# uart_tx_ctrl_flat

`src/rtl/uart_tx_ctrl_if.sv`:
```
// Byte-write handshake between the core and the UART transmit controller.
// wr_opt_byte carries {valid, byte[7:0]}; a byte is taken on a rising clock
// edge where valid and wr_ready are both high.
interface uart_tx_ctrl_if;
    logic [8:0] wr_opt_byte;
    logic       wr_ready;

    // Core side: offers bytes, observes back-pressure.
    modport master (
        output wr_opt_byte,
        input  wr_ready
    );

    // Controller side: accepts bytes, drives back-pressure.
    modport slave (
        input  wr_opt_byte,
        output wr_ready
    );
endinterface : uart_tx_ctrl_if

```
`src/rtl/uart_tx_ctrl.sv`:
```
// UART 8N1 transmit controller: buffers core bytes in a small circular FIFO
// and serialises them LSB first, each bit held CLKS_PER_BIT clocks, with
// back-to-back frames when more bytes are waiting. All outputs are flops.
module uart_tx_ctrl #(
    parameter int CLKS_PER_BIT = 217,
    parameter int FIFO_DEPTH   = 8
) (
    input  logic                              CLK,
    input  logic                              RST,
    uart_tx_ctrl_if.slave                     wr_if,
    output logic                              uart_line_out,
    output logic                              busy,
    output logic [$clog2(FIFO_DEPTH+1)-1:0]   fifo_level
);

    localparam int PTR_W = $clog2(FIFO_DEPTH);
    localparam int LVL_W = $clog2(FIFO_DEPTH + 1);
    localparam int CNT_W = $clog2(CLKS_PER_BIT);

    localparam logic [CNT_W-1:0] BIT_LAST   = CNT_W'(CLKS_PER_BIT - 1);
    localparam logic [LVL_W-1:0] LEVEL_FULL = LVL_W'(FIFO_DEPTH);

    typedef enum logic [1:0] {
        S_IDLE,
        S_START,
        S_DATA,
        S_STOP
    } state_e;

    // FIFO storage and bookkeeping
    logic [7:0]       mem [FIFO_DEPTH];
    logic [PTR_W-1:0] wr_ptr_q, wr_ptr_d;
    logic [PTR_W-1:0] rd_ptr_q, rd_ptr_d;
    logic [LVL_W-1:0] level_q, level_d;
    logic             wr_ready_q, wr_ready_d;
    logic             push;
    logic             pop;

    // Serialiser state
    state_e           state_q, state_d;
    logic [CNT_W-1:0] cnt_q, cnt_d;
    logic [2:0]       bit_idx_q, bit_idx_d;
    logic [7:0]       shift_q, shift_d;
    logic             line_q, line_d;
    logic             busy_q, busy_d;

    // wr_ready is a flop, so accepting a byte never depends combinationally on wr_opt_byte.
    assign push = wr_if.wr_opt_byte[8] && wr_ready_q;

    // FIFO pointer and level update; power-of-two depth lets the pointers wrap naturally.
    always_comb begin
        // NOTE: every signal gets a default before any branch so no path leaves it unassigned, which would infer a latch.
        wr_ptr_d = wr_ptr_q;
        rd_ptr_d = rd_ptr_q;
        level_d  = level_q;
        if (push) begin
            wr_ptr_d = wr_ptr_q + PTR_W'(1);
        end
        if (pop) begin
            rd_ptr_d = rd_ptr_q + PTR_W'(1);
        end
        unique case ({push, pop})
            2'b10:   level_d = level_q + LVL_W'(1);
            2'b01:   level_d = level_q - LVL_W'(1);
            default: level_d = level_q;
        endcase
    end

    // Frame sequencer: start bit, eight data bits LSB first, stop bit, chaining into the next byte.
    always_comb begin
        state_d   = state_q;
        cnt_d     = (state_q != S_IDLE && cnt_q != '0) ? cnt_q - CNT_W'(1) : cnt_q;
        bit_idx_d = bit_idx_q;
        shift_d   = shift_q;
        line_d    = line_q;
        pop       = 1'b0;

        unique case (state_q)
            S_IDLE: begin
                line_d = 1'b1;
                if (level_q != '0) begin
                    pop     = 1'b1;
                    shift_d = mem[rd_ptr_q];
                    line_d  = 1'b0;
                    cnt_d   = BIT_LAST;
                    state_d = S_START;
                end
            end
            S_START: begin
                if (cnt_q == '0) begin
                    line_d    = shift_q[0];
                    bit_idx_d = 3'd0;
                    cnt_d     = BIT_LAST;
                    state_d   = S_DATA;
                end
            end
            S_DATA: begin
                if (cnt_q == '0) begin
                    cnt_d = BIT_LAST;
                    if (bit_idx_q != 3'd7) begin
                        shift_d   = shift_q >> 1;
                        line_d    = shift_q[1];
                        bit_idx_d = bit_idx_q + 3'd1;
                    end else begin
                        line_d  = 1'b1;
                        state_d = S_STOP;
                    end
                end
            end
            S_STOP: begin
                if (cnt_q == '0) begin
                    if (level_q != '0) begin
                        // Next byte starts right after the stop bit, no idle gap.
                        pop     = 1'b1;
                        shift_d = mem[rd_ptr_q];
                        line_d  = 1'b0;
                        cnt_d   = BIT_LAST;
                        state_d = S_START;
                    end else begin
                        state_d = S_IDLE;
                    end
                end
            end
            default: begin
                state_d = S_IDLE;
            end
        endcase
    end

    // Registered status outputs, derived from next-state so they line up with the state they describe.
    always_comb begin
        wr_ready_d = (level_d != LEVEL_FULL);
        busy_d     = (state_d != S_IDLE) || (level_d != '0);
    end

    // FIFO data storage.
    always_ff @(posedge CLK) begin
        // NOTE: the byte array has no reset; pointers and level define which entries are valid, so stale contents are never read.
        if (push) begin
            mem[wr_ptr_q] <= wr_if.wr_opt_byte[7:0];
        end
    end

    // State registers with asynchronous reset; the line returns high immediately on reset.
    always_ff @(posedge CLK or posedge RST) begin
        // NOTE: non-blocking assignments so every flop samples the pre-edge values of the others.
        if (RST) begin
            wr_ptr_q   <= '0;
            rd_ptr_q   <= '0;
            level_q    <= '0;
            wr_ready_q <= 1'b1;
            state_q    <= S_IDLE;
            cnt_q      <= '0;
            bit_idx_q  <= 3'd0;
            shift_q    <= 8'h00;
            line_q     <= 1'b1;
            busy_q     <= 1'b0;
        end else begin
            wr_ptr_q   <= wr_ptr_d;
            rd_ptr_q   <= rd_ptr_d;
            level_q    <= level_d;
            wr_ready_q <= wr_ready_d;
            state_q    <= state_d;
            cnt_q      <= cnt_d;
            bit_idx_q  <= bit_idx_d;
            shift_q    <= shift_d;
            line_q     <= line_d;
            busy_q     <= busy_d;
        end
    end

    assign wr_if.wr_ready = wr_ready_q;
    assign uart_line_out  = line_q;
    assign busy           = busy_q;
    assign fifo_level     = level_q;

endmodule : uart_tx_ctrl

```
`src/flat_wrapper.sv`:
```
// flat-port wrapper written by rule: the top's interface ports become plain ports
module uart_tx_ctrl_flat 
#(
    parameter int CLKS_PER_BIT = 217,
    parameter int FIFO_DEPTH   = 8
)
  (CLK, RST, uart_line_out, busy, fifo_level, wr_if_wr_opt_byte, wr_if_wr_ready);
  uart_tx_ctrl_if wr_if_i ();
  input  logic CLK;
  input  logic RST;
  output logic uart_line_out;
  output logic busy;
  output logic [$clog2(FIFO_DEPTH+1)-1:0] fifo_level;
  input wire logic [$bits(wr_if_i.wr_opt_byte)-1:0] wr_if_wr_opt_byte;
  output wire logic [$bits(wr_if_i.wr_ready)-1:0] wr_if_wr_ready;
  assign wr_if_i.wr_opt_byte = wr_if_wr_opt_byte;
  assign wr_if_wr_ready = wr_if_i.wr_ready;
  uart_tx_ctrl #(.CLKS_PER_BIT(CLKS_PER_BIT), .FIFO_DEPTH(FIFO_DEPTH)) u_core (.CLK(CLK), .RST(RST), .wr_if(wr_if_i), .uart_line_out(uart_line_out), .busy(busy), .fifo_level(fifo_level));
endmodule
```
`config.mk`:
```
export PLATFORM = sky130hd
export DESIGN_NAME = uart_tx_ctrl_flat
export DESIGN_NICKNAME = d
export VERILOG_FILES = /design/src/rtl/uart_tx_ctrl_if.sv /design/src/rtl/uart_tx_ctrl.sv /design/src/flat_wrapper.sv
export SDC_FILE = /design/constraint.sdc
export NUM_CORES = 1
export LEC_CHECK = 0
export ABC_AREA = 1
export CORE_UTILIZATION = 40
export DETAILED_ROUTE_END_ITERATION = 12
export SYNTH_ARGS = -nofsm -noshare
export SYNTH_HDL_FRONTEND = slang
export SYNTH_SLANG_ARGS = --single-unit
```
`constraint.sdc`:
```
create_clock -name CLK -period 5.4 [get_ports CLK]
set_clock_uncertainty 0.05 [all_clocks]
set_input_delay 0.54 -clock CLK [delete_from_list [all_inputs] [get_ports CLK]]
set_output_delay 0.54 -clock CLK [all_outputs]
set_load 0.1 [all_outputs]
```
# axi_aw_target_arbiter

## config.mk

```make
export PLATFORM = sky130hd
export DESIGN_NAME = axi_aw_target_arbiter
export DESIGN_NICKNAME = d
export VERILOG_FILES = /design/src/rtl/axi_aw_target_arbiter.sv
export SDC_FILE = /design/constraint.sdc
export NUM_CORES = 1
export LEC_CHECK = 0
export CORE_MARGIN = 3
export CORE_UTILIZATION = 40
export DETAILED_ROUTE_END_ITERATION = 12
export PLACE_DENSITY = 0.82
export SLEW_MARGIN = 20
export SYNTH_ARGS = -nofsm -noshare
export SYNTH_HDL_FRONTEND = slang
export SYNTH_SLANG_ARGS = --single-unit
```

## constraint.sdc

```tcl
create_clock -name clk -period 2.5 [get_ports clk]
set_input_delay 0.25 -clock clk [delete_from_list [all_inputs] [get_ports clk]]
set_output_delay 0.25 -clock clk [all_outputs]
set_load 0.05 [all_outputs]
```

## src/rtl/axi_aw_target_arbiter.sv

```systemverilog
// Shares one target AW channel among N_INIT initiators (round-robin) and records AW order in a W-routing FIFO.
// Define AW_ARB_FIXED_PRIO_EN for fixed lowest-index-wins priority instead of round-robin.
module axi_aw_target_arbiter #(
   parameter int N_INIT     = 4,
   parameter int ADDR_WIDTH = 32,
   parameter int ID_WIDTH   = 4,
   parameter int FIFO_DEPTH = 4,
   parameter int IDX_W      = $clog2(N_INIT)
) (
   input  logic                         clk,
   input  logic                         rst,
   input  logic [N_INIT-1:0]            req_awvalid_i,
   input  logic [N_INIT*ADDR_WIDTH-1:0] req_awaddr_i,
   input  logic [N_INIT*ID_WIDTH-1:0]   req_awid_i,
   output logic [N_INIT-1:0]            req_awready_o,
   output logic                         awvalid_o,
   output logic [ADDR_WIDTH-1:0]        awaddr_o,
   output logic [ID_WIDTH+IDX_W-1:0]    awid_o,
   input  logic                         awready_i,
   output logic [IDX_W-1:0]             wsel_o,
   output logic                         wsel_valid_o,
   input  logic                         wsel_pop_i,
   output logic                         fifo_full_o
);

   localparam int PTR_W = $clog2(FIFO_DEPTH);
   localparam int CNT_W = PTR_W + 1;
   localparam logic [CNT_W-1:0] DEPTH_C  = CNT_W'(FIFO_DEPTH);
   localparam logic [IDX_W-1:0] LAST_IDX = IDX_W'(N_INIT - 1);
   localparam logic [IDX_W:0]   NINIT_C  = (IDX_W+1)'(N_INIT);

   typedef enum logic {IDLE, BUSY} state_t;

   state_t                  state, state_next;
   logic [IDX_W-1:0]        rr_ptr;
   logic [IDX_W-1:0]        win, win_q;
   logic                    found;
   logic [IDX_W:0]          cand_sum;
   logic [IDX_W-1:0]        cand;
   logic [ADDR_WIDTH-1:0]   sel_addr, awaddr_q;
   logic [ID_WIDTH-1:0]     sel_id, awid_q;
   logic                    grant, push, pop;
   logic [IDX_W-1:0]        fifo_mem [FIFO_DEPTH];
   logic [PTR_W-1:0]        wr_ptr, rd_ptr;
   logic [CNT_W-1:0]        count;

   assign grant = (state == IDLE) && (|req_awvalid_i) && (count < DEPTH_C);
   assign push  = (state == BUSY) && awready_i;
   assign pop   = wsel_pop_i && (count != '0);

   // Search starts at rr_ptr and wraps; in the fixed-priority build rr_ptr is tied to 0.
   always_comb begin
      win      = '0;
      found    = 1'b0;
      cand_sum = '0;
      cand     = '0;
      for (int i = 0; i < N_INIT; i++) begin
         cand_sum = {1'b0, rr_ptr} + (IDX_W+1)'(i);
         if (cand_sum >= NINIT_C)
            cand_sum = cand_sum - NINIT_C;
         cand = cand_sum[IDX_W-1:0];
         if (!found && req_awvalid_i[cand]) begin
            found = 1'b1;
            win   = cand;
         end
      end
   end

   always_comb begin
      sel_addr = '0;
      sel_id   = '0;
      for (int k = 0; k < N_INIT; k++) begin
         if (win == IDX_W'(k)) begin
            sel_addr = req_awaddr_i[k*ADDR_WIDTH +: ADDR_WIDTH];
            sel_id   = req_awid_i[k*ID_WIDTH +: ID_WIDTH];
         end
      end
   end

   always_ff @(posedge clk) begin
      if (rst)
         state <= IDLE;
      else
         state <= state_next;
   end

   always_comb begin
      state_next = state;
      case (state)
         IDLE:    if (grant) state_next = BUSY;
         BUSY:    if (awready_i) state_next = IDLE;
         default: state_next = IDLE;
      endcase
   end

   always_comb begin
      req_awready_o = '0;
      awvalid_o     = (state == BUSY);
      if (grant)
         req_awready_o[win] = 1'b1;
   end

   always_ff @(posedge clk) begin
      if (rst) begin
         awaddr_q <= '0;
         awid_q   <= '0;
         win_q    <= '0;
      end else if (grant) begin
         awaddr_q <= sel_addr;
         awid_q   <= sel_id;
         win_q    <= win;
      end
   end

`ifdef AW_ARB_FIXED_PRIO_EN
   assign rr_ptr = '0;
`else
   // The initiator after the last one to complete its AW handshake gets first look.
   always_ff @(posedge clk) begin
      if (rst)
         rr_ptr <= '0;
      else if (push)
         rr_ptr <= (win_q == LAST_IDX) ? '0 : win_q + IDX_W'(1);
   end
`endif

   always_ff @(posedge clk) begin
      if (rst) begin
         wr_ptr <= '0;
         rd_ptr <= '0;
         count  <= '0;
      end else begin
         if (push)
            wr_ptr <= wr_ptr + PTR_W'(1);
         if (pop)
            rd_ptr <= rd_ptr + PTR_W'(1);
         case ({push, pop})
            2'b10:   count <= count + CNT_W'(1);
            2'b01:   count <= count - CNT_W'(1);
            default: count <= count;
         endcase
      end
   end

   // Entry storage needs no reset; only the count decides what is valid.
   always_ff @(posedge clk) begin
      if (push)
         fifo_mem[wr_ptr] <= win_q;
   end

   assign awaddr_o     = awaddr_q;
   assign awid_o       = {win_q, awid_q};
   assign wsel_o       = fifo_mem[rd_ptr];
   assign wsel_valid_o = (count != '0);
   assign fifo_full_o  = (count == DEPTH_C);

endmodule

```

# karatsuba_rxd

`src/rtl/karatsuba_pkg.sv`:
```
// Shared definitions for the Karatsuba multiplier UART front-end.
// Holds the receive-frame state encoding and the default sizing constants.
package karatsuba_pkg;

    typedef enum logic [1:0] {
        RX_IDLE    = 2'd0,
        RX_RECEIVE = 2'd1,
        RX_STORE   = 2'd2,
        RX_DONE    = 2'd3
    } rx_state_t;

    // 100 MHz clock, 115200 baud
    localparam int CLKS_PER_BIT_DEFAULT = 868;
    localparam int NUM_BYTES            = 64;

endpackage

```
`src/rtl/karatsuba_rxd_rx_base.sv`:
```
// rx_base: 8N1 UART byte receiver.
// Two-flop synchroniser, falling-edge start detect with a half-bit glitch
// re-check, mid-bit sampling LSB first, and a stop-bit validity flag.
// It returns to idle right at the stop-bit sample so back-to-back frames work.
module rx_base
    import karatsuba_pkg::*;
#(
    parameter int CLKS_PER_BIT = CLKS_PER_BIT_DEFAULT
) (
    input  logic       clock,
    input  logic       reset,
    input  logic       Rx,
    output logic       o_data_avail,
    output logic [7:0] o_data_byte,
    output logic       o_stop_ok,
    output logic       o_active
);

    localparam int TW = $clog2(CLKS_PER_BIT);

    typedef enum logic [1:0] {B_IDLE, B_START, B_DATA, B_STOP} bit_state_t;

    logic          rx_meta, rx_sync, rx_dly;
    bit_state_t    st;
    logic [TW-1:0] tmr;
    logic [2:0]    bit_idx;
    logic [7:0]    shreg;

    // Synchronise the async line; rx_dly is only for falling-edge detection.
    // Everything resets to the idle-high level so reset never fakes a start.
    always_ff @(posedge clock) begin
        if (reset) begin
            rx_meta <= 1'b1;
            rx_sync <= 1'b1;
            rx_dly  <= 1'b1;
        end else begin
            rx_meta <= Rx;
            rx_sync <= rx_meta;
            rx_dly  <= rx_sync;
        end
    end

    // Bit timer / frame walker: start re-check at half a bit, then one sample per bit.
    always_ff @(posedge clock) begin
        if (reset) begin
            st           <= B_IDLE;
            tmr          <= '0;
            bit_idx      <= '0;
            shreg        <= '0;
            o_data_avail <= 1'b0;
            o_data_byte  <= '0;
            o_stop_ok    <= 1'b0;
        end else begin
            o_data_avail <= 1'b0;
            case (st)
                B_IDLE: begin
                    if (rx_dly && !rx_sync) begin
                        st  <= B_START;
                        tmr <= '0;
                    end
                end
                B_START: begin
                    if (tmr == TW'(CLKS_PER_BIT/2 - 1)) begin
                        tmr <= '0;
                        if (rx_sync) begin
                            st <= B_IDLE;       // line back high: glitch, not a start bit
                        end else begin
                            st      <= B_DATA;
                            bit_idx <= '0;
                        end
                    end else begin
                        tmr <= tmr + 1'b1;
                    end
                end
                B_DATA: begin
                    if (tmr == TW'(CLKS_PER_BIT - 1)) begin
                        tmr     <= '0;
                        shreg   <= {rx_sync, shreg[7:1]};
                        bit_idx <= bit_idx + 3'd1;
                        if (bit_idx == 3'd7) st <= B_STOP;
                    end else begin
                        tmr <= tmr + 1'b1;
                    end
                end
                B_STOP: begin
                    if (tmr == TW'(CLKS_PER_BIT - 1)) begin
                        tmr          <= '0;
                        o_data_avail <= 1'b1;
                        o_stop_ok    <= rx_sync;
                        o_data_byte  <= shreg;
                        st           <= B_IDLE;
                    end else begin
                        tmr <= tmr + 1'b1;
                    end
                end
                default: st <= B_IDLE;
            endcase
        end
    end

    assign o_active = (st != B_IDLE);

endmodule

```
`src/rtl/karatsuba_rxd.sv`:
```
// karatsuba_rxd: UART receive front-end for the Karatsuba modular multiplier.
// Arms on start, assembles NUM_BYTES bytes (LSB byte first) into D, then
// raises a sticky done. One operand per reset.
// Optional feature macro: KARATSUBA_RXD_TIMEOUT_EN adds an inter-byte idle
// timeout that aborts the frame back to IDLE with an err pulse.
module karatsuba_rxd #(
    parameter int CLKS_PER_BIT = karatsuba_pkg::CLKS_PER_BIT_DEFAULT,
    parameter int NUM_BYTES    = karatsuba_pkg::NUM_BYTES,
    parameter int TIMEOUT_CLKS = 20 * CLKS_PER_BIT
) (
    input  logic                   clock,
    input  logic                   reset,
    input  logic                   start,
    input  logic                   Rx,
    output logic [8*NUM_BYTES-1:0] D,
    output logic                   done,
    output logic                   busy,
    output logic                   err
);
    import karatsuba_pkg::*;

    localparam int CW = (NUM_BYTES > 1) ? $clog2(NUM_BYTES) : 1;

    rx_state_t     state;
    logic [CW-1:0] count;
    logic [7:0]    byte_q;

    logic          rx_avail;
    logic [7:0]    rx_byte;
    logic          rx_stop_ok;
    logic          rx_active;

`ifdef KARATSUBA_RXD_TIMEOUT_EN
    localparam int TOW = $clog2(TIMEOUT_CLKS + 1);
    logic [TOW-1:0] tcnt;
`endif

    rx_base #(.CLKS_PER_BIT(CLKS_PER_BIT)) u_rx (
        .clock        (clock),
        .reset        (reset),
        .Rx           (Rx),
        .o_data_avail (rx_avail),
        .o_data_byte  (rx_byte),
        .o_stop_ok    (rx_stop_ok),
        .o_active     (rx_active)
    );

    // Frame FSM: byte counter, operand register and registered status outputs.
    // done is raised on the STORE->DONE edge so it appears with DONE.
    always_ff @(posedge clock) begin
        if (reset) begin
            state  <= RX_IDLE;
            count  <= '0;
            byte_q <= '0;
            D      <= '0;
            done   <= 1'b0;
            busy   <= 1'b0;
            err    <= 1'b0;
`ifdef KARATSUBA_RXD_TIMEOUT_EN
            tcnt   <= '0;
`endif
        end else begin
            err <= 1'b0;
            case (state)
                RX_IDLE: begin
                    if (start && !done) begin
                        count <= '0;
                        busy  <= 1'b1;
                        state <= RX_RECEIVE;
`ifdef KARATSUBA_RXD_TIMEOUT_EN
                        tcnt  <= '0;
`endif
                    end
                end
                RX_RECEIVE: begin
                    if (rx_avail) begin
`ifdef KARATSUBA_RXD_TIMEOUT_EN
                        tcnt <= '0;
`endif
                        if (rx_stop_ok) begin
                            byte_q <= rx_byte;
                            state  <= RX_STORE;
                        end else begin
                            err <= 1'b1;        // bad stop bit: drop byte, keep count
                        end
                    end
`ifdef KARATSUBA_RXD_TIMEOUT_EN
                    else if (tcnt == TOW'(TIMEOUT_CLKS - 1)) begin
                        err   <= 1'b1;
                        count <= '0;
                        busy  <= 1'b0;
                        tcnt  <= '0;
                        state <= RX_IDLE;
                    end else begin
                        tcnt <= tcnt + 1'b1;
                    end
`endif
                end
                RX_STORE: begin
                    D[{count, 3'b000} +: 8] <= byte_q;
                    if (count == CW'(NUM_BYTES - 1)) begin
                        done  <= 1'b1;
                        busy  <= 1'b0;
                        state <= RX_DONE;
                    end else begin
                        count <= count + 1'b1;
                        state <= RX_RECEIVE;
`ifdef KARATSUBA_RXD_TIMEOUT_EN
                        tcnt  <= '0;
`endif
                    end
                end
                RX_DONE: begin
                    done  <= 1'b1;
                    state <= RX_IDLE;
                end
                default: state <= RX_IDLE;
            endcase
        end
    end

    // rx_active is informational only; TIMEOUT_CLKS matters only with the timeout built in.
    logic unused_ok;
    assign unused_ok = rx_active ^ (TIMEOUT_CLKS > 0);

endmodule

```
`config.mk`:
```
export PLATFORM = sky130hd
export DESIGN_NAME = karatsuba_rxd
export DESIGN_NICKNAME = d
export VERILOG_FILES = /design/src/rtl/karatsuba_pkg.sv /design/src/rtl/karatsuba_rxd_rx_base.sv /design/src/rtl/karatsuba_rxd.sv
export SDC_FILE = /design/constraint.sdc
export NUM_CORES = 1
export LEC_CHECK = 0
export ABC_AREA = 0
export ABC_CLOCK_PERIOD_IN_PS = 3000
export CAP_MARGIN = 25
export CORE_ASPECT_RATIO = 1.2
export CORE_MARGIN = 2
export CORE_UTILIZATION = 45
export DETAILED_ROUTE_END_ITERATION = 10
export GPL_ROUTABILITY_DRIVEN = 0
export PLACE_DENSITY = 0.76
export SETUP_SLACK_MARGIN = 0.3
export SYNTH_ARGS = -nofsm -noshare
export SYNTH_HDL_FRONTEND = slang
export SYNTH_HIERARCHICAL = 1
export SYNTH_SLANG_ARGS = --single-unit
```
`constraint.sdc`:
```
create_clock -name clock -period 3 [get_ports clock]
set_clock_uncertainty 0.1 [all_clocks]
set_input_delay 0.75 -clock clock [delete_from_list [all_inputs] [get_ports clock]]
set_output_delay 0.75 -clock clock [all_outputs]
set_load 0.01 [all_outputs]
```
karatsuba_rxd/metal_density.png
Scale: 1.5 px per um. The die is cut into 21 by 25 equal tiles; dark blue is low, red is high, scaled to the fullest tile. Values are wire area over tile area, all layers added.
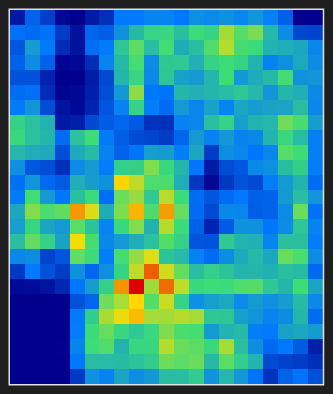
The mean over all tiles is 0.25. 17% of the tiles are over half the peak. 6.9% of the tiles are nearly empty. The fullest tile reaches 0.75. The densest ninth of the die: bottom middle.

==> flow_summary.html, karatsuba_rxd <==
<h3>Run summary</h3>
<table>
<tr><th>Metric</th><th>Value</th></tr>
<tr><th colspan="2">Status</th></tr>
<tr><td>Outcome</td><td>complete, no violations</td></tr>
<tr><th colspan="2">Worst setup path</th></tr>
<tr><td>Beginning of the worst register-to-register path</td><td>count[0]</td></tr>
<tr><td>Critical-path top delay cell</td><td>or4_1</td></tr>
<tr><td>CP startpoint</td><td>count[0]</td></tr>
<tr><td>Last element of the critical path</td><td>D[306]</td></tr>
<tr><th colspan="2">Final timing</th></tr>
<tr><td>Max Clk Rate</td><td>370.9 MHz</td></tr>
<tr><td>Unrepaired setup endpoints after global routing</td><td>yes</td></tr>
<tr><th colspan="2">Logic synthesis</th></tr>
<tr><td>Number of cell instances after yosys synthesis</td><td>2339</td></tr>
<tr><td>Fraction of post-synthesis cell area in the top cell type by area</td><td>50.29%</td></tr>
<tr><td>Library cells used by synthesis</td><td>83</td></tr>
<tr><th colspan="2">Run</th></tr>
<tr><td>Number of warnings the tools reported</td><td>36</td></tr>
<tr><th colspan="2">Finish</th></tr>
<tr><td>Clock Buffer Count</td><td>77</td></tr>
<tr><th colspan="2">Global route</th></tr>
<tr><td>Antenna violations before repair</td><td>1</td></tr>
<tr><td>Leftover overflow at the end of global routing</td><td>0</td></tr>
<tr><th colspan="2">Die</th></tr>
<tr><td>Initial core utilization</td><td>45.76%</td></tr>
<tr><td>Die Outline Area</td><td>51970 um2</td></tr>
<tr><th colspan="2">Placed design</th></tr>
<tr><td>Cell Count Post-Placement</td><td>3434</td></tr>
<tr><th colspan="2">Power and ir drop</th></tr>
<tr><td>Power after layout</td><td>14.62 mW</td></tr>
</table>
-- karatsuba_rxd: worst reg2reg max path, delay by kind of cell (launching register included) --
kind | cells | cell delay [ns]
buffers and inverters | 1 | 0.24
DFF | 1 | 0.38
AOI/OAI and AO/OA | 1 | 0.39
muxes | 1 | 0.20
and+or+nand+nor | 3 | 1.28
-- karatsuba_rxd: state kept, by name (all words and copies together) (netlist names), named ones only --
signal	count
D	512
state	2
u_rx/tmr	10
u_rx/shreg	8
u_rx/rx_sync	1
u_rx/o_data_avail	1
u_rx/bit_idx	3
u_rx/o_stop_ok	1
err	1
done	1
u_rx/rx_meta	1
u_rx/st	1
u_rx/o_data_byte	8
u_rx/rx_dly	1
busy	1
byte_q	8
count	6
-- karatsuba_rxd: cells by family (layout without fill, tap and decap cells) --
family	count (synthesis)	count (layout)
flops	567	567
fa+ha+maj	8	8
compound gates	213	214
buf+inv	185	755
simple gates	910	910
mux	444	444
xor+xnor	12	12
-- karatsuba_rxd: power by group --
part           leakage (nW)  internal, mW  switching, mW
Combinational          7.01        0.0379          0.169
Clock                 0.889          3.90           2.96
Sequential             4.57          7.53         0.0130
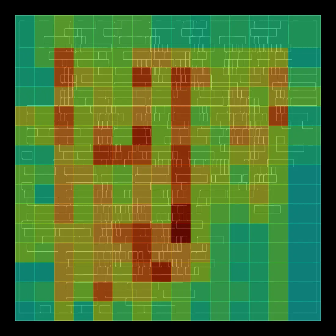
uart_tx_ctrl_flat/congestion.png
Final Util: 45.59%
average wire per standard cell: 15.11 um
global routing usage on met2: 27.53%
met3 usage: 3.918%
routing layer with the top usage in global route: met2

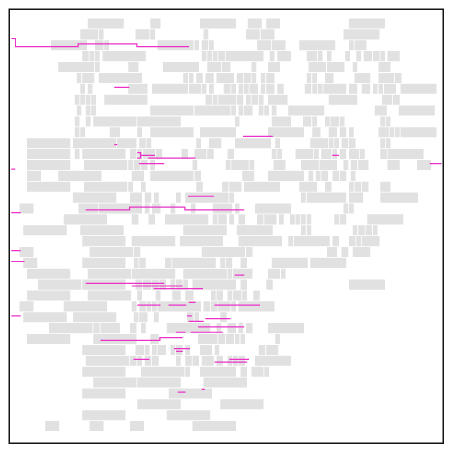
uart_tx_ctrl_flat/layer_met3.png
Scale: 4 px per um. Cells faint in the background.
The layer holds 3.3% of the routed length. 25 nets have wire on it.

==> flow_summary.html, uart_tx_ctrl_flat <==
<h3>Run summary</h3>
<table>
<tr><th>Metric</th><th>Value</th></tr>
<tr><th colspan="2">Finish</th></tr>
<tr><td>Most common logic cells in the final layout</td><td>nor2_1 (69), edfxtp_1 (64), nand2_1 (48), o21ai_0 (44), inv_1 (34)</td></tr>
<tr><th colspan="2">Logic synthesis</th></tr>
<tr><td>Compound-cell area share of the yosys netlist</td><td>12.20%</td></tr>
<tr><td>Fraction of synthesized cell area in xor and xnor cells</td><td>1.945%</td></tr>
<tr><th colspan="2">Min path</th></tr>
<tr><td>Hold Path End</td><td>u_core.shift_q[0]</td></tr>
<tr><th colspan="2">Power and ir drop</th></tr>
<tr><td>Power dissipated in combinational cells</td><td>394 uW</td></tr>
<tr><td>Biggest power consumer among the groups</td><td>sequential cells</td></tr>
<tr><th colspan="2">Final timing</th></tr>
<tr><td>Setup violation total in the final timing report</td><td>0</td></tr>
<tr><td>Normalized max-slew margin</td><td>35.34%</td></tr>
<tr><th colspan="2">CTS</th></tr>
<tr><td>Clk Tree Root Cell</td><td>clkbuf_8</td></tr>
<tr><td>CTS H-tree depth</td><td>3</td></tr>
<tr><th colspan="2">Status</th></tr>
<tr><td>Outcome</td><td>complete, no violations</td></tr>
<tr><th colspan="2">Detailed routing</th></tr>
<tr><td>Post-route DRC</td><td>0</td></tr>
<tr><th colspan="2">Die</th></tr>
<tr><td># IOs</td><td>18</td></tr>
<tr><th colspan="2">Worst setup path</th></tr>
<tr><td>Delay contributed by the slowest stage of the critical path</td><td>0.95 ns</td></tr>
<tr><td>Type of the worst setup path</td><td>reg2reg</td></tr>
</table>
-- uart_tx_ctrl_flat: cells by family (layout without fill, tap and decap cells) --
logic type      count (synthesis)  in the layout
compound gates                 88             88
fa+ha+maj                      13             13
xor+xnor                       10             10
flops                          98             98
simple gates                  162            162
buf+inv                        49             71
-- uart_tx_ctrl_flat: metal layers --
| metal | wire length [um] | up-vias | share of wire (%) |
|---|---|---|---|
| met1 | 4132 | 1444 | 47 |
| met5 | 0 | - | 0 |
| li1 | - | 1490 | - |
| met3 | 286 | 13 | 3.3 |
| met2 | 4229 | 62 | 48 |
| met4 | 147 | 0 | 1.7 |
-- uart_tx_ctrl_flat: cell type report --
class	count	area (um2)	area share, %
sequential	98	2775	55.91
inverter	37	138.9	2.798
clock buffer	9	123.9	2.496
timing repair buffer	18	177.7	3.580
tap	140	175.2	3.529
multi-input combinational	273	1521	30.65
clock inverter	7	51.30	1.034
-- uart_tx_ctrl_flat: per-stage QoR --
stage	total power, mW	instance area (um2)
2_1_floorplan	1.258	4503
3_3_place_gp	1.370	4788
3_5_place_dp	1.375	4788
4_1_cts	1.808	4964
5_1_grt	1.889	4964
6_report	1.791	4964
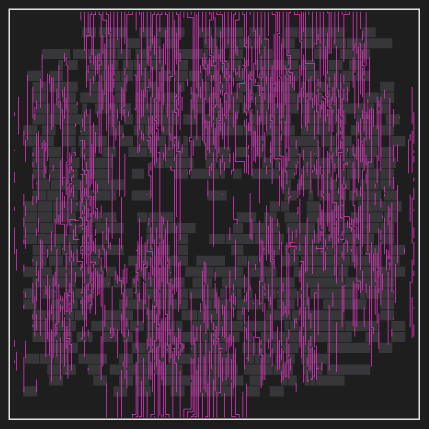
axi_aw_target_arbiter/layer_met2.png
Scale: 4 px per um. Cells faint in the background.
The layer holds 52% of the routed length. The longest straight run is 31.8 um. 652 nets have wire on it. The wires run mostly vertical.
post-detailed-routing wire length: 13.64 mm
global routing usage on met2: 46.48%
vias: 4118

==> flow_summary.html, axi_aw_target_arbiter <==
<h3>Run summary</h3>
<table>
<tr><th>Metric</th><th>Value</th></tr>
<tr><th colspan="2">Status</th></tr>
<tr><td>Outcome</td><td>complete, no violations</td></tr>
<tr><th colspan="2">Logic synthesis</th></tr>
<tr><td>Total of flip-flops plus latches after synthesis</td><td>58</td></tr>
<tr><td>Syn Inst Count</td><td>399</td></tr>
<tr><td>Dominant synthesized flop cell</td><td>dfxtp_1</td></tr>
<tr><th colspan="2">Die</th></tr>
<tr><td>Std-Cell Core Area</td><td>8848 um2</td></tr>
<tr><th colspan="2">Finish</th></tr>
<tr><td>Flip-flop count of the largest register after layout</td><td>32</td></tr>
<tr><td>Fraction of standard cell area in multi-input logic</td><td>36.54%</td></tr>
<tr><td>Registers</td><td>58</td></tr>
<tr><td>Finished Cell Area</td><td>6092 um2</td></tr>
<tr><td>Cell class ranked first by area</td><td>buffers</td></tr>
<tr><td>Clock Buffer Count</td><td>9</td></tr>
<tr><th colspan="2">Global route</th></tr>
<tr><td>Met3 usage</td><td>5.734%</td></tr>
<tr><th colspan="2">Power and ir drop</th></tr>
<tr><td>Clk network pwr share</td><td>23.9%</td></tr>
<tr><th colspan="2">CTS</th></tr>
<tr><td>Number of instances resized during post-cts repair</td><td>0</td></tr>
<tr><th colspan="2">Detailed routing</th></tr>
<tr><td>Initial DRT Pass Iterations</td><td>5</td></tr>
</table>
[axi_aw_target_arbiter: stage by stage]
stage,power [mW],utilization [%],cells
6_report,4.173,68.85,701
3_3_place_gp,3.148,66.29,685
2_1_floorplan,2.403,-,399
5_1_grt,4.351,68.85,701
3_5_place_dp,3.189,66.29,685
4_1_cts,4.190,68.85,701
[axi_aw_target_arbiter: kinds of logic (layout without fill, tap and decap cells)]
family | after synthesis | count (layout) | synth area share, %
AOI/OAI and AO/OA | 124 | 124 | 27.41
and+or+nand+nor | 117 | 117 | 17.12
xor gates and xnor gates | 5 | 5 | 1.185
buffers and inverters | 49 | 243 | 6.565
muxes | 39 | 39 | 11.57
adders and majority gates | 7 | 7 | 2.572
DFF | 58 | 58 | 33.57
[axi_aw_target_arbiter: worst max path at each step]
stage / end / startpoint / depth (start not counted)
detailed placement: count[2] / wsel_pop_i / 8
floorplan: req_awready_o[0] / awvalid_o / 3
global route: req_awready_o[1] / rr_ptr[1] / 6
finish: req_awready_o[3] / rr_ptr[1] / 6
CTS: req_awready_o[3] / rr_ptr[1] / 6
global placement: req_awready_o[2] / req_awvalid_i[2] / 7

==> notes/layouts.md <==
Pictures saved along the way, in no particular order.

Pin placement.
shot_01.png
Scale: 4 px per um. Pins as bars across the die edge, other pins in grey.
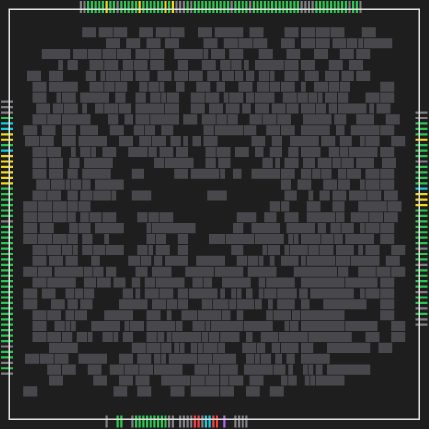
shot_02.png
Scale: 2 px per um. Pins as bars across the die edge, other pins in grey.
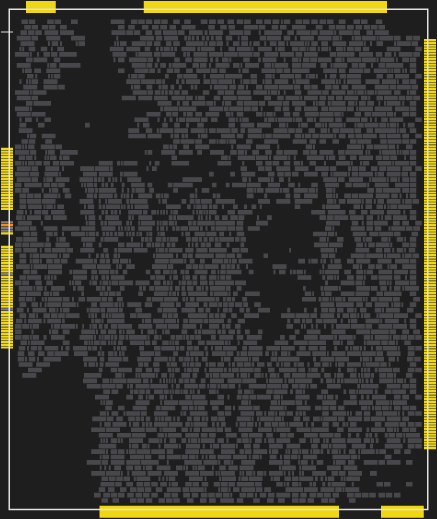
shot_03.png
Scale: 4 px per um. Pins as bars across the die edge, other pins in grey.
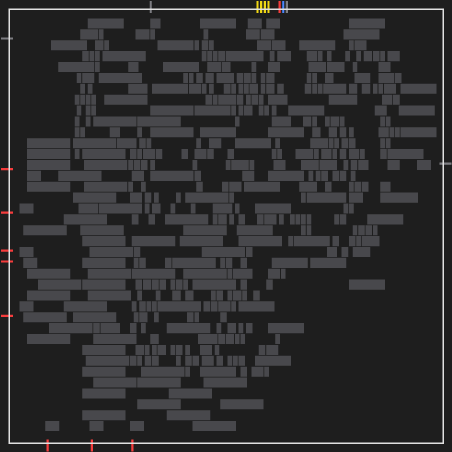
karatsuba_rxd is shot_02.png.
uart_tx_ctrl_flat is shot_03.png.
axi_aw_target_arbiter is shot_01.png.
- fewest pins: shot_03.png


# add_pipe

add_pipe/metal_density.png
Scale: 2 px per um. The die is cut into 31 by 22 equal tiles; dark blue is low, red is high, scaled to the fullest tile. Values are wire area over tile area, all layers added.
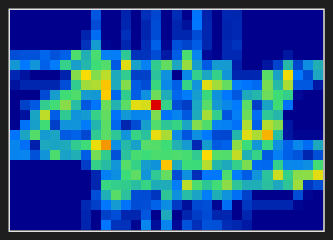

[src/rtl/add_pipe.sv]
// add_pipe: WIDTH-bit pipelined adder/subtractor. Each register stage resolves one
// SEG-bit carry-ripple segment; valid/ready flow control with carry-out and overflow.
module add_pipe #(
  parameter int WIDTH = 16,
  parameter int SEG   = 4
) (
  input  logic             clk,
  input  logic             rst_n,
  input  logic             in_valid,
  output logic             in_ready,
  input  logic [WIDTH-1:0] a,
  input  logic [WIDTH-1:0] b,
  input  logic             cin,
  input  logic             sub,
  output logic             out_valid,
  input  logic             out_ready,
  output logic [WIDTH-1:0] sum,
  output logic             cout,
  output logic             ovf
);
  localparam int S = WIDTH / SEG;

  // {carry, sum}
  function automatic logic [1:0] half_add(input logic x, input logic y);
    return {x & y, x ^ y};
  endfunction

  function automatic logic [1:0] full_add(input logic x, input logic y, input logic ci);
    logic [1:0] h0;
    logic [1:0] h1;
    h0 = half_add(x, y);
    h1 = half_add(h0[0], ci);
    return {h0[1] | h1[1], h1[0]};
  endfunction

  for (genvar k = 0; k < S; k++) begin : stg
    localparam int IW = WIDTH - k * SEG;  // operand bits not yet consumed on entry

    logic [IW-1:0]        op_a_s;
    logic [IW-1:0]        op_b_s;
    logic                 c_in_s;
    logic                 v_in_s;
    logic                 rdy_s;
    logic [SEG-1:0]       seg_sum_s;
    logic [SEG:0]         carry_s;
    logic [(k+1)*SEG-1:0] sum_nxt_s;
    logic [(k+1)*SEG-1:0] sum_r;
    logic                 v_r;
    logic                 c_r;

    // Subtraction is folded in at entry (invert B, force carry-in) and travels with the beat.
    if (k == 0) begin : head
      assign op_a_s    = a;
      assign op_b_s    = sub ? ~b : b;
      assign c_in_s    = sub | cin;
      assign v_in_s    = in_valid;
      assign sum_nxt_s = seg_sum_s;
    end else begin : chain
      assign op_a_s    = stg[k-1].skew.a_r;
      assign op_b_s    = stg[k-1].skew.b_r;
      assign c_in_s    = stg[k-1].c_r;
      assign v_in_s    = stg[k-1].v_r;
      assign sum_nxt_s = {seg_sum_s, stg[k-1].sum_r};
    end

    if (k == S - 1) begin : rdy_end
      assign rdy_s = ~v_r | out_ready;
    end else begin : rdy_mid
      assign rdy_s = ~v_r | stg[k+1].rdy_s;
    end

    // Carry-ripple across this stage's SEG bits.
    always_comb begin
      logic [1:0] fa_s;
      fa_s       = 2'b00;
      carry_s    = {(SEG+1){1'b0}};
      seg_sum_s  = {SEG{1'b0}};
      carry_s[0] = c_in_s;
      for (int i = 0; i < SEG; i++) begin
        fa_s           = full_add(op_a_s[i], op_b_s[i], carry_s[i]);
        seg_sum_s[i]   = fa_s[0];
        carry_s[i+1]   = fa_s[1];
      end
    end

    // Stage valid, carry and accumulated sum; advance only when downstream can take it.
    always_ff @(posedge clk) begin
      if (!rst_n) begin
        v_r   <= 1'b0;
        c_r   <= 1'b0;
        sum_r <= {((k+1)*SEG){1'b0}};
      end else if (rdy_s) begin
        v_r   <= v_in_s;
        c_r   <= carry_s[SEG];
        sum_r <= sum_nxt_s;
      end
    end

    if (k < S - 1) begin : skew
      logic [IW-SEG-1:0] a_r;
      logic [IW-SEG-1:0] b_r;

      // Skew buffers carry the operand bits later stages still need.
      always_ff @(posedge clk) begin
        if (!rst_n) begin
          a_r <= {(IW-SEG){1'b0}};
          b_r <= {(IW-SEG){1'b0}};
        end else if (rdy_s) begin
          a_r <= op_a_s[IW-1:SEG];
          b_r <= op_b_s[IW-1:SEG];
        end
      end
    end

    if (k == S - 1) begin : last
      logic ovf_r;

      // Overflow: carry into the MSB disagrees with carry out of it.
      always_ff @(posedge clk) begin
        if (!rst_n) begin
          ovf_r <= 1'b0;
        end else if (rdy_s) begin
          ovf_r <= carry_s[SEG] ^ carry_s[SEG-1];
        end
      end
    end
  end

  assign in_ready  = stg[0].rdy_s;
  assign out_valid = stg[S-1].v_r;
  assign sum       = stg[S-1].sum_r;
  assign cout      = stg[S-1].c_r;
  assign ovf       = stg[S-1].last.ovf_r;

endmodule

[config.mk]
export PLATFORM = sky130hd
export DESIGN_NAME = add_pipe
export DESIGN_NICKNAME = d
export VERILOG_FILES = /design/src/rtl/add_pipe.sv
export SDC_FILE = /design/constraint.sdc
export NUM_CORES = 1
export LEC_CHECK = 0
export CAP_MARGIN = 0
export CORE_ASPECT_RATIO = 0.7
export CORE_MARGIN = 1
export CORE_UTILIZATION = 25
export DETAILED_ROUTE_END_ITERATION = 16
export PLACE_DENSITY = 0.51
export SLEW_MARGIN = 20
export SYNTH_ARGS = -nofsm -noshare
export SYNTH_HDL_FRONTEND = slang
export SYNTH_SLANG_ARGS = --single-unit
export TNS_END_PERCENT = 20
[constraint.sdc]
create_clock -name clk -period 3.6 [get_ports clk]
set_input_delay 0.54 -clock clk [delete_from_list [all_inputs] [get_ports clk]]
set_output_delay 0.54 -clock clk [all_outputs]
set_load 0.05 [all_outputs]
# rob_alloc_queue

===== src/rtl/rob_alloc_queue.sv =====
// Reorder-buffer allocation/commit queue: dual in-order allocate, writeback completion,
// dual in-order commit with stale-PRF release, branch truncation and full flush.
module rob_alloc_queue #(
   parameter int unsigned ROB_DEPTH = 16,
   parameter int unsigned TAG_W     = 4,
   parameter int unsigned PRF_W     = 6,
   parameter int unsigned ARF_W     = 5
) (
   input  logic             clk,
   input  logic             rst,
   input  logic             instr0_req,
   input  logic             instr1_req,
   input  logic [PRF_W-1:0] instr0_stale_rd,
   input  logic [PRF_W-1:0] instr1_stale_rd,
   input  logic             instr0_stale_rd_valid,
   input  logic             instr1_stale_rd_valid,
   input  logic [ARF_W-1:0] instr0_rd_arf,
   input  logic [ARF_W-1:0] instr1_rd_arf,
   input  logic [PRF_W-1:0] instr0_rd_prf,
   input  logic [PRF_W-1:0] instr1_rd_prf,
   input  logic [31:0]      instr0_pc,
   input  logic [31:0]      instr1_pc,
   input  logic             instr0_is_store_op,
   input  logic             instr1_is_store_op,
   output logic             rob_instr0_check_top,
   output logic             rob_instr1_check_top,
   output logic             rob_is_empty,
   output logic [TAG_W-1:0] instr0_rob_tag,
   output logic [TAG_W-1:0] instr1_rob_tag,
   input  logic             wb0_valid,
   input  logic             wb1_valid,
   input  logic [TAG_W-1:0] wb0_tag,
   input  logic [TAG_W-1:0] wb1_tag,
   input  logic             br_recover,
   input  logic [TAG_W-1:0] br_tag,
   input  logic             flush,
   output logic             recovery_no_copy,
   output logic [TAG_W-1:0] recovery_target_rob_tag,
   output logic             commit0_valid,
   output logic             commit1_valid,
   output logic [PRF_W-1:0] commit0_stale_rd,
   output logic [PRF_W-1:0] commit1_stale_rd,
   output logic             commit0_free,
   output logic             commit1_free,
   output logic [ARF_W-1:0] commit0_rd_arf,
   output logic [ARF_W-1:0] commit1_rd_arf,
   output logic [PRF_W-1:0] commit0_rd_prf,
   output logic [PRF_W-1:0] commit1_rd_prf,
   output logic             commit0_is_store,
   output logic             commit1_is_store
);

   localparam int unsigned PTR_W = TAG_W + 1;

   typedef struct packed {
      logic [PRF_W-1:0] stale_rd;
      logic             stale_valid;
      logic [ARF_W-1:0] rd_arf;
      logic [PRF_W-1:0] rd_prf;
      logic             is_store;
   } entry_t;

   logic [PTR_W-1:0]     head_q, head_d, tail_q, tail_d, count, tail1, br_tail;
   logic [ROB_DEPTH-1:0] valid_q, valid_d, done_q, done_d;
   entry_t               pl_q [ROB_DEPTH];
   entry_t               pl_d [ROB_DEPTH];
   logic                 no_copy_q, no_copy_d;
   logic [TAG_W-1:0]     target_q, target_d;
   logic [TAG_W-1:0]     head_idx, head_idx1, br_off;
   logic                 alloc0, alloc1;
   entry_t               c0_e, c1_e;

   assign count                = tail_q - head_q;
   assign rob_instr0_check_top = count <= PTR_W'(ROB_DEPTH - 1);
   assign rob_instr1_check_top = count <= PTR_W'(ROB_DEPTH - 2);
   assign rob_is_empty         = count == '0;

   assign tail1          = tail_q + {{TAG_W{1'b0}}, instr0_req};
   assign instr0_rob_tag = tail_q[TAG_W-1:0];
   assign instr1_rob_tag = tail1[TAG_W-1:0];

   assign head_idx  = head_q[TAG_W-1:0];
   assign head_idx1 = head_idx + 1'b1;
   assign c0_e      = pl_q[head_idx];
   assign c1_e      = pl_q[head_idx1];

   assign commit0_valid    = valid_q[head_idx] & done_q[head_idx];
   assign commit1_valid    = commit0_valid & valid_q[head_idx1] & done_q[head_idx1];
   assign commit0_stale_rd = c0_e.stale_rd;
   assign commit1_stale_rd = c1_e.stale_rd;
   assign commit0_free     = commit0_valid & c0_e.stale_valid;
   assign commit1_free     = commit1_valid & c1_e.stale_valid;
   assign commit0_rd_arf   = c0_e.rd_arf;
   assign commit1_rd_arf   = c1_e.rd_arf;
   assign commit0_rd_prf   = c0_e.rd_prf;
   assign commit1_rd_prf   = c1_e.rd_prf;
   assign commit0_is_store = commit0_valid & c0_e.is_store;
   assign commit1_is_store = commit1_valid & c1_e.is_store;

   assign recovery_no_copy        = no_copy_q;
   assign recovery_target_rob_tag = target_q;

   assign alloc0 = instr0_req & rob_instr0_check_top;
   assign alloc1 = instr1_req & rob_instr1_check_top;

   // Branch offset from head gives the new tail, including its wrap bit.
   assign br_off  = br_tag - head_idx;
   assign br_tail = head_q + PTR_W'(br_off) + PTR_W'(1);

   always_comb begin
      valid_d   = valid_q;
      done_d    = done_q;
      pl_d      = pl_q;
      tail_d    = tail_q;
      no_copy_d = no_copy_q;
      target_d  = target_q;
      head_d    = head_q + {{TAG_W{1'b0}}, commit0_valid} + {{TAG_W{1'b0}}, commit1_valid};

      if (wb0_valid && valid_q[wb0_tag]) done_d[wb0_tag] = 1'b1;
      if (wb1_valid && valid_q[wb1_tag]) done_d[wb1_tag] = 1'b1;

      if (commit0_valid) begin
         valid_d[head_idx] = 1'b0;
         done_d[head_idx]  = 1'b0;
      end
      if (commit1_valid) begin
         valid_d[head_idx1] = 1'b0;
         done_d[head_idx1]  = 1'b0;
      end

      if (flush) begin
         valid_d   = '0;
         done_d    = '0;
         tail_d    = head_d;
         no_copy_d = 1'b0;
      end else if (br_recover) begin
         for (int unsigned i = 0; i < ROB_DEPTH; i++) begin
            if (TAG_W'(TAG_W'(i) - head_idx) > br_off) begin
               valid_d[i] = 1'b0;
               done_d[i]  = 1'b0;
            end
         end
         tail_d    = br_tail;
         target_d  = br_tag;
         no_copy_d = tail_q == br_tail;
      end else begin
         if (alloc0) begin
            valid_d[instr0_rob_tag] = 1'b1;
            done_d[instr0_rob_tag]  = 1'b0;
            pl_d[instr0_rob_tag]    = '{instr0_stale_rd, instr0_stale_rd_valid, instr0_rd_arf,
                                        instr0_rd_prf, instr0_is_store_op};
         end
         if (alloc1) begin
            valid_d[instr1_rob_tag] = 1'b1;
            done_d[instr1_rob_tag]  = 1'b0;
            pl_d[instr1_rob_tag]    = '{instr1_stale_rd, instr1_stale_rd_valid, instr1_rd_arf,
                                        instr1_rd_prf, instr1_is_store_op};
         end
         tail_d = tail_q + {{TAG_W{1'b0}}, alloc0} + {{TAG_W{1'b0}}, alloc1};
      end
   end

   always_ff @(posedge clk or posedge rst) begin
      if (rst) begin
         head_q    <= '0;
         tail_q    <= '0;
         valid_q   <= '0;
         done_q    <= '0;
         no_copy_q <= 1'b0;
         target_q  <= '0;
         for (int unsigned i = 0; i < ROB_DEPTH; i++) pl_q[i] <= '0;
      end else begin
         head_q    <= head_d;
         tail_q    <= tail_d;
         valid_q   <= valid_d;
         done_q    <= done_d;
         no_copy_q <= no_copy_d;
         target_q  <= target_d;
         for (int unsigned i = 0; i < ROB_DEPTH; i++) pl_q[i] <= pl_d[i];
      end
   end

endmodule


===== config.mk =====
export PLATFORM = sky130hd
export DESIGN_NAME = rob_alloc_queue
export DESIGN_NICKNAME = d
export VERILOG_FILES = /design/src/rtl/rob_alloc_queue.sv
export SDC_FILE = /design/constraint.sdc
export NUM_CORES = 2
export LEC_CHECK = 0
export CORE_UTILIZATION = 51
export DETAILED_ROUTE_END_ITERATION = 6
export HOLD_SLACK_MARGIN = 0.08
export PLACE_DENSITY = 0.74
export SYNTH_ARGS = -nofsm -noshare
export SYNTH_HDL_FRONTEND = slang
export SYNTH_SLANG_ARGS = --single-unit

===== constraint.sdc =====
create_clock -name clk -period 10.95 [get_ports clk]
set_input_delay 1.6425 -clock clk [delete_from_list [all_inputs] [get_ports clk]]
set_output_delay 1.6425 -clock clk [all_outputs]
set_load 0.1 [all_outputs]

add_pipe/congestion.png
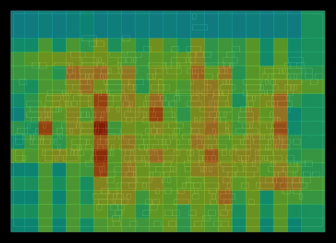
met3 usage: 3.167%
global-route usage over all layers: 11.54%
global routing usage on met2: 19.61%
average wire per standard cell: 12.30 um
met1 track demand over resource in global routing: 14.16%

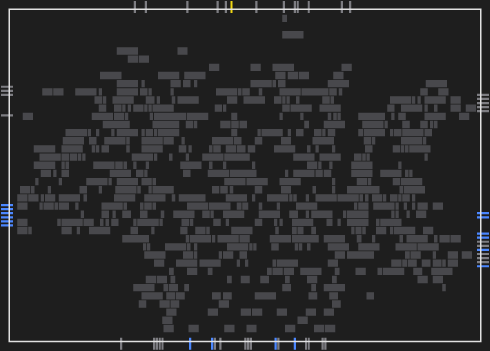
add_pipe/io_placement.png
Scale: 3 px per um. Pins as bars across the die edge, other pins in grey.
Blue marks a, pins 16, direction input, edge 6 right, 6 left, 4 bottom. Yellow marks out_valid, pins 1, direction output, edge top.
All pins by edge: 19 bottom, 16 right, 13 top, 10 left.
floorplan die width: 156.6 um
die height: 110.2 um
number of input and output port buffers inserted: 57

Notes on add_pipe/metal_density.png above:
The densest ninth of the die: middle. 14% of the tiles are over half the peak. The fullest tile reaches 0.35. 30% of the tiles are nearly empty. The mean over all tiles is 0.079. The emptiest ninth of the die: bottom left.

==> flow_summary.html, add_pipe <==
<h3>Run summary</h3>
<table>
<tr><th>Metric</th><th>Value</th></tr>
<tr><th colspan="2">Power and ir drop</th></tr>
<tr><td>Largest voltage drop on the vdd net</td><td>0.0001966 V</td></tr>
<tr><th colspan="2">Finish</th></tr>
<tr><td>Comb gate area</td><td>1998 um2</td></tr>
<tr><td>Final Util</td><td>32.15%</td></tr>
<tr><td>Number of nets in the layout</td><td>552</td></tr>
<tr><td>Count of multi-input gates</td><td>301</td></tr>
<tr><td>Cell class ranked first by area</td><td>logic gates</td></tr>
<tr><th colspan="2">CTS</th></tr>
<tr><td>Clock tree buffer depth</td><td>2</td></tr>
<tr><td>Inserted Clock Buffers</td><td>9</td></tr>
<tr><th colspan="2">Worst setup path</th></tr>
<tr><td>Worst-case register-to-register setup slack</td><td>1.40 ns</td></tr>
<tr><td>Type of destination of the critical path</td><td>register</td></tr>
<tr><th colspan="2">Logic synthesis</th></tr>
<tr><td>Compound-cell area share of the yosys netlist</td><td>18.24%</td></tr>
<tr><td>Post-synth area from yosys stat</td><td>4184 um2</td></tr>
<tr><td>Post-synthesis cell type with the largest instance count</td><td>nand2_1</td></tr>
<tr><td>Fraction of synthesized cell area in xor and xnor cells</td><td>3.559%</td></tr>
<tr><td>Largest combinational cell category by area</td><td>AND-OR/OR-AND gates</td></tr>
<tr><td>Nets at Floorplan</td><td>511</td></tr>
<tr><th colspan="2">Status</th></tr>
<tr><td>Outcome</td><td>complete, no violations</td></tr>
<tr><th colspan="2">Detailed routing</th></tr>
<tr><td>Post-detailed-routing wire length</td><td>8.954 mm</td></tr>
<tr><th colspan="2">Die</th></tr>
<tr><td># IOs</td><td>58</td></tr>
</table>
-- add_pipe: sequential cells by signal, indices dropped and copies added, names as in the netlist --
register,flops
stg.v_r,3
cout,1
stg.skew.a_r,24
stg.skew.b_r,24
out_valid,1
stg.sum_r,24
sum,16
stg.c_r,3
ovf,1
-- add_pipe: metrics by stage --
step                      instance area [um2]  std cells  power (mW)
after floorplan                          4184        457       1.357
after detailed placement                 4936        712       1.464
after global routing                     5256        728       2.574
after global placement                   4936        712       1.458
after CTS                                5256        728       2.498
final                                    5256        728       2.453
-- add_pipe: where the power goes --
group | switching (mW) | internal [mW]
sequential | 0.0379 | 1.14
combinational | 0.126 | 0.128
clock | 0.413 | 0.608
total | 0.577 | 1.88
-- add_pipe: routing by layer --
layer	vias to the layer above	track usage, %	wire (um)
met3	10	3.167	271
met4	0	3.992	111
met5	-	0	0
li1	1557	-	-
met1	1472	14.16	4353
met2	38	19.61	4217
-- add_pipe: critical path, delay by kind of cell --
kind	cells	cell delay, ns
XOR/XNOR	1	0.12
adder cells (fa/ha/maj)	4	1.56
buffers and inverters	2	0.62
multiplexers	1	0.06
AND/OR/NAND/NOR	1	0.07
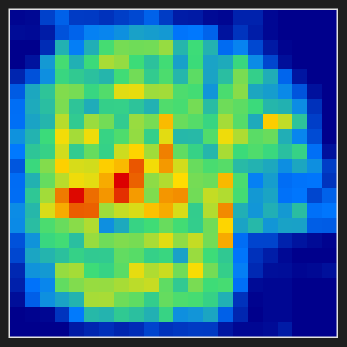
rob_alloc_queue/metal_density.png
Scale: 1.5 px per um. The die is cut into 22 by 22 equal tiles; dark blue is low, red is high, scaled to the fullest tile. Values are wire area over tile area, all layers added.
13% of the tiles are nearly empty. 35% of the tiles are over half the peak. The mean over all tiles is 0.34. The fullest tile reaches 0.92. The emptiest ninth of the die: bottom right.
post-detailed-routing wire length: 89.28 mm
average wire per standard cell: 32.67 um
global-route usage over all layers: 37.68%
vias: 20962

==> flow_summary.html, rob_alloc_queue <==
<h3>Run summary</h3>
<table>
<tr><th>Metric</th><th>Value</th></tr>
<tr><th colspan="2">Status</th></tr>
<tr><td>Outcome</td><td>complete, but fails checks</td></tr>
<tr><td>Failing checks</td><td>DRC</td></tr>
<tr><th colspan="2">Power and ir drop</th></tr>
<tr><td>Power dissipated in combinational cells</td><td>2.32 mW</td></tr>
<tr><td>Power after layout</td><td>5.802 mW</td></tr>
<tr><td>Clock network power consumption</td><td>1.48 mW</td></tr>
<tr><td>Power density relative to cell area</td><td>216.4 nW/um2</td></tr>
<tr><th colspan="2">Logic synthesis</th></tr>
<tr><td>Dominant synthesized flop cell</td><td>dfrtp_1</td></tr>
<tr><td>Post-synth area from yosys stat</td><td>23740 um2</td></tr>
<tr><th colspan="2">Finish</th></tr>
<tr><td>Area growth from synthesis to final layout</td><td>12.95%</td></tr>
<tr><th colspan="2">Placed design</th></tr>
<tr><td>Detailed placement HPWL</td><td>52.08 mm</td></tr>
<tr><th colspan="2">Detailed routing</th></tr>
<tr><td>Post-route DRC</td><td>110</td></tr>
<tr><th colspan="2">Global route</th></tr>
<tr><td>Routing layer with the top usage in global route</td><td>met2</td></tr>
<tr><td>Met3 usage</td><td>13.77%</td></tr>
<tr><th colspan="2">CTS</th></tr>
<tr><td>Clk Tree Root Cell</td><td>clkbuf_16</td></tr>
<tr><th colspan="2">Run</th></tr>
<tr><td>Count of maximum capacitance violations</td><td>0</td></tr>
<tr><th colspan="2">Final timing</th></tr>
<tr><td>Total negative slack</td><td>0 ns</td></tr>
</table>
## rob_alloc_queue: area by class of cell
| cell class | instances | area [um2] | area share (%) |
|---|---|---|---|
| Sequential cell | 351 | 8792 | 32.79 |
| Clock buffer | 56 | 1184 | 4.415 |
| Antenna cell | 1 | 2.502 | 0.009334 |
| Timing Repair Buffer | 173 | 1594 | 5.945 |
| Clock inverter | 17 | 241.5 | 0.9007 |
| Inverter | 205 | 773.2 | 2.884 |
| Multi-Input combinational cell | 1330 | 13470 | 50.25 |
| Tap cell | 600 | 750.7 | 2.800 |
## rob_alloc_queue: final timing paths
path                                  start                to  cells after the start
setup / recovery                  head_q[0]  commit1_is_store                      7
hold / removal             recovery_no_copy  recovery_no_copy                      1
setup reg to reg                  head_q[0]         pl_q[252]                     11
hold reg to reg            recovery_no_copy  recovery_no_copy                      1
max in group asynchronous               rst        valid_q[2]                      4
min in group asynchronous               rst         pl_q[302]                      2
## rob_alloc_queue: sequential cells by signal (all words and copies together), names as in the netlist
signal	count
recovery_no_copy	1
tail_q	5
valid_q	16
done_q	16
pl_q	304
recovery_target_rob_tag	4
head_q	5

==> layout pictures side by side <==
M3 wires.
image #1
Scale: 3 px per um. Cells faint in the background.
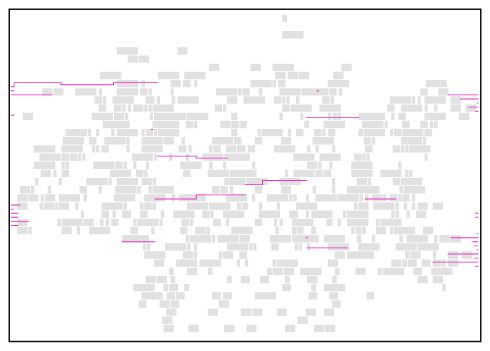
image #2
Scale: 2 px per um. Cells faint in the background.
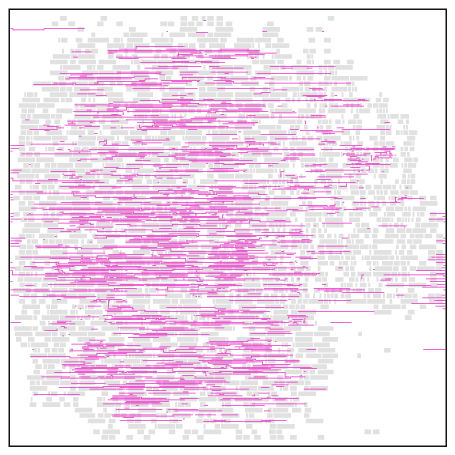
add_pipe is image #1.
rob_alloc_queue is image #2.


# video_timing_gen

video_timing_gen/layer_met3.png
Scale: 6 px per um. Cells faint in the background.
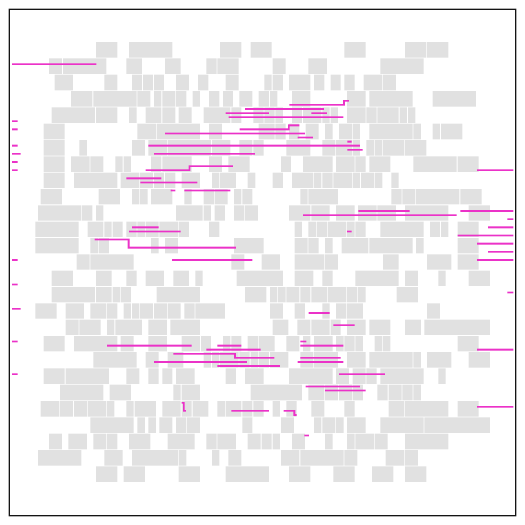

==> config.mk <==
export PLATFORM = sky130hd
export DESIGN_NAME = video_timing_gen
export DESIGN_NICKNAME = d
export VERILOG_FILES = /design/src/rtl/video_timing_pkg.sv /design/src/rtl/video_timing_gen_sync_delay_line.sv /design/src/rtl/video_timing_gen.sv
export SDC_FILE = /design/constraint.sdc
export NUM_CORES = 1
export LEC_CHECK = 0
export CORE_MARGIN = 4
export CORE_UTILIZATION = 50
export DETAILED_ROUTE_END_ITERATION = 6
export PLACE_DENSITY_LB_ADDON = 0.1
export SLEW_MARGIN = 10
export SYNTH_ARGS = -nofsm -noshare
export SYNTH_HDL_FRONTEND = slang
export SYNTH_HIERARCHICAL = 1
export SYNTH_SLANG_ARGS = --single-unit
==> constraint.sdc <==
create_clock -name clk -period 4.1 [get_ports clk]
set_input_delay 0.82 -clock clk [delete_from_list [all_inputs] [get_ports clk]]
set_output_delay 0.82 -clock clk [all_outputs]
set_load 0.005 [all_outputs]
==> src/rtl/video_timing_pkg.sv <==
// Shared mode bundles and axis-bound arithmetic for the raster timing generator.
package video_timing_pkg;

   typedef struct packed {
      int unsigned h_visible;
      int unsigned h_front;
      int unsigned h_sync;
      int unsigned h_back;
      int unsigned v_visible;
      int unsigned v_front;
      int unsigned v_sync;
      int unsigned v_back;
      logic        hsync_pol;
      logic        vsync_pol;
   } timing_mode_t;

   typedef struct packed {
      int unsigned total;
      int unsigned sync_begin;
      int unsigned sync_end;
   } axis_bounds_t;

   localparam timing_mode_t SVGA_800x600_60 = '{
      h_visible: 800, h_front: 40, h_sync: 128, h_back: 88,
      v_visible: 600, v_front: 1,  v_sync: 4,   v_back: 23,
      hsync_pol: 1'b1, vsync_pol: 1'b1};

   localparam timing_mode_t VGA_640x480_60 = '{
      h_visible: 640, h_front: 16, h_sync: 96, h_back: 48,
      v_visible: 480, v_front: 10, v_sync: 2,  v_back: 33,
      hsync_pol: 1'b0, vsync_pol: 1'b0};

   localparam timing_mode_t XGA_1024x768_60 = '{
      h_visible: 1024, h_front: 24, h_sync: 136, h_back: 160,
      v_visible: 768,  v_front: 3,  v_sync: 6,   v_back: 29,
      hsync_pol: 1'b0, vsync_pol: 1'b0};

   // sync_end is exclusive.
   function automatic axis_bounds_t calc_bounds(input int unsigned visible,
                                                input int unsigned front,
                                                input int unsigned sync,
                                                input int unsigned back);
      axis_bounds_t b;
      b.total      = visible + front + sync + back;
      b.sync_begin = visible + front;
      b.sync_end   = visible + front + sync;
      return b;
   endfunction

endpackage

==> src/rtl/video_timing_gen_sync_delay_line.sv <==
// Enable-gated shift register delaying the sync pair; DEPTH=0 passes straight through.
module sync_delay_line #(
   parameter int WIDTH = 2,
   parameter int DEPTH = 1
) (
   input  logic             clk,
   input  logic             nrst,
   input  logic             en_i,
   input  logic [WIDTH-1:0] rst_val_i,
   input  logic [WIDTH-1:0] din_i,
   output logic [WIDTH-1:0] dout_o
);

   if (DEPTH == 0) begin : g_bypass
      logic unused_bypass;
      assign unused_bypass = ^{clk, nrst, en_i, rst_val_i};
      assign dout_o = din_i;
   end else begin : g_shift
      for (genvar gi = 0; gi < DEPTH; gi++) begin : g_stage
         logic [WIDTH-1:0] stage_q;
         logic [WIDTH-1:0] stage_d;

         if (gi == 0) begin : g_head
            assign stage_d = din_i;
         end else begin : g_tail
            assign stage_d = g_stage[gi-1].stage_q;
         end

         always_ff @(posedge clk) begin
            if (!nrst) begin
               stage_q <= rst_val_i;
            end else if (en_i) begin
               stage_q <= stage_d;
            end
         end
      end
      assign dout_o = g_stage[DEPTH-1].stage_q;
   end

endmodule

==> src/rtl/video_timing_gen.sv <==
// Parametrised raster timing generator: counters, decoded flags and delayed syncs,
// all advancing only on pixel-enable cycles.
module video_timing_gen
   import video_timing_pkg::*;
#(
   parameter int          CW         = 16,
   parameter int unsigned H_VISIBLE  = 800,
   parameter int unsigned H_FRONT    = 40,
   parameter int unsigned H_SYNC     = 128,
   parameter int unsigned H_BACK     = 88,
   parameter int unsigned V_VISIBLE  = 600,
   parameter int unsigned V_FRONT    = 1,
   parameter int unsigned V_SYNC     = 4,
   parameter int unsigned V_BACK     = 23,
   parameter bit          HSYNC_POL  = 1'b1,
   parameter bit          VSYNC_POL  = 1'b1,
   parameter int unsigned SYNC_DELAY = 1
) (
   input  logic          clk,
   input  logic          nrst,
   input  logic          en,
   output logic [CW-1:0] hcount,
   output logic [CW-1:0] vcount,
   output logic          vis,
   output logic          hsync,
   output logic          vsync,
   output logic          line_start,
   output logic          frame_start
);

   localparam axis_bounds_t HB = calc_bounds(H_VISIBLE, H_FRONT, H_SYNC, H_BACK);
   localparam axis_bounds_t VB = calc_bounds(V_VISIBLE, V_FRONT, V_SYNC, V_BACK);

   if (H_FRONT < 1 || H_SYNC < 1 || H_BACK < 1 ||
       V_FRONT < 1 || V_SYNC < 1 || V_BACK < 1) begin : g_bad_width
      $fatal(1, "video_timing_gen: porch and sync widths must be at least 1");
   end
   if (64'(HB.total) > (64'd1 << CW) || 64'(VB.total) > (64'd1 << CW)) begin : g_bad_total
      $fatal(1, "video_timing_gen: H_TOTAL/V_TOTAL exceed counter range");
   end
   if (SYNC_DELAY > 15) begin : g_bad_delay
      $fatal(1, "video_timing_gen: SYNC_DELAY must be 0..15");
   end

   // Bounds are kept one bit wider so an end equal to 2^CW still compares correctly.
   localparam logic [CW-1:0] H_LAST  = CW'(HB.total - 1);
   localparam logic [CW-1:0] V_LAST  = CW'(VB.total - 1);
   localparam logic [CW:0]   H_VIS_W = (CW+1)'(H_VISIBLE);
   localparam logic [CW:0]   V_VIS_W = (CW+1)'(V_VISIBLE);
   localparam logic [CW:0]   HS_B    = (CW+1)'(HB.sync_begin);
   localparam logic [CW:0]   HS_E    = (CW+1)'(HB.sync_end);
   localparam logic [CW:0]   VS_B    = (CW+1)'(VB.sync_begin);
   localparam logic [CW:0]   VS_E    = (CW+1)'(VB.sync_end);
   localparam logic [1:0]    SYNC_IDLE = {~VSYNC_POL, ~HSYNC_POL};

   logic [CW-1:0] hcount_q, hcount_d;
   logic [CW-1:0] vcount_q, vcount_d;
   logic          vis_q, vis_d;
   logic          line_start_q, line_start_d;
   logic          frame_start_q, frame_start_d;
   logic [1:0]    sync_raw_q, sync_raw_d;
   logic [1:0]    sync_dly;
   logic          h_wrap, v_wrap;
   logic          raw_h_act, raw_v_act;
   logic [CW:0]   hcount_d_w, vcount_d_w;

   always_comb begin
      h_wrap   = (hcount_q == H_LAST);
      v_wrap   = (vcount_q == V_LAST);
      hcount_d = h_wrap ? '0 : hcount_q + CW'(1);
      vcount_d = vcount_q;
      if (h_wrap) begin
         vcount_d = v_wrap ? '0 : vcount_q + CW'(1);
      end

      // Flags decode the next counter values so they land in the same cycle as the counters.
      hcount_d_w    = {1'b0, hcount_d};
      vcount_d_w    = {1'b0, vcount_d};
      vis_d         = (hcount_d_w < H_VIS_W) && (vcount_d_w < V_VIS_W);
      line_start_d  = (hcount_d == '0);
      frame_start_d = (hcount_d == '0) && (vcount_d == '0);
      raw_h_act     = (hcount_d_w >= HS_B) && (hcount_d_w < HS_E);
      raw_v_act     = (vcount_d_w >= VS_B) && (vcount_d_w < VS_E);
      sync_raw_d    = {raw_v_act ? VSYNC_POL : ~VSYNC_POL,
                       raw_h_act ? HSYNC_POL : ~HSYNC_POL};
   end

   always_ff @(posedge clk) begin
      if (!nrst) begin
         hcount_q      <= '0;
         vcount_q      <= '0;
         vis_q         <= 1'b1;
         line_start_q  <= 1'b1;
         frame_start_q <= 1'b1;
         sync_raw_q    <= SYNC_IDLE;
      end else if (en) begin
         hcount_q      <= hcount_d;
         vcount_q      <= vcount_d;
         vis_q         <= vis_d;
         line_start_q  <= line_start_d;
         frame_start_q <= frame_start_d;
         sync_raw_q    <= sync_raw_d;
      end
   end

   sync_delay_line #(
      .WIDTH (2),
      .DEPTH (int'(SYNC_DELAY))
   ) u_sync_delay (
      .clk       (clk),
      .nrst      (nrst),
      .en_i      (en),
      .rst_val_i (SYNC_IDLE),
      .din_i     (sync_raw_q),
      .dout_o    (sync_dly)
   );

   assign hcount      = hcount_q;
   assign vcount      = vcount_q;
   assign vis         = vis_q;
   assign line_start  = line_start_q;
   assign frame_start = frame_start_q;
   assign hsync       = sync_dly[0];
   assign vsync       = sync_dly[1];

endmodule
# pwm_capture

--- src/rtl/pwm_pkg.sv ---
`default_nettype none
// ============================================================================
// Module      : pwm_pkg
// Description : Shared types and constants for the PWM capture / generation
//               blocks: FSM state encoding, clock/tick rates, servo period
//               and the default loss-of-signal timeout.
// Revision    : 1.0 - initial release
// ============================================================================
package pwm_pkg;

    localparam int CLK_HZ                = 48_000_000;
    localparam int TICK_HZ               = 24_000_000;
    localparam int SERVO_PERIOD_TICKS    = 480_000;   // 20 ms at TICK_HZ
    localparam int TIMEOUT_TICKS_DEFAULT = 960_000;   // 40 ms at TICK_HZ

    localparam int CNT_W_DEFAULT   = 20;
    localparam int WIDTH_W_DEFAULT = 16;

    typedef enum logic [1:0] {
        IDLE = 2'd0,
        HIGH = 2'd1,
        LOW  = 2'd2
    } state_t;

    typedef logic [CNT_W_DEFAULT-1:0]   cnt_t;
    typedef logic [WIDTH_W_DEFAULT-1:0] width_t;

endpackage
`default_nettype wire

--- src/rtl/sync_edge_det.sv ---
`default_nettype none
// ============================================================================
// Module      : sync_edge_det
// Description : Two-flop synchronizer for an asynchronous pin followed by an
//               edge register. Produces the synchronized level and one-CLK
//               rise / fall pulses.
// Ports       : CLK  - system clock
//               RST  - asynchronous active-high reset (all flops to 0)
//               din  - asynchronous input pin
//               level- synchronized pin level
//               rise - one-CLK pulse on a 0->1 transition of level
//               fall - one-CLK pulse on a 1->0 transition of level
// Revision    : 1.0 - initial release
// ============================================================================
module sync_edge_det (
    input  logic CLK,
    input  logic RST,
    input  logic din,
    output logic level,
    output logic rise,
    output logic fall
);

    logic r_meta;
    logic r_sync;
    logic r_prev;

    always_ff @(posedge CLK or posedge RST) begin
        if (RST) begin
            r_meta <= 1'b0;
            r_sync <= 1'b0;
            r_prev <= 1'b0;
        end else begin
            r_meta <= din;
            r_sync <= r_meta;
            r_prev <= r_sync;
        end
    end

    assign level = r_sync;
    assign rise  = r_sync & ~r_prev;
    assign fall  = ~r_sync & r_prev;

endmodule
`default_nettype wire

--- src/rtl/pwm_capture.sv ---
`default_nettype none
// ============================================================================
// Module      : pwm_capture
// Description : Pulse-width decoder. Measures high time and rising-to-rising
//               period of one PWM/servo input in prescaled ticks and
//               publishes each completed measurement with a one-CLK strobe.
//               Declares loss of signal when no valid edge arrives within
//               TIMEOUT_TICKS.
// Ports       : CLK         - system clock (48 MHz)
//               RST         - asynchronous active-high reset
//               pwm_in      - asynchronous PWM input pin
//               width_out   - last high time in ticks (saturating)
//               period_out  - last rising-to-rising period in ticks
//               meas_valid  - one-CLK strobe when width/period update
//               width_sat   - last width was clamped to 2^WIDTH_W-1
//               signal_lost - level, no valid edge within TIMEOUT_TICKS
// Revision    : 1.0 - initial release
// ============================================================================
module pwm_capture
    import pwm_pkg::*;
#(
    parameter int CLK_DIV       = CLK_HZ / TICK_HZ,
    parameter int CNT_W         = CNT_W_DEFAULT,
    parameter int WIDTH_W       = WIDTH_W_DEFAULT,
    parameter int TIMEOUT_TICKS = TIMEOUT_TICKS_DEFAULT
) (
    input  logic               CLK,
    input  logic               RST,
    input  logic               pwm_in,
    output logic [WIDTH_W-1:0] width_out,
    output logic [CNT_W-1:0]   period_out,
    output logic               meas_valid,
    output logic               width_sat,
    output logic               signal_lost
);

    localparam int                 c_div_w     = (CLK_DIV > 1) ? $clog2(CLK_DIV) : 1;
    localparam logic [c_div_w-1:0] c_div_last  = c_div_w'(CLK_DIV - 1);
    localparam logic [CNT_W-1:0]   c_cnt_max   = {CNT_W{1'b1}};
    localparam logic [CNT_W-1:0]   c_timeout   = CNT_W'(TIMEOUT_TICKS);
    localparam logic [CNT_W-1:0]   c_width_max = CNT_W'((2 ** WIDTH_W) - 1);

    // ------------------------------------------------------------------
    // Input synchronization and edge detection
    // ------------------------------------------------------------------
    logic w_level;
    logic w_rise;
    logic w_fall;

    sync_edge_det u_sync (
        .CLK   (CLK),
        .RST   (RST),
        .din   (pwm_in),
        .level (w_level),
        .rise  (w_rise),
        .fall  (w_fall)
    );

    // ------------------------------------------------------------------
    // Arming after reset. The synchronizer restarts from 0, so a pin that
    // is already high when RST drops shows up as a rise in the middle of
    // a pulse. Only once the pipeline has refilled and the pin has been
    // seen low is a rise trusted to start a measurement.
    // ------------------------------------------------------------------
    logic [1:0] r_settle;
    logic       r_armed;

    always_ff @(posedge CLK or posedge RST) begin
        if (RST) begin
            r_settle <= 2'd0;
            r_armed  <= 1'b0;
        end else if (r_settle != 2'd3) begin
            r_settle <= r_settle + 2'd1;
        end else if (!w_level) begin
            r_armed  <= 1'b1;
        end
    end

    // ------------------------------------------------------------------
    // Tick prescaler: tick is the wrap cycle of a free-running divider
    // ------------------------------------------------------------------
    logic [c_div_w-1:0] r_div;
    logic               w_tick;

    always_ff @(posedge CLK or posedge RST) begin
        if (RST) begin
            r_div <= '0;
        end else if (r_div == c_div_last) begin
            r_div <= '0;
        end else begin
            r_div <= r_div + c_div_w'(1);
        end
    end

    assign w_tick = (r_div == c_div_last);

    // ------------------------------------------------------------------
    // Measurement FSM
    // ------------------------------------------------------------------
    state_t           r_state;
    state_t           w_state_next;
    logic [CNT_W-1:0] r_cnt;
    logic [CNT_W-1:0] r_hi_cnt;
    logic             w_timeout;
    logic             w_restart;
    logic             w_hi_load;
    logic             w_publish;

    assign w_timeout = (r_state != IDLE) && (r_cnt >= c_timeout);

    // State register
    always_ff @(posedge CLK or posedge RST) begin
        if (RST) begin
            r_state <= IDLE;
        end else begin
            r_state <= w_state_next;
        end
    end

    // Next-state logic; timeout outranks any edge seen in the same CLK
    always_comb begin
        w_state_next = r_state;
        case (r_state)
            IDLE: if (w_rise && r_armed) w_state_next = HIGH;
            HIGH: begin
                if (w_timeout)   w_state_next = IDLE;
                else if (w_fall) w_state_next = LOW;
            end
            LOW: begin
                if (w_timeout)   w_state_next = IDLE;
                else if (w_rise) w_state_next = HIGH;
            end
            default: w_state_next = IDLE;
        endcase
    end

    // Control outputs of the FSM
    always_comb begin
        w_restart = 1'b0;
        w_hi_load = 1'b0;
        w_publish = 1'b0;
        case (r_state)
            IDLE: w_restart = w_rise && r_armed;
            HIGH: begin
                // A second rise without a fall restarts timing from here
                w_restart = w_rise && !w_timeout;
                w_hi_load = w_fall && !w_timeout;
            end
            LOW: begin
                w_restart = w_rise && !w_timeout;
                w_publish = w_rise && !w_timeout;
            end
            default: ;
        endcase
    end

    // Tick counter: an edge clearing it wins over a coincident tick
    always_ff @(posedge CLK or posedge RST) begin
        if (RST) begin
            r_cnt <= '0;
        end else if (w_restart || w_timeout || (r_state == IDLE)) begin
            r_cnt <= '0;
        end else if (w_tick && (r_cnt != c_cnt_max)) begin
            r_cnt <= r_cnt + CNT_W'(1);
        end
    end

    always_ff @(posedge CLK or posedge RST) begin
        if (RST) begin
            r_hi_cnt <= '0;
        end else if (w_hi_load) begin
            r_hi_cnt <= r_cnt;
        end
    end

    // ------------------------------------------------------------------
    // Published results; held between strobes
    // ------------------------------------------------------------------
    logic [WIDTH_W-1:0] r_width;
    logic [CNT_W-1:0]   r_period;
    logic               r_valid;
    logic               r_sat;
    logic               r_lost;

    always_ff @(posedge CLK or posedge RST) begin
        if (RST) begin
            r_width  <= '0;
            r_period <= '0;
            r_valid  <= 1'b0;
            r_sat    <= 1'b0;
            r_lost   <= 1'b1;
        end else begin
            r_valid <= w_publish;
            if (w_publish) begin
                r_period <= r_cnt;
                r_lost   <= 1'b0;
                if (r_hi_cnt > c_width_max) begin
                    r_width <= '1;
                    r_sat   <= 1'b1;
                end else begin
                    r_width <= r_hi_cnt[WIDTH_W-1:0];
                    r_sat   <= 1'b0;
                end
            end else if (w_timeout) begin
                r_width  <= '0;
                r_period <= '0;
                r_sat    <= 1'b0;
                r_lost   <= 1'b1;
            end
        end
    end

    assign width_out   = r_width;
    assign period_out  = r_period;
    assign meas_valid  = r_valid;
    assign width_sat   = r_sat;
    assign signal_lost = r_lost;

endmodule
`default_nettype wire

--- config.mk ---
export PLATFORM = sky130hd
export DESIGN_NAME = pwm_capture
export DESIGN_NICKNAME = d
export VERILOG_FILES = /design/src/rtl/pwm_pkg.sv /design/src/rtl/sync_edge_det.sv /design/src/rtl/pwm_capture.sv
export SDC_FILE = /design/constraint.sdc
export NUM_CORES = 1
export LEC_CHECK = 0
export CAP_MARGIN = 0
export CORE_MARGIN = 2
export CORE_UTILIZATION = 40
export CTS_CLUSTER_SIZE = 24
export DETAILED_ROUTE_END_ITERATION = 8
export GPL_ROUTABILITY_DRIVEN = 0
export SYNTH_ARGS = -nofsm -noshare
export SYNTH_HDL_FRONTEND = slang
export SYNTH_SLANG_ARGS = --single-unit
--- constraint.sdc ---
create_clock -name CLK -period 3.5 [get_ports CLK]
set_input_delay 0.7 -clock CLK [delete_from_list [all_inputs] [get_ports CLK]]
set_output_delay 0.7 -clock CLK [all_outputs]
set_load 0.01 [all_outputs]
# ulpb_tx_arbiter

`config.mk`:
```
export PLATFORM = sky130hd
export DESIGN_NAME = ulpb_tx_arbiter
export DESIGN_NICKNAME = d
export VERILOG_FILES = /design/src/rtl/ulpb_tx_arbiter_pkg.sv /design/src/rtl/ulpb_tx_arbiter_rr_pick.sv /design/src/rtl/ulpb_tx_arbiter.sv
export SDC_FILE = /design/constraint.sdc
export NUM_CORES = 1
export LEC_CHECK = 0
export CELL_PAD_IN_SITES_DETAIL_PLACEMENT = 2
export CELL_PAD_IN_SITES_GLOBAL_PLACEMENT = 2
export CORE_UTILIZATION = 20
export CTS_CLUSTER_DIAMETER = 200
export DETAILED_ROUTE_END_ITERATION = 16
export HOLD_SLACK_MARGIN = 0.02
export PLACE_DENSITY = 0.87
export SYNTH_ARGS = -nofsm -noshare
export SYNTH_HDL_FRONTEND = slang
export SYNTH_SLANG_ARGS = --single-unit
```
`constraint.sdc`:
```
create_clock -name CLK -period 2.05 [get_ports CLK]
set_clock_uncertainty 0.15 [all_clocks]
set_input_delay 0.3075 -clock CLK [delete_from_list [all_inputs] [get_ports CLK]]
set_output_delay 0.3075 -clock CLK [all_outputs]
set_load 0.01 [all_outputs]
```
`src/rtl/ulpb_tx_arbiter_pkg.sv`:
```
// Shared definitions for the ULPB TX arbiter: FSM state encoding and default bus widths.
package ulpb_tx_arbiter_pkg;

  localparam int unsigned DefAddrWidth = 8;
  localparam int unsigned DefDataWidth = 32;

  typedef enum logic [2:0] {
    StIdle,
    StLoad,
    StNodeReq,
    StRel,
    StStream,
    StWaitResp,
    StResp
  } state_e;

endpackage

```
`src/rtl/ulpb_tx_arbiter_rr_pick.sv`:
```
// Combinational round-robin picker: first set request strictly after last_grant, wrapping.
module ulpb_tx_arbiter_rr_pick #(
  parameter int unsigned NumReq = 3,
  parameter int unsigned IdxW   = 2
) (
  input  logic [NumReq-1:0] req,
  input  logic [IdxW-1:0]   last_grant,
  output logic [NumReq-1:0] grant,
  output logic [IdxW-1:0]   grant_idx,
  output logic              found
);

  always_comb begin
    grant     = '0;
    grant_idx = '0;
    found     = 1'b0;
    // Upper segment (above last_grant) has priority, then wrap to the lower segment.
    for (int unsigned i = 0; i < NumReq; i++) begin
      if (!found && req[i] && (i > 32'(last_grant))) begin
        found     = 1'b1;
        grant[i]  = 1'b1;
        grant_idx = IdxW'(i);
      end
    end
    for (int unsigned i = 0; i < NumReq; i++) begin
      if (!found && req[i] && (i <= 32'(last_grant))) begin
        found     = 1'b1;
        grant[i]  = 1'b1;
        grant_idx = IdxW'(i);
      end
    end
  end

endmodule

```
`src/rtl/ulpb_tx_arbiter.sv`:
```
// Round-robin arbiter sharing one ulpb_node32 TX port among NUM_REQ requesters.
// Grants whole messages, relays 4-phase word handshakes and routes SUCC/FAIL to the owner.
module ulpb_tx_arbiter
  import ulpb_tx_arbiter_pkg::*;
#(
  parameter int unsigned NUM_REQ    = 3,
  parameter int unsigned ADDR_WIDTH = DefAddrWidth,
  parameter int unsigned DATA_WIDTH = DefDataWidth
) (
  input  logic                          CLK,
  input  logic                          RESET,
  input  logic [NUM_REQ*ADDR_WIDTH-1:0] REQ_ADDR,
  input  logic [NUM_REQ*DATA_WIDTH-1:0] REQ_DATA,
  input  logic [NUM_REQ-1:0]            REQ_PEND,
  input  logic [NUM_REQ-1:0]            REQ_REQ,
  output logic [NUM_REQ-1:0]            REQ_ACK,
  output logic [NUM_REQ-1:0]            REQ_SUCC,
  output logic [NUM_REQ-1:0]            REQ_FAIL,
  input  logic [NUM_REQ-1:0]            REQ_RESP_ACK,
  output logic [NUM_REQ-1:0]            GRANT,
  output logic [ADDR_WIDTH-1:0]         TX_ADDR,
  output logic [DATA_WIDTH-1:0]         TX_DATA,
  output logic                          TX_PEND,
  output logic                          TX_REQ,
  input  logic                          TX_ACK,
  input  logic                          TX_SUCC,
  input  logic                          TX_FAIL,
  output logic                          TX_RESP_ACK
);

  localparam int unsigned IdxW = (NUM_REQ > 1) ? $clog2(NUM_REQ) : 1;

  state_e                 state_q, state_d;
  logic [NUM_REQ-1:0]     grant_q, grant_d;
  logic [IdxW-1:0]        gidx_q, gidx_d, last_q, last_d;
  logic [NUM_REQ-1:0]     req_q;
  logic [NUM_REQ-1:0]     ack_q, ack_d, succ_q, succ_d, fail_q, fail_d;
  logic [ADDR_WIDTH-1:0]  tx_addr_q, tx_addr_d;
  logic [DATA_WIDTH-1:0]  tx_data_q, tx_data_d;
  logic                   tx_pend_q, tx_pend_d, tx_req_q, tx_req_d;
  logic                   tx_resp_ack_q, tx_resp_ack_d, resp_done_q, resp_done_d;
  logic                   to_resp, node_any, node_succ;
  logic [NUM_REQ-1:0]     pick_grant;
  logic [IdxW-1:0]        pick_idx;
  logic                   pick_valid;
  logic [ADDR_WIDTH-1:0]  addr_arr [NUM_REQ];
  logic [DATA_WIDTH-1:0]  data_arr [NUM_REQ];

  always_comb begin
    for (int unsigned i = 0; i < NUM_REQ; i++) begin
      addr_arr[i] = REQ_ADDR[i*ADDR_WIDTH +: ADDR_WIDTH];
      data_arr[i] = REQ_DATA[i*DATA_WIDTH +: DATA_WIDTH];
    end
  end

  // Arbitration runs on a registered request copy, keeping requester inputs off the pick path.
  ulpb_tx_arbiter_rr_pick #(
    .NumReq (NUM_REQ),
    .IdxW   (IdxW)
  ) u_rr_pick (
    .req        (req_q),
    .last_grant (last_q),
    .grant      (pick_grant),
    .grant_idx  (pick_idx),
    .found      (pick_valid)
  );

  // Simultaneous SUCC and FAIL is reported as FAIL.
  assign node_any  = TX_SUCC | TX_FAIL;
  assign node_succ = TX_SUCC & ~TX_FAIL;

  always_comb begin
    state_d       = state_q;
    grant_d       = grant_q;
    gidx_d        = gidx_q;
    last_d        = last_q;
    ack_d         = ack_q;
    succ_d        = succ_q;
    fail_d        = fail_q;
    tx_addr_d     = tx_addr_q;
    tx_data_d     = tx_data_q;
    tx_pend_d     = tx_pend_q;
    tx_req_d      = tx_req_q;
    tx_resp_ack_d = tx_resp_ack_q;
    resp_done_d   = resp_done_q;
    to_resp       = 1'b0;
    unique case (state_q)
      StIdle: begin
        if (pick_valid) begin
          grant_d = pick_grant;
          gidx_d  = pick_idx;
          state_d = StLoad;
        end
      end
      StLoad: begin
        tx_addr_d = addr_arr[gidx_q];
        tx_data_d = data_arr[gidx_q];
        tx_pend_d = REQ_PEND[gidx_q];
        tx_req_d  = 1'b1;
        state_d   = StNodeReq;
      end
      StNodeReq: begin
        if (TX_ACK) begin
          tx_req_d      = 1'b0;
          ack_d[gidx_q] = 1'b1;
          state_d       = StRel;
        end else if (TX_FAIL) begin
          tx_req_d = 1'b0;
          to_resp  = 1'b1;
        end
      end
      StRel: begin
        if (!REQ_REQ[gidx_q] && !TX_ACK) begin
          ack_d[gidx_q] = 1'b0;
          state_d       = tx_pend_q ? StStream : StWaitResp;
        end
      end
      StStream: begin
        if (TX_FAIL) begin
          to_resp = 1'b1;
        end else if (REQ_REQ[gidx_q]) begin
          state_d = StLoad;
        end
      end
      StWaitResp: begin
        if (node_any) to_resp = 1'b1;
      end
      StResp: begin
        succ_d[gidx_q] = node_succ;
        fail_d[gidx_q] = TX_FAIL;
        if (!node_any) begin
          tx_resp_ack_d = 1'b0;
        end else if (REQ_RESP_ACK[gidx_q]) begin
          tx_resp_ack_d = 1'b1;
          resp_done_d   = 1'b1;
        end
        if (resp_done_q && !node_any && !REQ_RESP_ACK[gidx_q]) begin
          state_d     = StIdle;
          grant_d     = '0;
          last_d      = gidx_q;
          resp_done_d = 1'b0;
        end
      end
      default: state_d = StIdle;
    endcase
    if (to_resp) begin
      succ_d[gidx_q] = node_succ;
      fail_d[gidx_q] = TX_FAIL;
      state_d        = StResp;
    end
  end

  always_ff @(posedge CLK or posedge RESET) begin
    if (RESET) begin
      state_q       <= StIdle;
      grant_q       <= '0;
      gidx_q        <= '0;
      last_q        <= IdxW'(NUM_REQ - 1);
      req_q         <= '0;
      ack_q         <= '0;
      succ_q        <= '0;
      fail_q        <= '0;
      tx_addr_q     <= '0;
      tx_data_q     <= '0;
      tx_pend_q     <= 1'b0;
      tx_req_q      <= 1'b0;
      tx_resp_ack_q <= 1'b0;
      resp_done_q   <= 1'b0;
    end else begin
      state_q       <= state_d;
      grant_q       <= grant_d;
      gidx_q        <= gidx_d;
      last_q        <= last_d;
      req_q         <= REQ_REQ;
      ack_q         <= ack_d;
      succ_q        <= succ_d;
      fail_q        <= fail_d;
      tx_addr_q     <= tx_addr_d;
      tx_data_q     <= tx_data_d;
      tx_pend_q     <= tx_pend_d;
      tx_req_q      <= tx_req_d;
      tx_resp_ack_q <= tx_resp_ack_d;
      resp_done_q   <= resp_done_d;
    end
  end

  assign REQ_ACK     = ack_q;
  assign REQ_SUCC    = succ_q;
  assign REQ_FAIL    = fail_q;
  assign GRANT       = grant_q;
  assign TX_ADDR     = tx_addr_q;
  assign TX_DATA     = tx_data_q;
  assign TX_PEND     = tx_pend_q;
  assign TX_REQ      = tx_req_q;
  assign TX_RESP_ACK = tx_resp_ack_q;

endmodule

```
# hazard_control_unit

`src/rtl/hazard_control_unit.sv`:
```
// Pipeline hazard controller for the 5-stage core.
// Produces register enables (1 = advance, 0 = hold) for PC, F/D and D/E,
// and bubble (flush) lines for F/D and D/E. Resolves load-use hazards,
// PC-writing instructions and taken branches, multi-cycle vector ops that
// occupy Execute, and instruction-memory wait states.
//
// Vector occupancy FSM
//   state | meaning
//   IDLE  | Execute is free; a vector op entering Execute may start a hold
//   BUSY  | vector op still occupying Execute; vec_cnt counts remaining cycles
//
// imem wait tracking: wait_cnt counts consecutive not-ready cycles
// (saturating); imem_timeout is a sticky status flag that only reset clears.
module hazard_control_unit #(
   parameter int REG_BITS = 4,
   parameter int VEC_LAT  = 4,
   parameter int TIMEOUT  = 16
) (
   input  logic                clk,
   input  logic                rst,
   input  logic [REG_BITS-1:0] Ra1D,
   input  logic [REG_BITS-1:0] Ra2D,
   input  logic [REG_BITS-1:0] WA3E,
   input  logic                MemtoRegE,
   input  logic                RegWriteE,
   input  logic                PCSrcD,
   input  logic                PCSrcE,
   input  logic                PCSrcM,
   input  logic                PCSrcW,
   input  logic                BranchTakenE,
   input  logic                VecStartE,
   input  logic                imem_ready,
   output logic                StallF,
   output logic                StallD,
   output logic                StallE,
   output logic                FlushD,
   output logic                FlushE,
   output logic                vec_busy,
   output logic                imem_timeout
);

   // The op's first Execute cycle is the cycle VecStartE is seen, so the
   // FSM only has to cover VEC_LAT-1 further cycles; the counter therefore
   // loads VEC_LAT-2 and the BUSY state lasts until it reaches zero.
   localparam bit            VEC_MULTI = (VEC_LAT > 1);
   localparam int            VCW       = (VEC_LAT > 2) ? $clog2(VEC_LAT - 1) : 1;
   localparam logic [VCW-1:0] VEC_LOAD = VCW'((VEC_LAT > 1) ? (VEC_LAT - 2) : 0);

   localparam int             WCW       = $clog2(TIMEOUT + 1);
   localparam logic [WCW-1:0] WAIT_MAX  = WCW'(TIMEOUT);
   localparam logic [WCW-1:0] WAIT_LAST = WCW'(TIMEOUT - 1);

   typedef enum logic {
      IDLE = 1'b0,
      BUSY = 1'b1
   } vec_state_t;

   vec_state_t     state;
   vec_state_t     state_next;
   logic [VCW-1:0] vec_cnt;
   logic [VCW-1:0] vec_cnt_next;

   logic [WCW-1:0] wait_cnt;

   logic ld;
   logic pcw;
   logic hold_e;
   logic hold_d;
   logic hold_f;
   logic vec_start;

   // ------------------------------------------------------------------
   // Vector occupancy FSM
   // ------------------------------------------------------------------

   // A start that coincides with a taken branch is on the wrong path and
   // is being flushed, so it must not occupy Execute.
   assign vec_start = VecStartE & ~BranchTakenE & VEC_MULTI;

   // State and occupancy counter registers.
   always_ff @(posedge clk or posedge rst) begin
      if (rst) begin
         state   <= IDLE;
         vec_cnt <= '0;
      end else begin
         state   <= state_next;
         vec_cnt <= vec_cnt_next;
      end
   end

   // Next-state and counter update; VecStartE is ignored while BUSY.
   always_comb begin
      state_next   = state;
      vec_cnt_next = vec_cnt;
      case (state)
         IDLE: begin
            if (vec_start) begin
               state_next   = BUSY;
               vec_cnt_next = VEC_LOAD;
            end
         end
         BUSY: begin
            if (vec_cnt == '0) begin
               state_next = IDLE;
            end else begin
               vec_cnt_next = vec_cnt - VCW'(1);
            end
         end
         default: begin
            state_next   = IDLE;
            vec_cnt_next = '0;
         end
      endcase
   end

   assign vec_busy = (state == BUSY);

   // ------------------------------------------------------------------
   // Instruction-memory wait tracking
   // ------------------------------------------------------------------

   // Consecutive not-ready cycle counter, saturating at TIMEOUT.
   always_ff @(posedge clk or posedge rst) begin
      if (rst) begin
         wait_cnt <= '0;
      end else if (imem_ready) begin
         wait_cnt <= '0;
      end else if (wait_cnt != WAIT_MAX) begin
         wait_cnt <= wait_cnt + WCW'(1);
      end
   end

   // Sticky timeout flag: sets on the edge where wait_cnt reaches TIMEOUT.
   always_ff @(posedge clk or posedge rst) begin
      if (rst) begin
         imem_timeout <= 1'b0;
      end else if (!imem_ready && (wait_cnt == WAIT_LAST)) begin
         imem_timeout <= 1'b1;
      end
   end

   // ------------------------------------------------------------------
   // Hazard terms and stage controls
   // ------------------------------------------------------------------

   // Hazard detection and hold/flush resolution; register zero is not
   // special-cased, and rst forces every stage to advance with no bubbles.
   always_comb begin
      ld     = MemtoRegE & RegWriteE & ((WA3E == Ra1D) | (WA3E == Ra2D))
               & ~BranchTakenE;
      pcw    = PCSrcD | PCSrcE | PCSrcM;
      hold_e = vec_busy;
      hold_d = ld | hold_e;
      hold_f = ld | pcw | hold_e | ~imem_ready;

      StallE = 1'b1;
      StallD = 1'b1;
      StallF = 1'b1;
      FlushE = 1'b0;
      FlushD = 1'b0;

      if (!rst) begin
         StallE = ~hold_e;
         StallD = ~hold_d;
         StallF = ~hold_f;
         FlushE = (ld | BranchTakenE) & ~hold_e;
         FlushD = (pcw | PCSrcW | BranchTakenE | ~imem_ready) & ~hold_d;
      end
   end

endmodule

```
`config.mk`:
```
export PLATFORM = sky130hd
export DESIGN_NAME = hazard_control_unit
export DESIGN_NICKNAME = d
export VERILOG_FILES = /design/src/rtl/hazard_control_unit.sv
export SDC_FILE = /design/constraint.sdc
export NUM_CORES = 1
export LEC_CHECK = 0
export ABC_AREA = 1
export CORE_UTILIZATION = 43
export DETAILED_ROUTE_END_ITERATION = 16
export HOLD_SLACK_MARGIN = 0.12
export PLACE_DENSITY = 0.8
export SYNTH_ARGS = -nofsm -noshare
export SYNTH_HDL_FRONTEND = slang
export SYNTH_SLANG_ARGS = --single-unit
```
`constraint.sdc`:
```
create_clock -name clk -period 3.8 [get_ports clk]
set_input_delay 0.38 -clock clk [delete_from_list [all_inputs] [get_ports clk]]
set_output_delay 0.38 -clock clk [all_outputs]
set_load 0.05 [all_outputs]
```
video_timing_gen/congestion.png
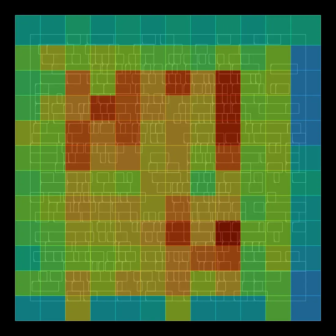
average wire per standard cell: 16.38 um
routing layer with the top usage in global route: met1
global routing usage on met2: 30.70%
global-route usage over all layers: 21.79%

Notes on video_timing_gen/layer_met3.png above:
The layer holds 6.1% of the routed length. 59 nets have wire on it. The layer carries 470 um of wire.
post-detailed-routing wire length: 7.732 mm
met3 usage: 4.612%

==> flow_summary.html, video_timing_gen <==
<h3>Run summary</h3>
<table>
<tr><th>Metric</th><th>Value</th></tr>
<tr><th colspan="2">Logic synthesis</th></tr>
<tr><td>Total of flip-flops plus latches after synthesis</td><td>39</td></tr>
<tr><td>Post-synthesis cell type with the largest instance count</td><td>nand2_1</td></tr>
<tr><td>Fraction of the mapped netlist area in simple logic gates</td><td>35.20%</td></tr>
<tr><td>Synthesized area per cell</td><td>7.612 um2</td></tr>
<tr><th colspan="2">Finish</th></tr>
<tr><td>Area growth from synthesis to final layout</td><td>15.66%</td></tr>
<tr><td>Finished Cell Area</td><td>3354 um2</td></tr>
<tr><td>Final Util</td><td>60.18%</td></tr>
<tr><th colspan="2">Min path</th></tr>
<tr><td>Hold crit path type</td><td>reg2reg</td></tr>
<tr><th colspan="2">Detailed routing</th></tr>
<tr><td>Post-route DRC</td><td>0</td></tr>
<tr><td>Initial DRT Pass Iterations</td><td>6</td></tr>
<tr><td>Post-route met1 wirelength</td><td>3.866 mm</td></tr>
<tr><th colspan="2">Status</th></tr>
<tr><td>Outcome</td><td>complete, no violations</td></tr>
<tr><th colspan="2">CTS</th></tr>
<tr><td>Number of instances resized during post-cts repair</td><td>0</td></tr>
<tr><td>Clock tree buffer depth</td><td>2</td></tr>
<tr><td>Worst-skew pair later-pin latency</td><td>0.29 ns</td></tr>
<tr><th colspan="2">Worst setup path</th></tr>
<tr><td>Data required time of the critical path</td><td>4.28 ns</td></tr>
<tr><td>Crit path launch type</td><td>register</td></tr>
<tr><th colspan="2">Final timing</th></tr>
<tr><td>Normalized max-slew margin</td><td>47.61%</td></tr>
<tr><td>Total negative slack</td><td>0 ns</td></tr>
</table>
==> video_timing_gen: cell type report <==
type / count / area (um2)
sequential: 39 / 800.8
fill: 534 / 2220
clock buffer: 8 / 100.1
multi-input combinational: 300 / 1909
tap: 72 / 90.09
inverter: 11 / 41.29
timing repair buffer: 42 / 412.9
==> video_timing_gen: path summary, 6_finish.rpt <==
path | start | to | slack [ns] | cells after the start
max | hcount[0] | sync_raw_q[1] | 0.99 | 8
min | sync_raw_q[0] | sync_raw_q[0] | 0.47 | 2
max reg2reg | hcount[0] | sync_raw_q[1] | 0.99 | 8
min reg2reg | sync_raw_q[0] | sync_raw_q[0] | 0.47 | 2
==> video_timing_gen: logic make-up after synthesis <==
| logic type | after synthesis |
|---|---|
| AND/OR/NAND/NOR | 181 |
| flip-flops | 39 |
| XOR/XNOR | 26 |
| adder cells (fa/ha/maj) | 2 |
| buffers and inverters | 43 |
| multiplexers | 6 |
| AND-OR/OR-AND | 83 |
| other | 1 |
==> video_timing_gen: flip-flops by register name (all words and copies together) (netlist names) <==
| register | cells |
|---|---|
| hcount | 16 |
| line_start | 1 |
| sync_raw_q | 2 |
| vcount | 16 |
| vis | 1 |
| frame_start | 1 |
| u_sync_delay/dout_o | 2 |
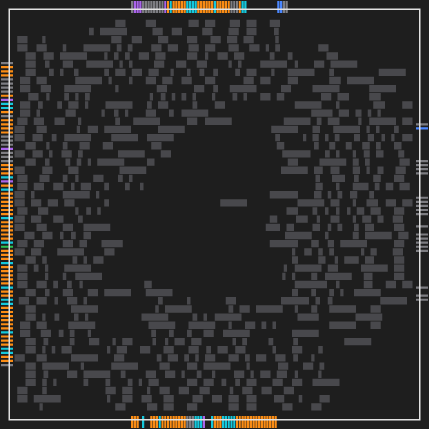
ulpb_tx_arbiter/io_placement.png
Scale: 3 px per um. Pins as bars across the die edge, other pins in grey.
Orange marks REQ_DATA, pins 96, direction input, edge 45 left, 33 bottom, 18 top. Cyan marks TX_DATA, pins 32, direction output, edge 13 left, 11 bottom, 8 top. Blue marks REQ_FAIL, pins 3, direction output, edge 2 top, 1 right. Purple marks TX_ADDR, pins 8, direction output, edge 4 top, 3 left, 1 bottom. Green marks RESET, pins 1, direction input, edge left.
All pins by edge: 75 left, 48 bottom, 46 top, 20 right.

==> flow_summary.html, ulpb_tx_arbiter <==
<h3>Run summary</h3>
<table>
<tr><th>Metric</th><th>Value</th></tr>
<tr><th colspan="2">Worst setup path</th></tr>
<tr><td>Data required time of the critical path</td><td>2.14 ns</td></tr>
<tr><td>Worst flop-to-flop path endpoint</td><td>state_q[1]</td></tr>
<tr><th colspan="2">Die</th></tr>
<tr><td># IOs</td><td>189</td></tr>
<tr><th colspan="2">Power and ir drop</th></tr>
<tr><td>Net switching fraction of the power</td><td>39.21%</td></tr>
<tr><th colspan="2">CTS</th></tr>
<tr><td>CTS H-tree depth</td><td>3</td></tr>
<tr><td>Clk Tree Root Cell</td><td>clkbuf_16</td></tr>
<tr><td>Number of instances resized during post-cts repair</td><td>0</td></tr>
<tr><th colspan="2">Logic synthesis</th></tr>
<tr><td>Total of flip-flops plus latches after synthesis</td><td>66</td></tr>
<tr><td>Compound-cell area share of the yosys netlist</td><td>17.57%</td></tr>
<tr><td>Fraction of synthesized cell area in xor and xnor cells</td><td>0%</td></tr>
<tr><td>Async set-reset flop share out of synthesis</td><td>100.0%</td></tr>
<tr><th colspan="2">Finish</th></tr>
<tr><td># fillers</td><td>1880</td></tr>
<tr><th colspan="2">Detailed routing</th></tr>
<tr><td>Initial DRT Pass Iterations</td><td>4</td></tr>
<tr><th colspan="2">Status</th></tr>
<tr><td>Outcome</td><td>complete, no violations</td></tr>
<tr><th colspan="2">Final timing</th></tr>
<tr><td>Unrepaired setup endpoints after global routing</td><td>no</td></tr>
<tr><th colspan="2">Global route</th></tr>
<tr><td>Global routing usage on met2</td><td>30.40%</td></tr>
<tr><td>Global-route usage over all layers</td><td>16.56%</td></tr>
</table>
## ulpb_tx_arbiter: metrics by stage
| step | power, mW | instances |
|---|---|---|
| after floorplan | 4.522 | 408 |
| after global placement | 6.325 | 807 |
| after detailed placement | 6.598 | 807 |
| after CTS | 8.229 | 822 |
| after global routing | 8.660 | 822 |
| final | 8.075 | 822 |
## ulpb_tx_arbiter: flip-flops by register name (all words and copies together), names as in the netlist, named ones only
name,cells
REQ_SUCC,3
gidx_q,2
TX_ADDR,8
TX_RESP_ACK,1
REQ_FAIL,3
TX_DATA,32
resp_done_q,1
last_q,2
state_q,3
GRANT,3
req_q,3
TX_PEND,1
TX_REQ,1
## ulpb_tx_arbiter: critical path: cells and delay by family, from the launching register on
kind / cells / cell delay (ns)
compound gates: 3 / 0.42
buf+inv: 1 / 0.21
flops: 1 / 0.48
simple gates: 2 / 0.53
## ulpb_tx_arbiter: final cells by class
type / instances / area [um2] / share of cell area, %
flip-flops and latches: 66 / 1657 / 27.20
clock buffers: 10 / 239.0 / 3.924
multi-input cells: 304 / 1780 / 29.24
clock inverters: 5 / 55.05 / 0.9040
repair buffers: 205 / 2047 / 33.61
well taps: 225 / 281.5 / 4.623
inverters: 7 / 30.03 / 0.4931
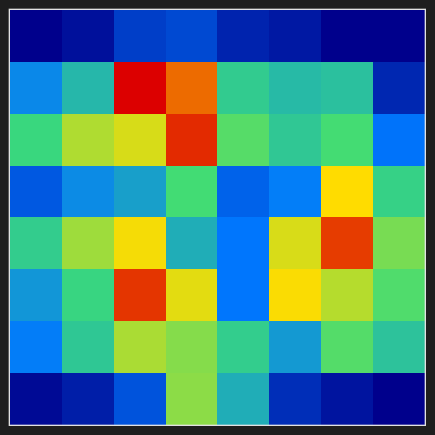
hazard_control_unit/metal_density.png
Scale: 10 px per um. The die is cut into 8 by 8 equal tiles; dark blue is low, red is high, scaled to the fullest tile. Values are wire area over tile area, all layers added.
The mean over all tiles is 0.15. The emptiest ninth of the die: top right. 7.8% of the tiles are nearly empty. 36% of the tiles are over half the peak. The densest ninth of the die: right middle.

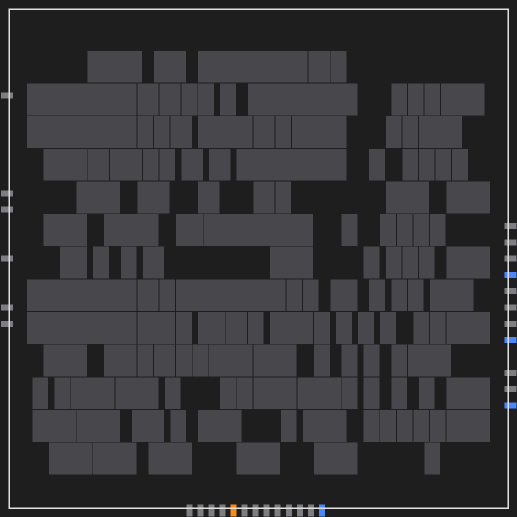
hazard_control_unit/io_placement.png
Scale: 12 px per um. Pins as bars across the die edge, other pins in grey.
Orange marks PCSrcW, pins 1, direction input, edge bottom. Blue marks Ra1D, pins 4, direction input, edge 3 right, 1 bottom.
All pins by edge: 13 bottom, 11 right, 6 left.
number of input and output port buffers inserted: 29
die height: 41.46 um

==> flow_summary.html, hazard_control_unit <==
<h3>Run summary</h3>
<table>
<tr><th>Metric</th><th>Value</th></tr>
<tr><th colspan="2">Status</th></tr>
<tr><td>Outcome</td><td>complete, no violations</td></tr>
<tr><th colspan="2">Worst setup path</th></tr>
<tr><td>Crit path launch type</td><td>input pin</td></tr>
<tr><td>Worst flop-to-flop path endpoint</td><td>wait_cnt[0]</td></tr>
<tr><th colspan="2">Global route</th></tr>
<tr><td>Routing layer with the top usage in global route</td><td>met2</td></tr>
<tr><th colspan="2">Power and ir drop</th></tr>
<tr><td>Power density relative to cell area</td><td>403.5 nW/um2</td></tr>
<tr><th colspan="2">Detailed routing</th></tr>
<tr><td>First DRT Iteration DRCs</td><td>9</td></tr>
<tr><td>Highest metal layer used by the detailed router</td><td>met4</td></tr>
<tr><th colspan="2">Finish</th></tr>
<tr><td># fillers</td><td>121</td></tr>
<tr><th colspan="2">Logic synthesis</th></tr>
<tr><td>Count of warnings emitted by yosys</td><td>0</td></tr>
</table>
## hazard_control_unit: report_power, final
| group | total, mW | switching, mW | internal (mW) |
|---|---|---|---|
| clock | 0.0731 | 0.0326 | 0.0404 |
| combinational | 0.204 | 0.126 | 0.0788 |
| sequential | 0.128 | 0.0147 | 0.113 |
| total | 0.405 | 0.173 | 0.232 |
## hazard_control_unit: final cells by class
type	instances	area, um2	share of cell area [%]
timing repair buffer	29	290.3	28.89
clock buffer	4	26.28	2.615
sequential	9	225.2	22.42
inverter	25	93.84	9.340
tap	15	18.77	1.868
multi-input combinational	70	350.3	34.87
## hazard_control_unit: registers in the layout (all words and copies together), names as in the netlist
name and flops:
vec_busy 1, imem_timeout 1, vec_cnt 2, wait_cnt 5
## hazard_control_unit: cells in the final DEF, fill, tap and decap left out, types with 2 or more instances in the layout
cell type	Yosys	final
a21oi_1	2	2
clkbuf_4	0	3
clkdlybuf4s50_1	0	29
dfrtp_1	9	9
ha_1	4	4
inv_1	21	21
inv_2	4	4
nand2_1	35	35
nand3_1	5	5
nor2_1	8	8
nor3_1	2	2
o21ai_0	5	5
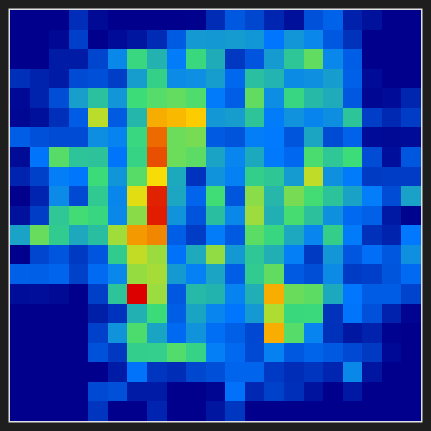
pwm_capture/metal_density.png
Scale: 4 px per um. The die is cut into 21 by 21 equal tiles; dark blue is low, red is high, scaled to the fullest tile. Values are wire area over tile area, all layers added.
The emptiest ninth of the die: bottom left. 19% of the tiles are nearly empty. 12% of the tiles are over half the peak. The fullest tile reaches 0.48. The densest ninth of the die: middle. The mean over all tiles is 0.12.
global-route usage over all layers: 16.33%
vias: 2601
average wire per standard cell: 15.66 um
post-detailed-routing wire length: 7.861 mm

==> flow_summary.html, pwm_capture <==
<h3>Run summary</h3>
<table>
<tr><th>Metric</th><th>Value</th></tr>
<tr><th colspan="2">Final timing</th></tr>
<tr><td>Normalized max-slew margin</td><td>36.10%</td></tr>
<tr><td>Max-slew violation total from the final report</td><td>0</td></tr>
<tr><td>Layout Skew</td><td>0.01177 ns</td></tr>
<tr><th colspan="2">Detailed routing</th></tr>
<tr><td>Post-route met1 wirelength</td><td>4.102 mm</td></tr>
<tr><th colspan="2">Finish</th></tr>
<tr><td>Area growth from synthesis to final layout</td><td>18.34%</td></tr>
<tr><td>Most common logic cells in the final layout</td><td>dfrtp_1 (87), clkdlybuf4s50_1 (41), o21ai_0 (39), nor2_1 (23), nand2_1 (23)</td></tr>
<tr><td>Most used logic cell in the final layout</td><td>dfrtp_1</td></tr>
<tr><th colspan="2">Worst setup path</th></tr>
<tr><td>Last element of the critical path</td><td>period_out[14]</td></tr>
<tr><th colspan="2">Power and ir drop</th></tr>
<tr><td>NetSw</td><td>555.3 uW</td></tr>
<tr><td>Clk network pwr share</td><td>36.4%</td></tr>
<tr><td>Power dissipated in combinational cells</td><td>271 uW</td></tr>
<tr><td>Biggest power consumer among the groups</td><td>sequential cells</td></tr>
<tr><th colspan="2">Logic synthesis</th></tr>
<tr><td>Compound-cell area share of the yosys netlist</td><td>14.88%</td></tr>
<tr><td>Nets at Floorplan</td><td>340</td></tr>
<tr><th colspan="2">Global route</th></tr>
<tr><td>Routing layer with the top usage in global route</td><td>met1</td></tr>
<tr><th colspan="2">Status</th></tr>
<tr><td>Outcome</td><td>complete, no violations</td></tr>
<tr><th colspan="2">Run</th></tr>
<tr><td>Count of maximum capacitance violations</td><td>0</td></tr>
</table>
==> pwm_capture: cell usage after synthesis (4+ instances only) <==
library cell,count
a22o_1,21
and3_1,4
buf_2,7
clkbuf_1,8
dfrtp_1,87
ha_1,7
inv_1,9
mux2_4,20
nand2_1,23
nand3_1,9
nor2_1,23
o21ai_0,39
xnor2_1,5
xor2_1,9
==> pwm_capture: area by class of cell <==
type	count	share of cell area [%]
clock buffers	11	3.062
clock inverters	5	1.734
inverters	9	0.7586
multi-input cells	212	33.49
flip-flops and latches	88	47.71
well taps	133	3.603
repair buffers	44	9.645
==> pwm_capture: stage by stage <==
stage | area (um2) | hold WS (ns) | worst slack (ns)
2_1_floorplan | 3902 | 0.3312 | 0.5231
3_3_place_gp | 4397 | 0.3336 | 1.176
3_5_place_dp | 4397 | 0.3371 | 1.065
4_1_cts | 4618 | 0.3575 | 1.058
5_1_grt | 4618 | 0.3680 | 0.8569
6_report | 4618 | 0.3538 | 1.086
==> pwm_capture: worst max-delay path: cells and delay by family, from the launching register on <==
kind	cells	cell delay (ns)
DFF	1	0.51
buffers and inverters	1	0.32
AOI/OAI and AO/OA	4	1.50

==> notes/layouts.md <==
Pictures saved along the way, in no particular order.

M2 wires.
(a)
Scale: 6 px per um. Cells faint in the background.
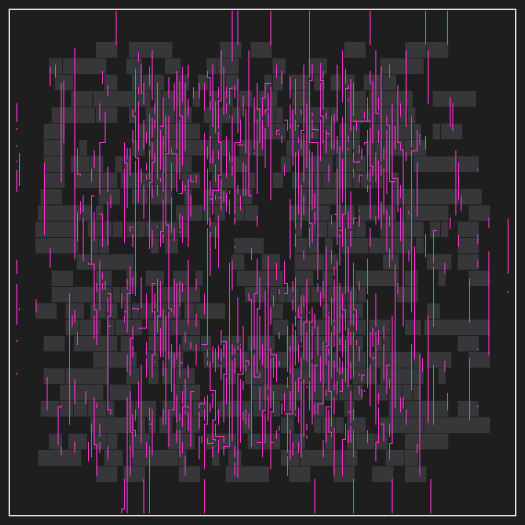
(b)
Scale: 12 px per um. Cells faint in the background.
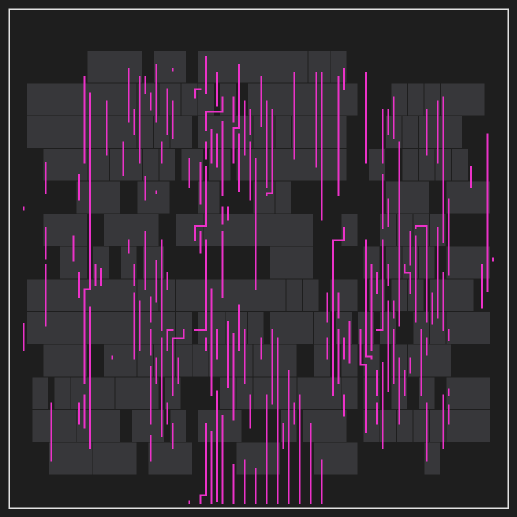
(c)
Scale: 4 px per um. Cells faint in the background.
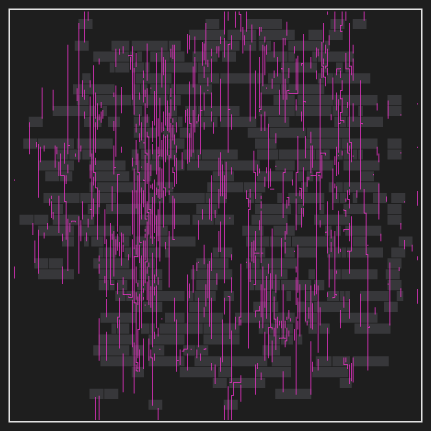
(d)
Scale: 3 px per um. Cells faint in the background.
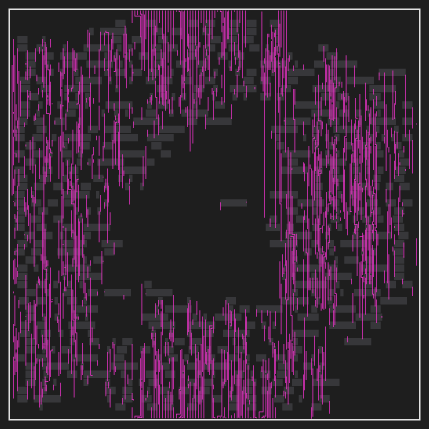
pwm_capture: (c)
ulpb_tx_arbiter: (d)
video_timing_gen: (a)
hazard_control_unit: (b)
The one with the largest die is (d).


# accum_buffer

[config.mk]
export PLATFORM = sky130hd
export DESIGN_NAME = accum_buffer
export DESIGN_NICKNAME = d
export VERILOG_FILES = /design/src/rtl/accum_buffer.sv
export SDC_FILE = /design/constraint.sdc
export NUM_CORES = 2
export LEC_CHECK = 0
export CAP_MARGIN = 20
export CORE_MARGIN = 5
export CORE_UTILIZATION = 29
export DETAILED_ROUTE_END_ITERATION = 16
export GPL_ROUTABILITY_DRIVEN = 0
export SYNTH_ARGS = -nofsm -noshare
export SYNTH_HDL_FRONTEND = slang
export SYNTH_SLANG_ARGS = --single-unit
[constraint.sdc]
create_clock -name clk -period 7.72 [get_ports clk]
set_input_delay 1.544 -clock clk [delete_from_list [all_inputs] [get_ports clk]]
set_output_delay 1.544 -clock clk [all_outputs]
set_load 0.05 [all_outputs]
[src/rtl/accum_buffer.sv]
// accum_buffer: double-buffered partial-sum accumulator for one systolic-array column.
//
// The write bank (W) sums the column's ofmap stream over num_passes passes into ACC_DEPTH
// slots. When a tile completes, W and R swap: R is streamed out in slot order over a
// valid/ready handshake while the next tile accumulates into the new W.
//
// Optional feature macro: ACC_SATURATE_EN
//   defined   -> accumulation saturates to the signed OFMAP_WIDTH range on overflow
//   undefined -> two's-complement wrap-around
// Pass-0 overwrites are stored verbatim in both builds.

module accum_buffer #(
  parameter int unsigned OFMAP_WIDTH = 32,
  parameter int unsigned ACC_DEPTH   = 16,
  parameter int unsigned ADDR_WIDTH  = 4
) (
  input  logic                   clk,
  input  logic                   rst_n,
  input  logic                   config_en,
  input  logic [7:0]             num_passes,
  input  logic                   in_valid,
  output logic                   in_ready,
  input  logic [OFMAP_WIDTH-1:0] in_data,
  output logic                   out_valid,
  input  logic                   out_ready,
  output logic [OFMAP_WIDTH-1:0] out_data
);

  localparam logic [ADDR_WIDTH-1:0] LastSlot = ADDR_WIDTH'(ACC_DEPTH - 1);
  localparam logic [ADDR_WIDTH-1:0] PtrOne   = ADDR_WIDTH'(1);

`ifdef ACC_SATURATE_EN
  localparam logic [OFMAP_WIDTH-1:0] SatMax = {1'b0, {(OFMAP_WIDTH-1){1'b1}}};
  localparam logic [OFMAP_WIDTH-1:0] SatMin = {1'b1, {(OFMAP_WIDTH-1){1'b0}}};
`endif

  // Bank storage: index 0/1 selected by bank_sel_q (W) and its complement (R).
  logic [OFMAP_WIDTH-1:0] bank_mem [0:1][0:ACC_DEPTH-1];

  // Control state
  logic                  bank_sel_q, bank_sel_d;
  logic [ADDR_WIDTH-1:0] wr_ptr_q, wr_ptr_d;
  logic [ADDR_WIDTH-1:0] rd_ptr_q, rd_ptr_d;
  logic [7:0]            pass_cnt_q, pass_cnt_d;
  logic [7:0]            num_passes_q, num_passes_d;
  logic                  r_full_q, r_full_d;
  logic                  wr_hold_q, wr_hold_d;

  // Decoded events
  logic wr_fire;
  logic last_slot;
  logic last_pass;
  logic tile_done;
  logic rd_fire;
  logic rd_last;
  logic r_free;
  logic swap;
  logic idle;

  // Datapath
  logic                   wr_bank;
  logic                   rd_bank;
  logic [OFMAP_WIDTH-1:0] acc_old;
  logic [OFMAP_WIDTH-1:0] acc_sum;
  logic [OFMAP_WIDTH-1:0] acc_next;
  logic [OFMAP_WIDTH-1:0] wr_value;

  assign wr_bank = bank_sel_q;
  assign rd_bank = ~bank_sel_q;

  // Handshake outputs: input stalls only while a finished W tile waits for R to drain.
  always_comb begin
    in_ready  = ~wr_hold_q;
    out_valid = r_full_q;
    out_data  = bank_mem[rd_bank][rd_ptr_q];
  end

  // Event decode for the write and read sides.
  always_comb begin
    wr_fire   = in_valid && in_ready;
    last_slot = (wr_ptr_q == LastSlot);
    // num_passes of 0 behaves as a single pass.
    if (num_passes_q <= 8'd1) begin
      last_pass = (pass_cnt_q == 8'd0);
    end else begin
      last_pass = (pass_cnt_q == (num_passes_q - 8'd1));
    end
    tile_done = wr_fire && last_slot && last_pass;
    rd_fire   = out_valid && out_ready;
    rd_last   = rd_fire && (rd_ptr_q == LastSlot);
    // R counts as free when already empty or when its final pop happens this cycle.
    r_free    = ~r_full_q || rd_last;
    swap      = (tile_done || wr_hold_q) && r_free;
    idle      = (wr_ptr_q == '0) && (pass_cnt_q == 8'd0) && ~wr_hold_q;
  end

  // Accumulate in_data into the addressed W slot, with optional saturation.
  always_comb begin
    acc_old  = bank_mem[wr_bank][wr_ptr_q];
    acc_sum  = acc_old + in_data;
    acc_next = acc_sum;
`ifdef ACC_SATURATE_EN
    // Signed overflow: operands agree in sign but the sum does not.
    if ((acc_old[OFMAP_WIDTH-1] == in_data[OFMAP_WIDTH-1]) &&
        (acc_sum[OFMAP_WIDTH-1] != acc_old[OFMAP_WIDTH-1])) begin
      acc_next = acc_old[OFMAP_WIDTH-1] ? SatMin : SatMax;
    end
`endif
    wr_value = (pass_cnt_q == 8'd0) ? in_data : acc_next;
  end

  // Next-state logic for pointers, pass counter, bank swap and configuration.
  always_comb begin
    wr_ptr_d     = wr_ptr_q;
    pass_cnt_d   = pass_cnt_q;
    rd_ptr_d     = rd_ptr_q;
    bank_sel_d   = bank_sel_q;
    r_full_d     = r_full_q;
    wr_hold_d    = wr_hold_q;
    num_passes_d = num_passes_q;

    if (wr_fire) begin
      if (last_slot) begin
        wr_ptr_d   = '0;
        pass_cnt_d = last_pass ? 8'd0 : (pass_cnt_q + 8'd1);
      end else begin
        wr_ptr_d = wr_ptr_q + PtrOne;
      end
    end

    if (rd_fire) begin
      rd_ptr_d = rd_last ? '0 : (rd_ptr_q + PtrOne);
    end

    if (swap) begin
      bank_sel_d = ~bank_sel_q;
      r_full_d   = 1'b1;
      wr_hold_d  = 1'b0;
    end else begin
      if (rd_last) begin
        r_full_d = 1'b0;
      end
      if (tile_done) begin
        wr_hold_d = 1'b1;
      end
    end

    // New pass count only between tiles; it governs the next tile.
    if (config_en && idle) begin
      num_passes_d = num_passes;
    end
  end

  // Control registers.
  always_ff @(posedge clk or negedge rst_n) begin
    if (!rst_n) begin
      bank_sel_q   <= 1'b0;
      wr_ptr_q     <= '0;
      rd_ptr_q     <= '0;
      pass_cnt_q   <= 8'd0;
      num_passes_q <= 8'd1;
      r_full_q     <= 1'b0;
      wr_hold_q    <= 1'b0;
    end else begin
      bank_sel_q   <= bank_sel_d;
      wr_ptr_q     <= wr_ptr_d;
      rd_ptr_q     <= rd_ptr_d;
      pass_cnt_q   <= pass_cnt_d;
      num_passes_q <= num_passes_d;
      r_full_q     <= r_full_d;
      wr_hold_q    <= wr_hold_d;
    end
  end

  // Bank storage: cleared on reset so out_data reads zero, written one slot per transfer.
  always_ff @(posedge clk or negedge rst_n) begin
    if (!rst_n) begin
      for (int b = 0; b < 2; b++) begin
        for (int i = 0; i < int'(ACC_DEPTH); i++) begin
          bank_mem[b][i] <= '0;
        end
      end
    end else if (wr_fire) begin
      bank_mem[wr_bank][wr_ptr_q] <= wr_value;
    end
  end

  // A held tile always implies R is still occupied.
  hold_implies_full_a : assert property (@(posedge clk) disable iff (!rst_n)
    wr_hold_q |-> r_full_q);

  // Presented output must not change while the consumer stalls.
  out_stable_a : assert property (@(posedge clk) disable iff (!rst_n)
    (out_valid && !out_ready) |=> (out_valid && $stable(out_data)));

endmodule

==> flow_summary.html <==
<h3>Run summary</h3>
<table>
<tr><th>Metric</th><th>Value</th></tr>
<tr><th colspan="2">Status</th></tr>
<tr><td>Outcome</td><td>complete, no violations</td></tr>
<tr><th colspan="2">Finish</th></tr>
<tr><td>Finished Cell Area</td><td>62860 um2</td></tr>
<tr><th colspan="2">Logic synthesis</th></tr>
<tr><td>Fraction of the yosys area taken by sequential cells</td><td>47.28%</td></tr>
<tr><td>Post-synth area from yosys stat</td><td>55620 um2</td></tr>
<tr><td>Area fraction in mux cells</td><td>27.33%</td></tr>
<tr><td>Syn Inst Count</td><td>4851</td></tr>
<tr><td>Fraction of post-synthesis cell area in the top cell type by area</td><td>47.24%</td></tr>
<tr><th colspan="2">CTS</th></tr>
<tr><td>Number of instances resized during post-cts repair</td><td>0</td></tr>
<tr><td>Clk Tree Root Cell</td><td>clkbuf_16</td></tr>
<tr><td>Worst-skew pair later-pin latency</td><td>0.74 ns</td></tr>
<tr><th colspan="2">Detailed routing</th></tr>
<tr><td>Vias per cell</td><td>5.528</td></tr>
<tr><th colspan="2">Global route</th></tr>
<tr><td>Global routing usage on met2</td><td>28.59%</td></tr>
<tr><td>Routing layer with the top usage in global route</td><td>met2</td></tr>
<tr><td>Leftover overflow at the end of global routing</td><td>0</td></tr>
<tr><th colspan="2">Final timing</th></tr>
<tr><td>Setup violation total in the final timing report</td><td>0</td></tr>
<tr><td>Actual transition at the worst max-transition pin</td><td>1.181 ns</td></tr>
<tr><td>Tightest hold margin</td><td>0.4943 ns</td></tr>
<tr><td>Max-slew violation total from the final report</td><td>0</td></tr>
<tr><td>Final critical delay including setup and external delays</td><td>6.092 ns</td></tr>
<tr><th colspan="2">Worst setup path</th></tr>
<tr><td>Beginning of the worst register-to-register path</td><td>bank_sel_q</td></tr>
<tr><td>Register-to-Register Path Depth</td><td>14</td></tr>
<tr><td>Delay contributed by the slowest stage of the critical path</td><td>1.08 ns</td></tr>
<tr><td>Number of buffer and inverter instances along the worst setup path</td><td>2</td></tr>
<tr><th colspan="2">Power and ir drop</th></tr>
<tr><td>Static Leak</td><td>26.07 nW</td></tr>
<tr><td>Power after layout</td><td>25.70 mW</td></tr>
<tr><td>Largest voltage drop on the vdd net</td><td>0.0002603 V</td></tr>
<tr><th colspan="2">Run</th></tr>
<tr><td>Count of maximum capacitance violations</td><td>0</td></tr>
<tr><th colspan="2">Min path</th></tr>
<tr><td>Hold Path End</td><td>bank_mem[86]</td></tr>
</table>
==> registers in the layout, indices dropped and copies added (netlist names) <==
register      count
bank_mem       1024
num_passes_q      8
pass_cnt_q        8
rd_ptr_q          4
wr_ptr_q          4
bank_sel_q        1
out_valid         1
wr_hold_q         1
==> cell usage after synthesis, drive strengths merged (4+ instances only) <==
cell    instances
a211oi          4
a21o           19
a21oi          93
a31oi          25
a41oi           4
and2            5
and3            7
and4            4
buf            87
clkbuf        392
dfrtp        1050
ha             40
inv            32
mux2           56
mux2i          88
mux4          608
nand2        1042
nand2b         12
nand3          17
nand4           7
nor2           69
nor2b           5
nor3           16
o21a            4
o21ai        1027
o21bai          8
o22ai          34
o31ai           5
or2            21
xnor2          26
xor2           12
==> report_power, final <==
group	leakage, nW	switching, mW	internal (mW)	total (mW)
Combinational	10.2	6.86	4.94	11.8
Sequential	14.0	1.42	7.05	8.47
Clock	1.81	2.31	3.11	5.42
==> layout make-up <==
class,instances,area (um2)
Clock buffer,160,3161
Antenna cell,1,2.502
Inverter,33,126.4
Clock inverter,42,480.5
Fill cell,18696,127500
Multi-Input combinational cell,3288,27710
Tap cell,2511,3142
Sequential cell,1051,26330
Timing Repair Buffer,185,1904
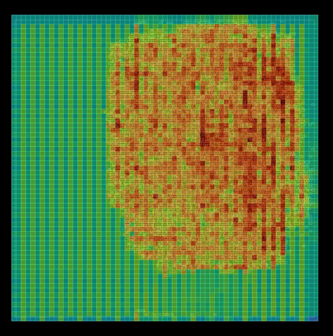
accum_buffer/congestion.png
met1 track demand over resource in global routing: 24.82%
average wire per standard cell: 24.84 um
met3 usage: 2.523%
Final Util: 33.02%

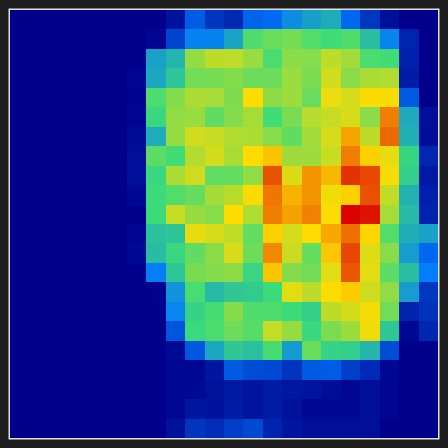
accum_buffer/metal_density.png
The die is cut into 22 by 22 equal tiles; dark blue is low, red is high, scaled to the fullest tile. Values are wire area over tile area, all layers added.
The fullest tile reaches 0.50. 40% of the tiles are nearly empty. The mean over all tiles is 0.15. The emptiest ninth of the die: bottom left. 35% of the tiles are over half the peak.

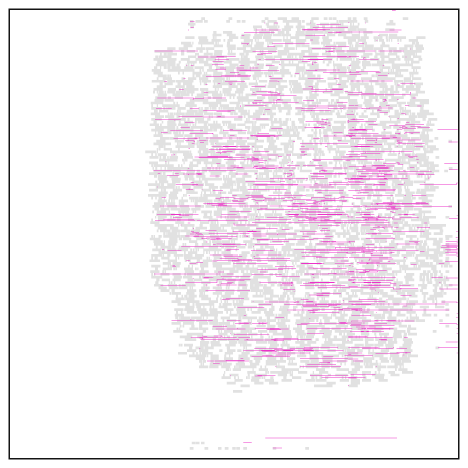
accum_buffer/layer_met3.png
Scale: 1 px per um. Cells faint in the background.
369 nets have wire on it. The layer carries 13800 um of wire. The wires run mostly horizontal. The layer holds 7.7% of the routed length. The longest straight run is 137 um.
post-detailed-routing wire length: 180.6 mm
vias: 40191



==> screenshots <==
M2 wires.
Plate I
Scale: 3 px per um. Cells faint in the background.
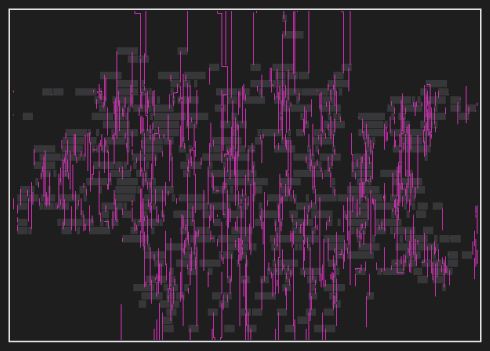
Plate II
Scale: 1 px per um. Cells faint in the background.
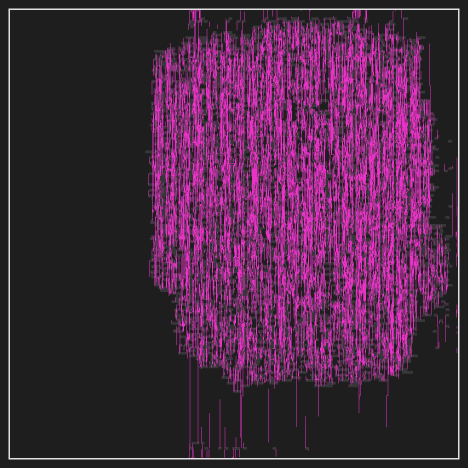
Plate III
Scale: 2 px per um. Cells faint in the background.
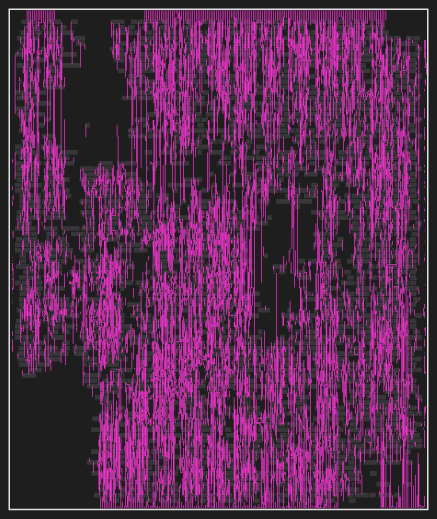
Plate IV
Scale: 2 px per um. Cells faint in the background.
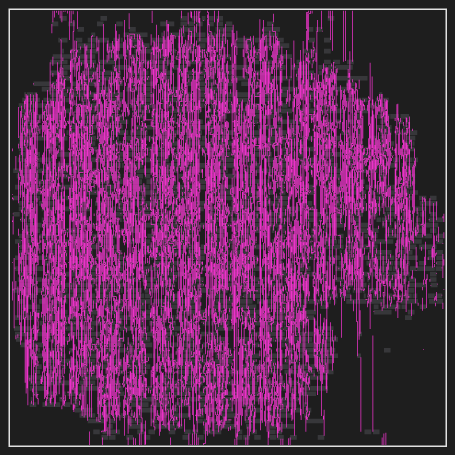
Plate V
Scale: 4 px per um. Cells faint in the background.
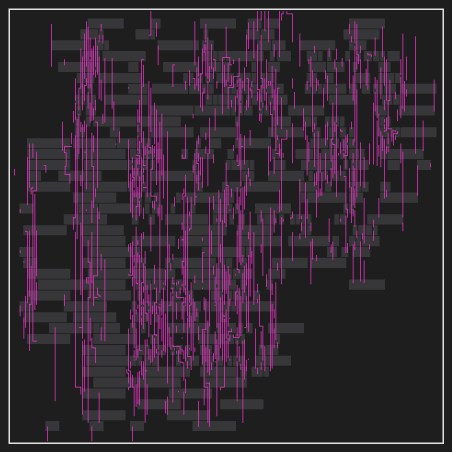
The one with the largest die is Plate II.
karatsuba_rxd -> Plate III
uart_tx_ctrl_flat -> Plate V
accum_buffer -> Plate II
rob_alloc_queue -> Plate IV
add_pipe -> Plate I

Key to Plate V:
The layer carries 4230 um of wire. The layer holds 48% of the routed length. 366 nets have wire on it. The longest straight run is 62.9 um.


==> screenshots <==
M3 wires.
panel A
Scale: 4 px per um. Cells faint in the background.
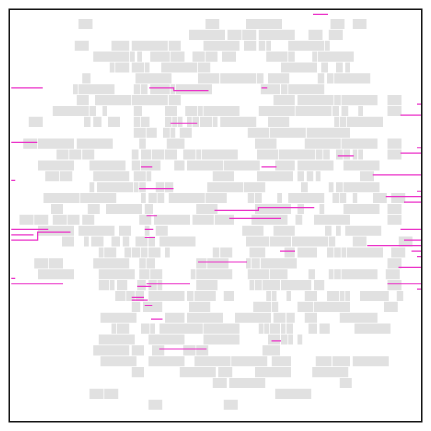
panel B
Scale: 4 px per um. Cells faint in the background.
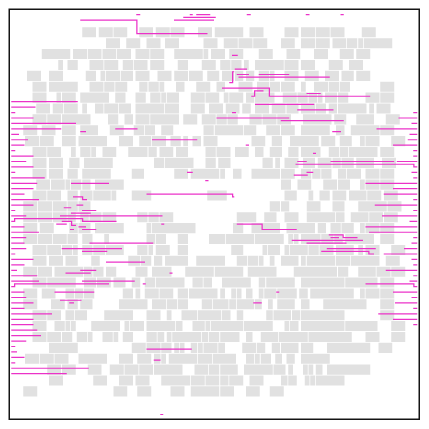
panel C
Scale: 12 px per um. Cells faint in the background.
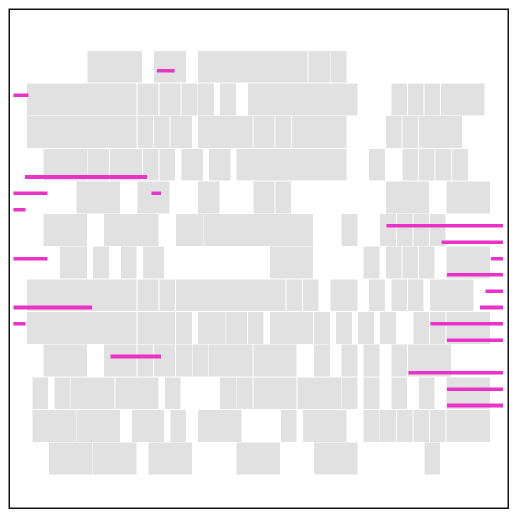
panel D
Scale: 2 px per um. Cells faint in the background.
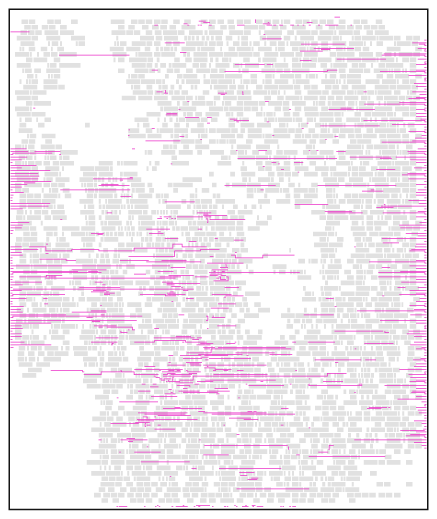
panel E
Scale: 3 px per um. Cells faint in the background.
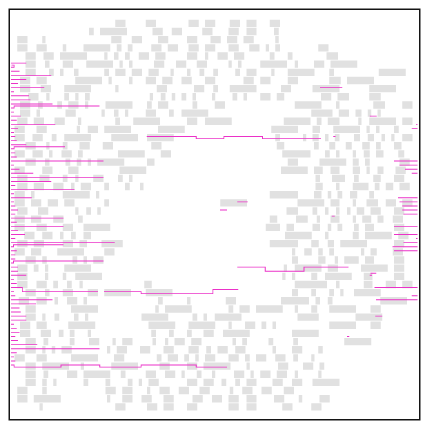
- largest die: panel D
hazard_control_unit is panel C.
karatsuba_rxd is panel D.
axi_aw_target_arbiter is panel B.
pwm_capture is panel A.
ulpb_tx_arbiter is panel E.

Power figures rest on the tool's default switching activity, not on a simulated workload.
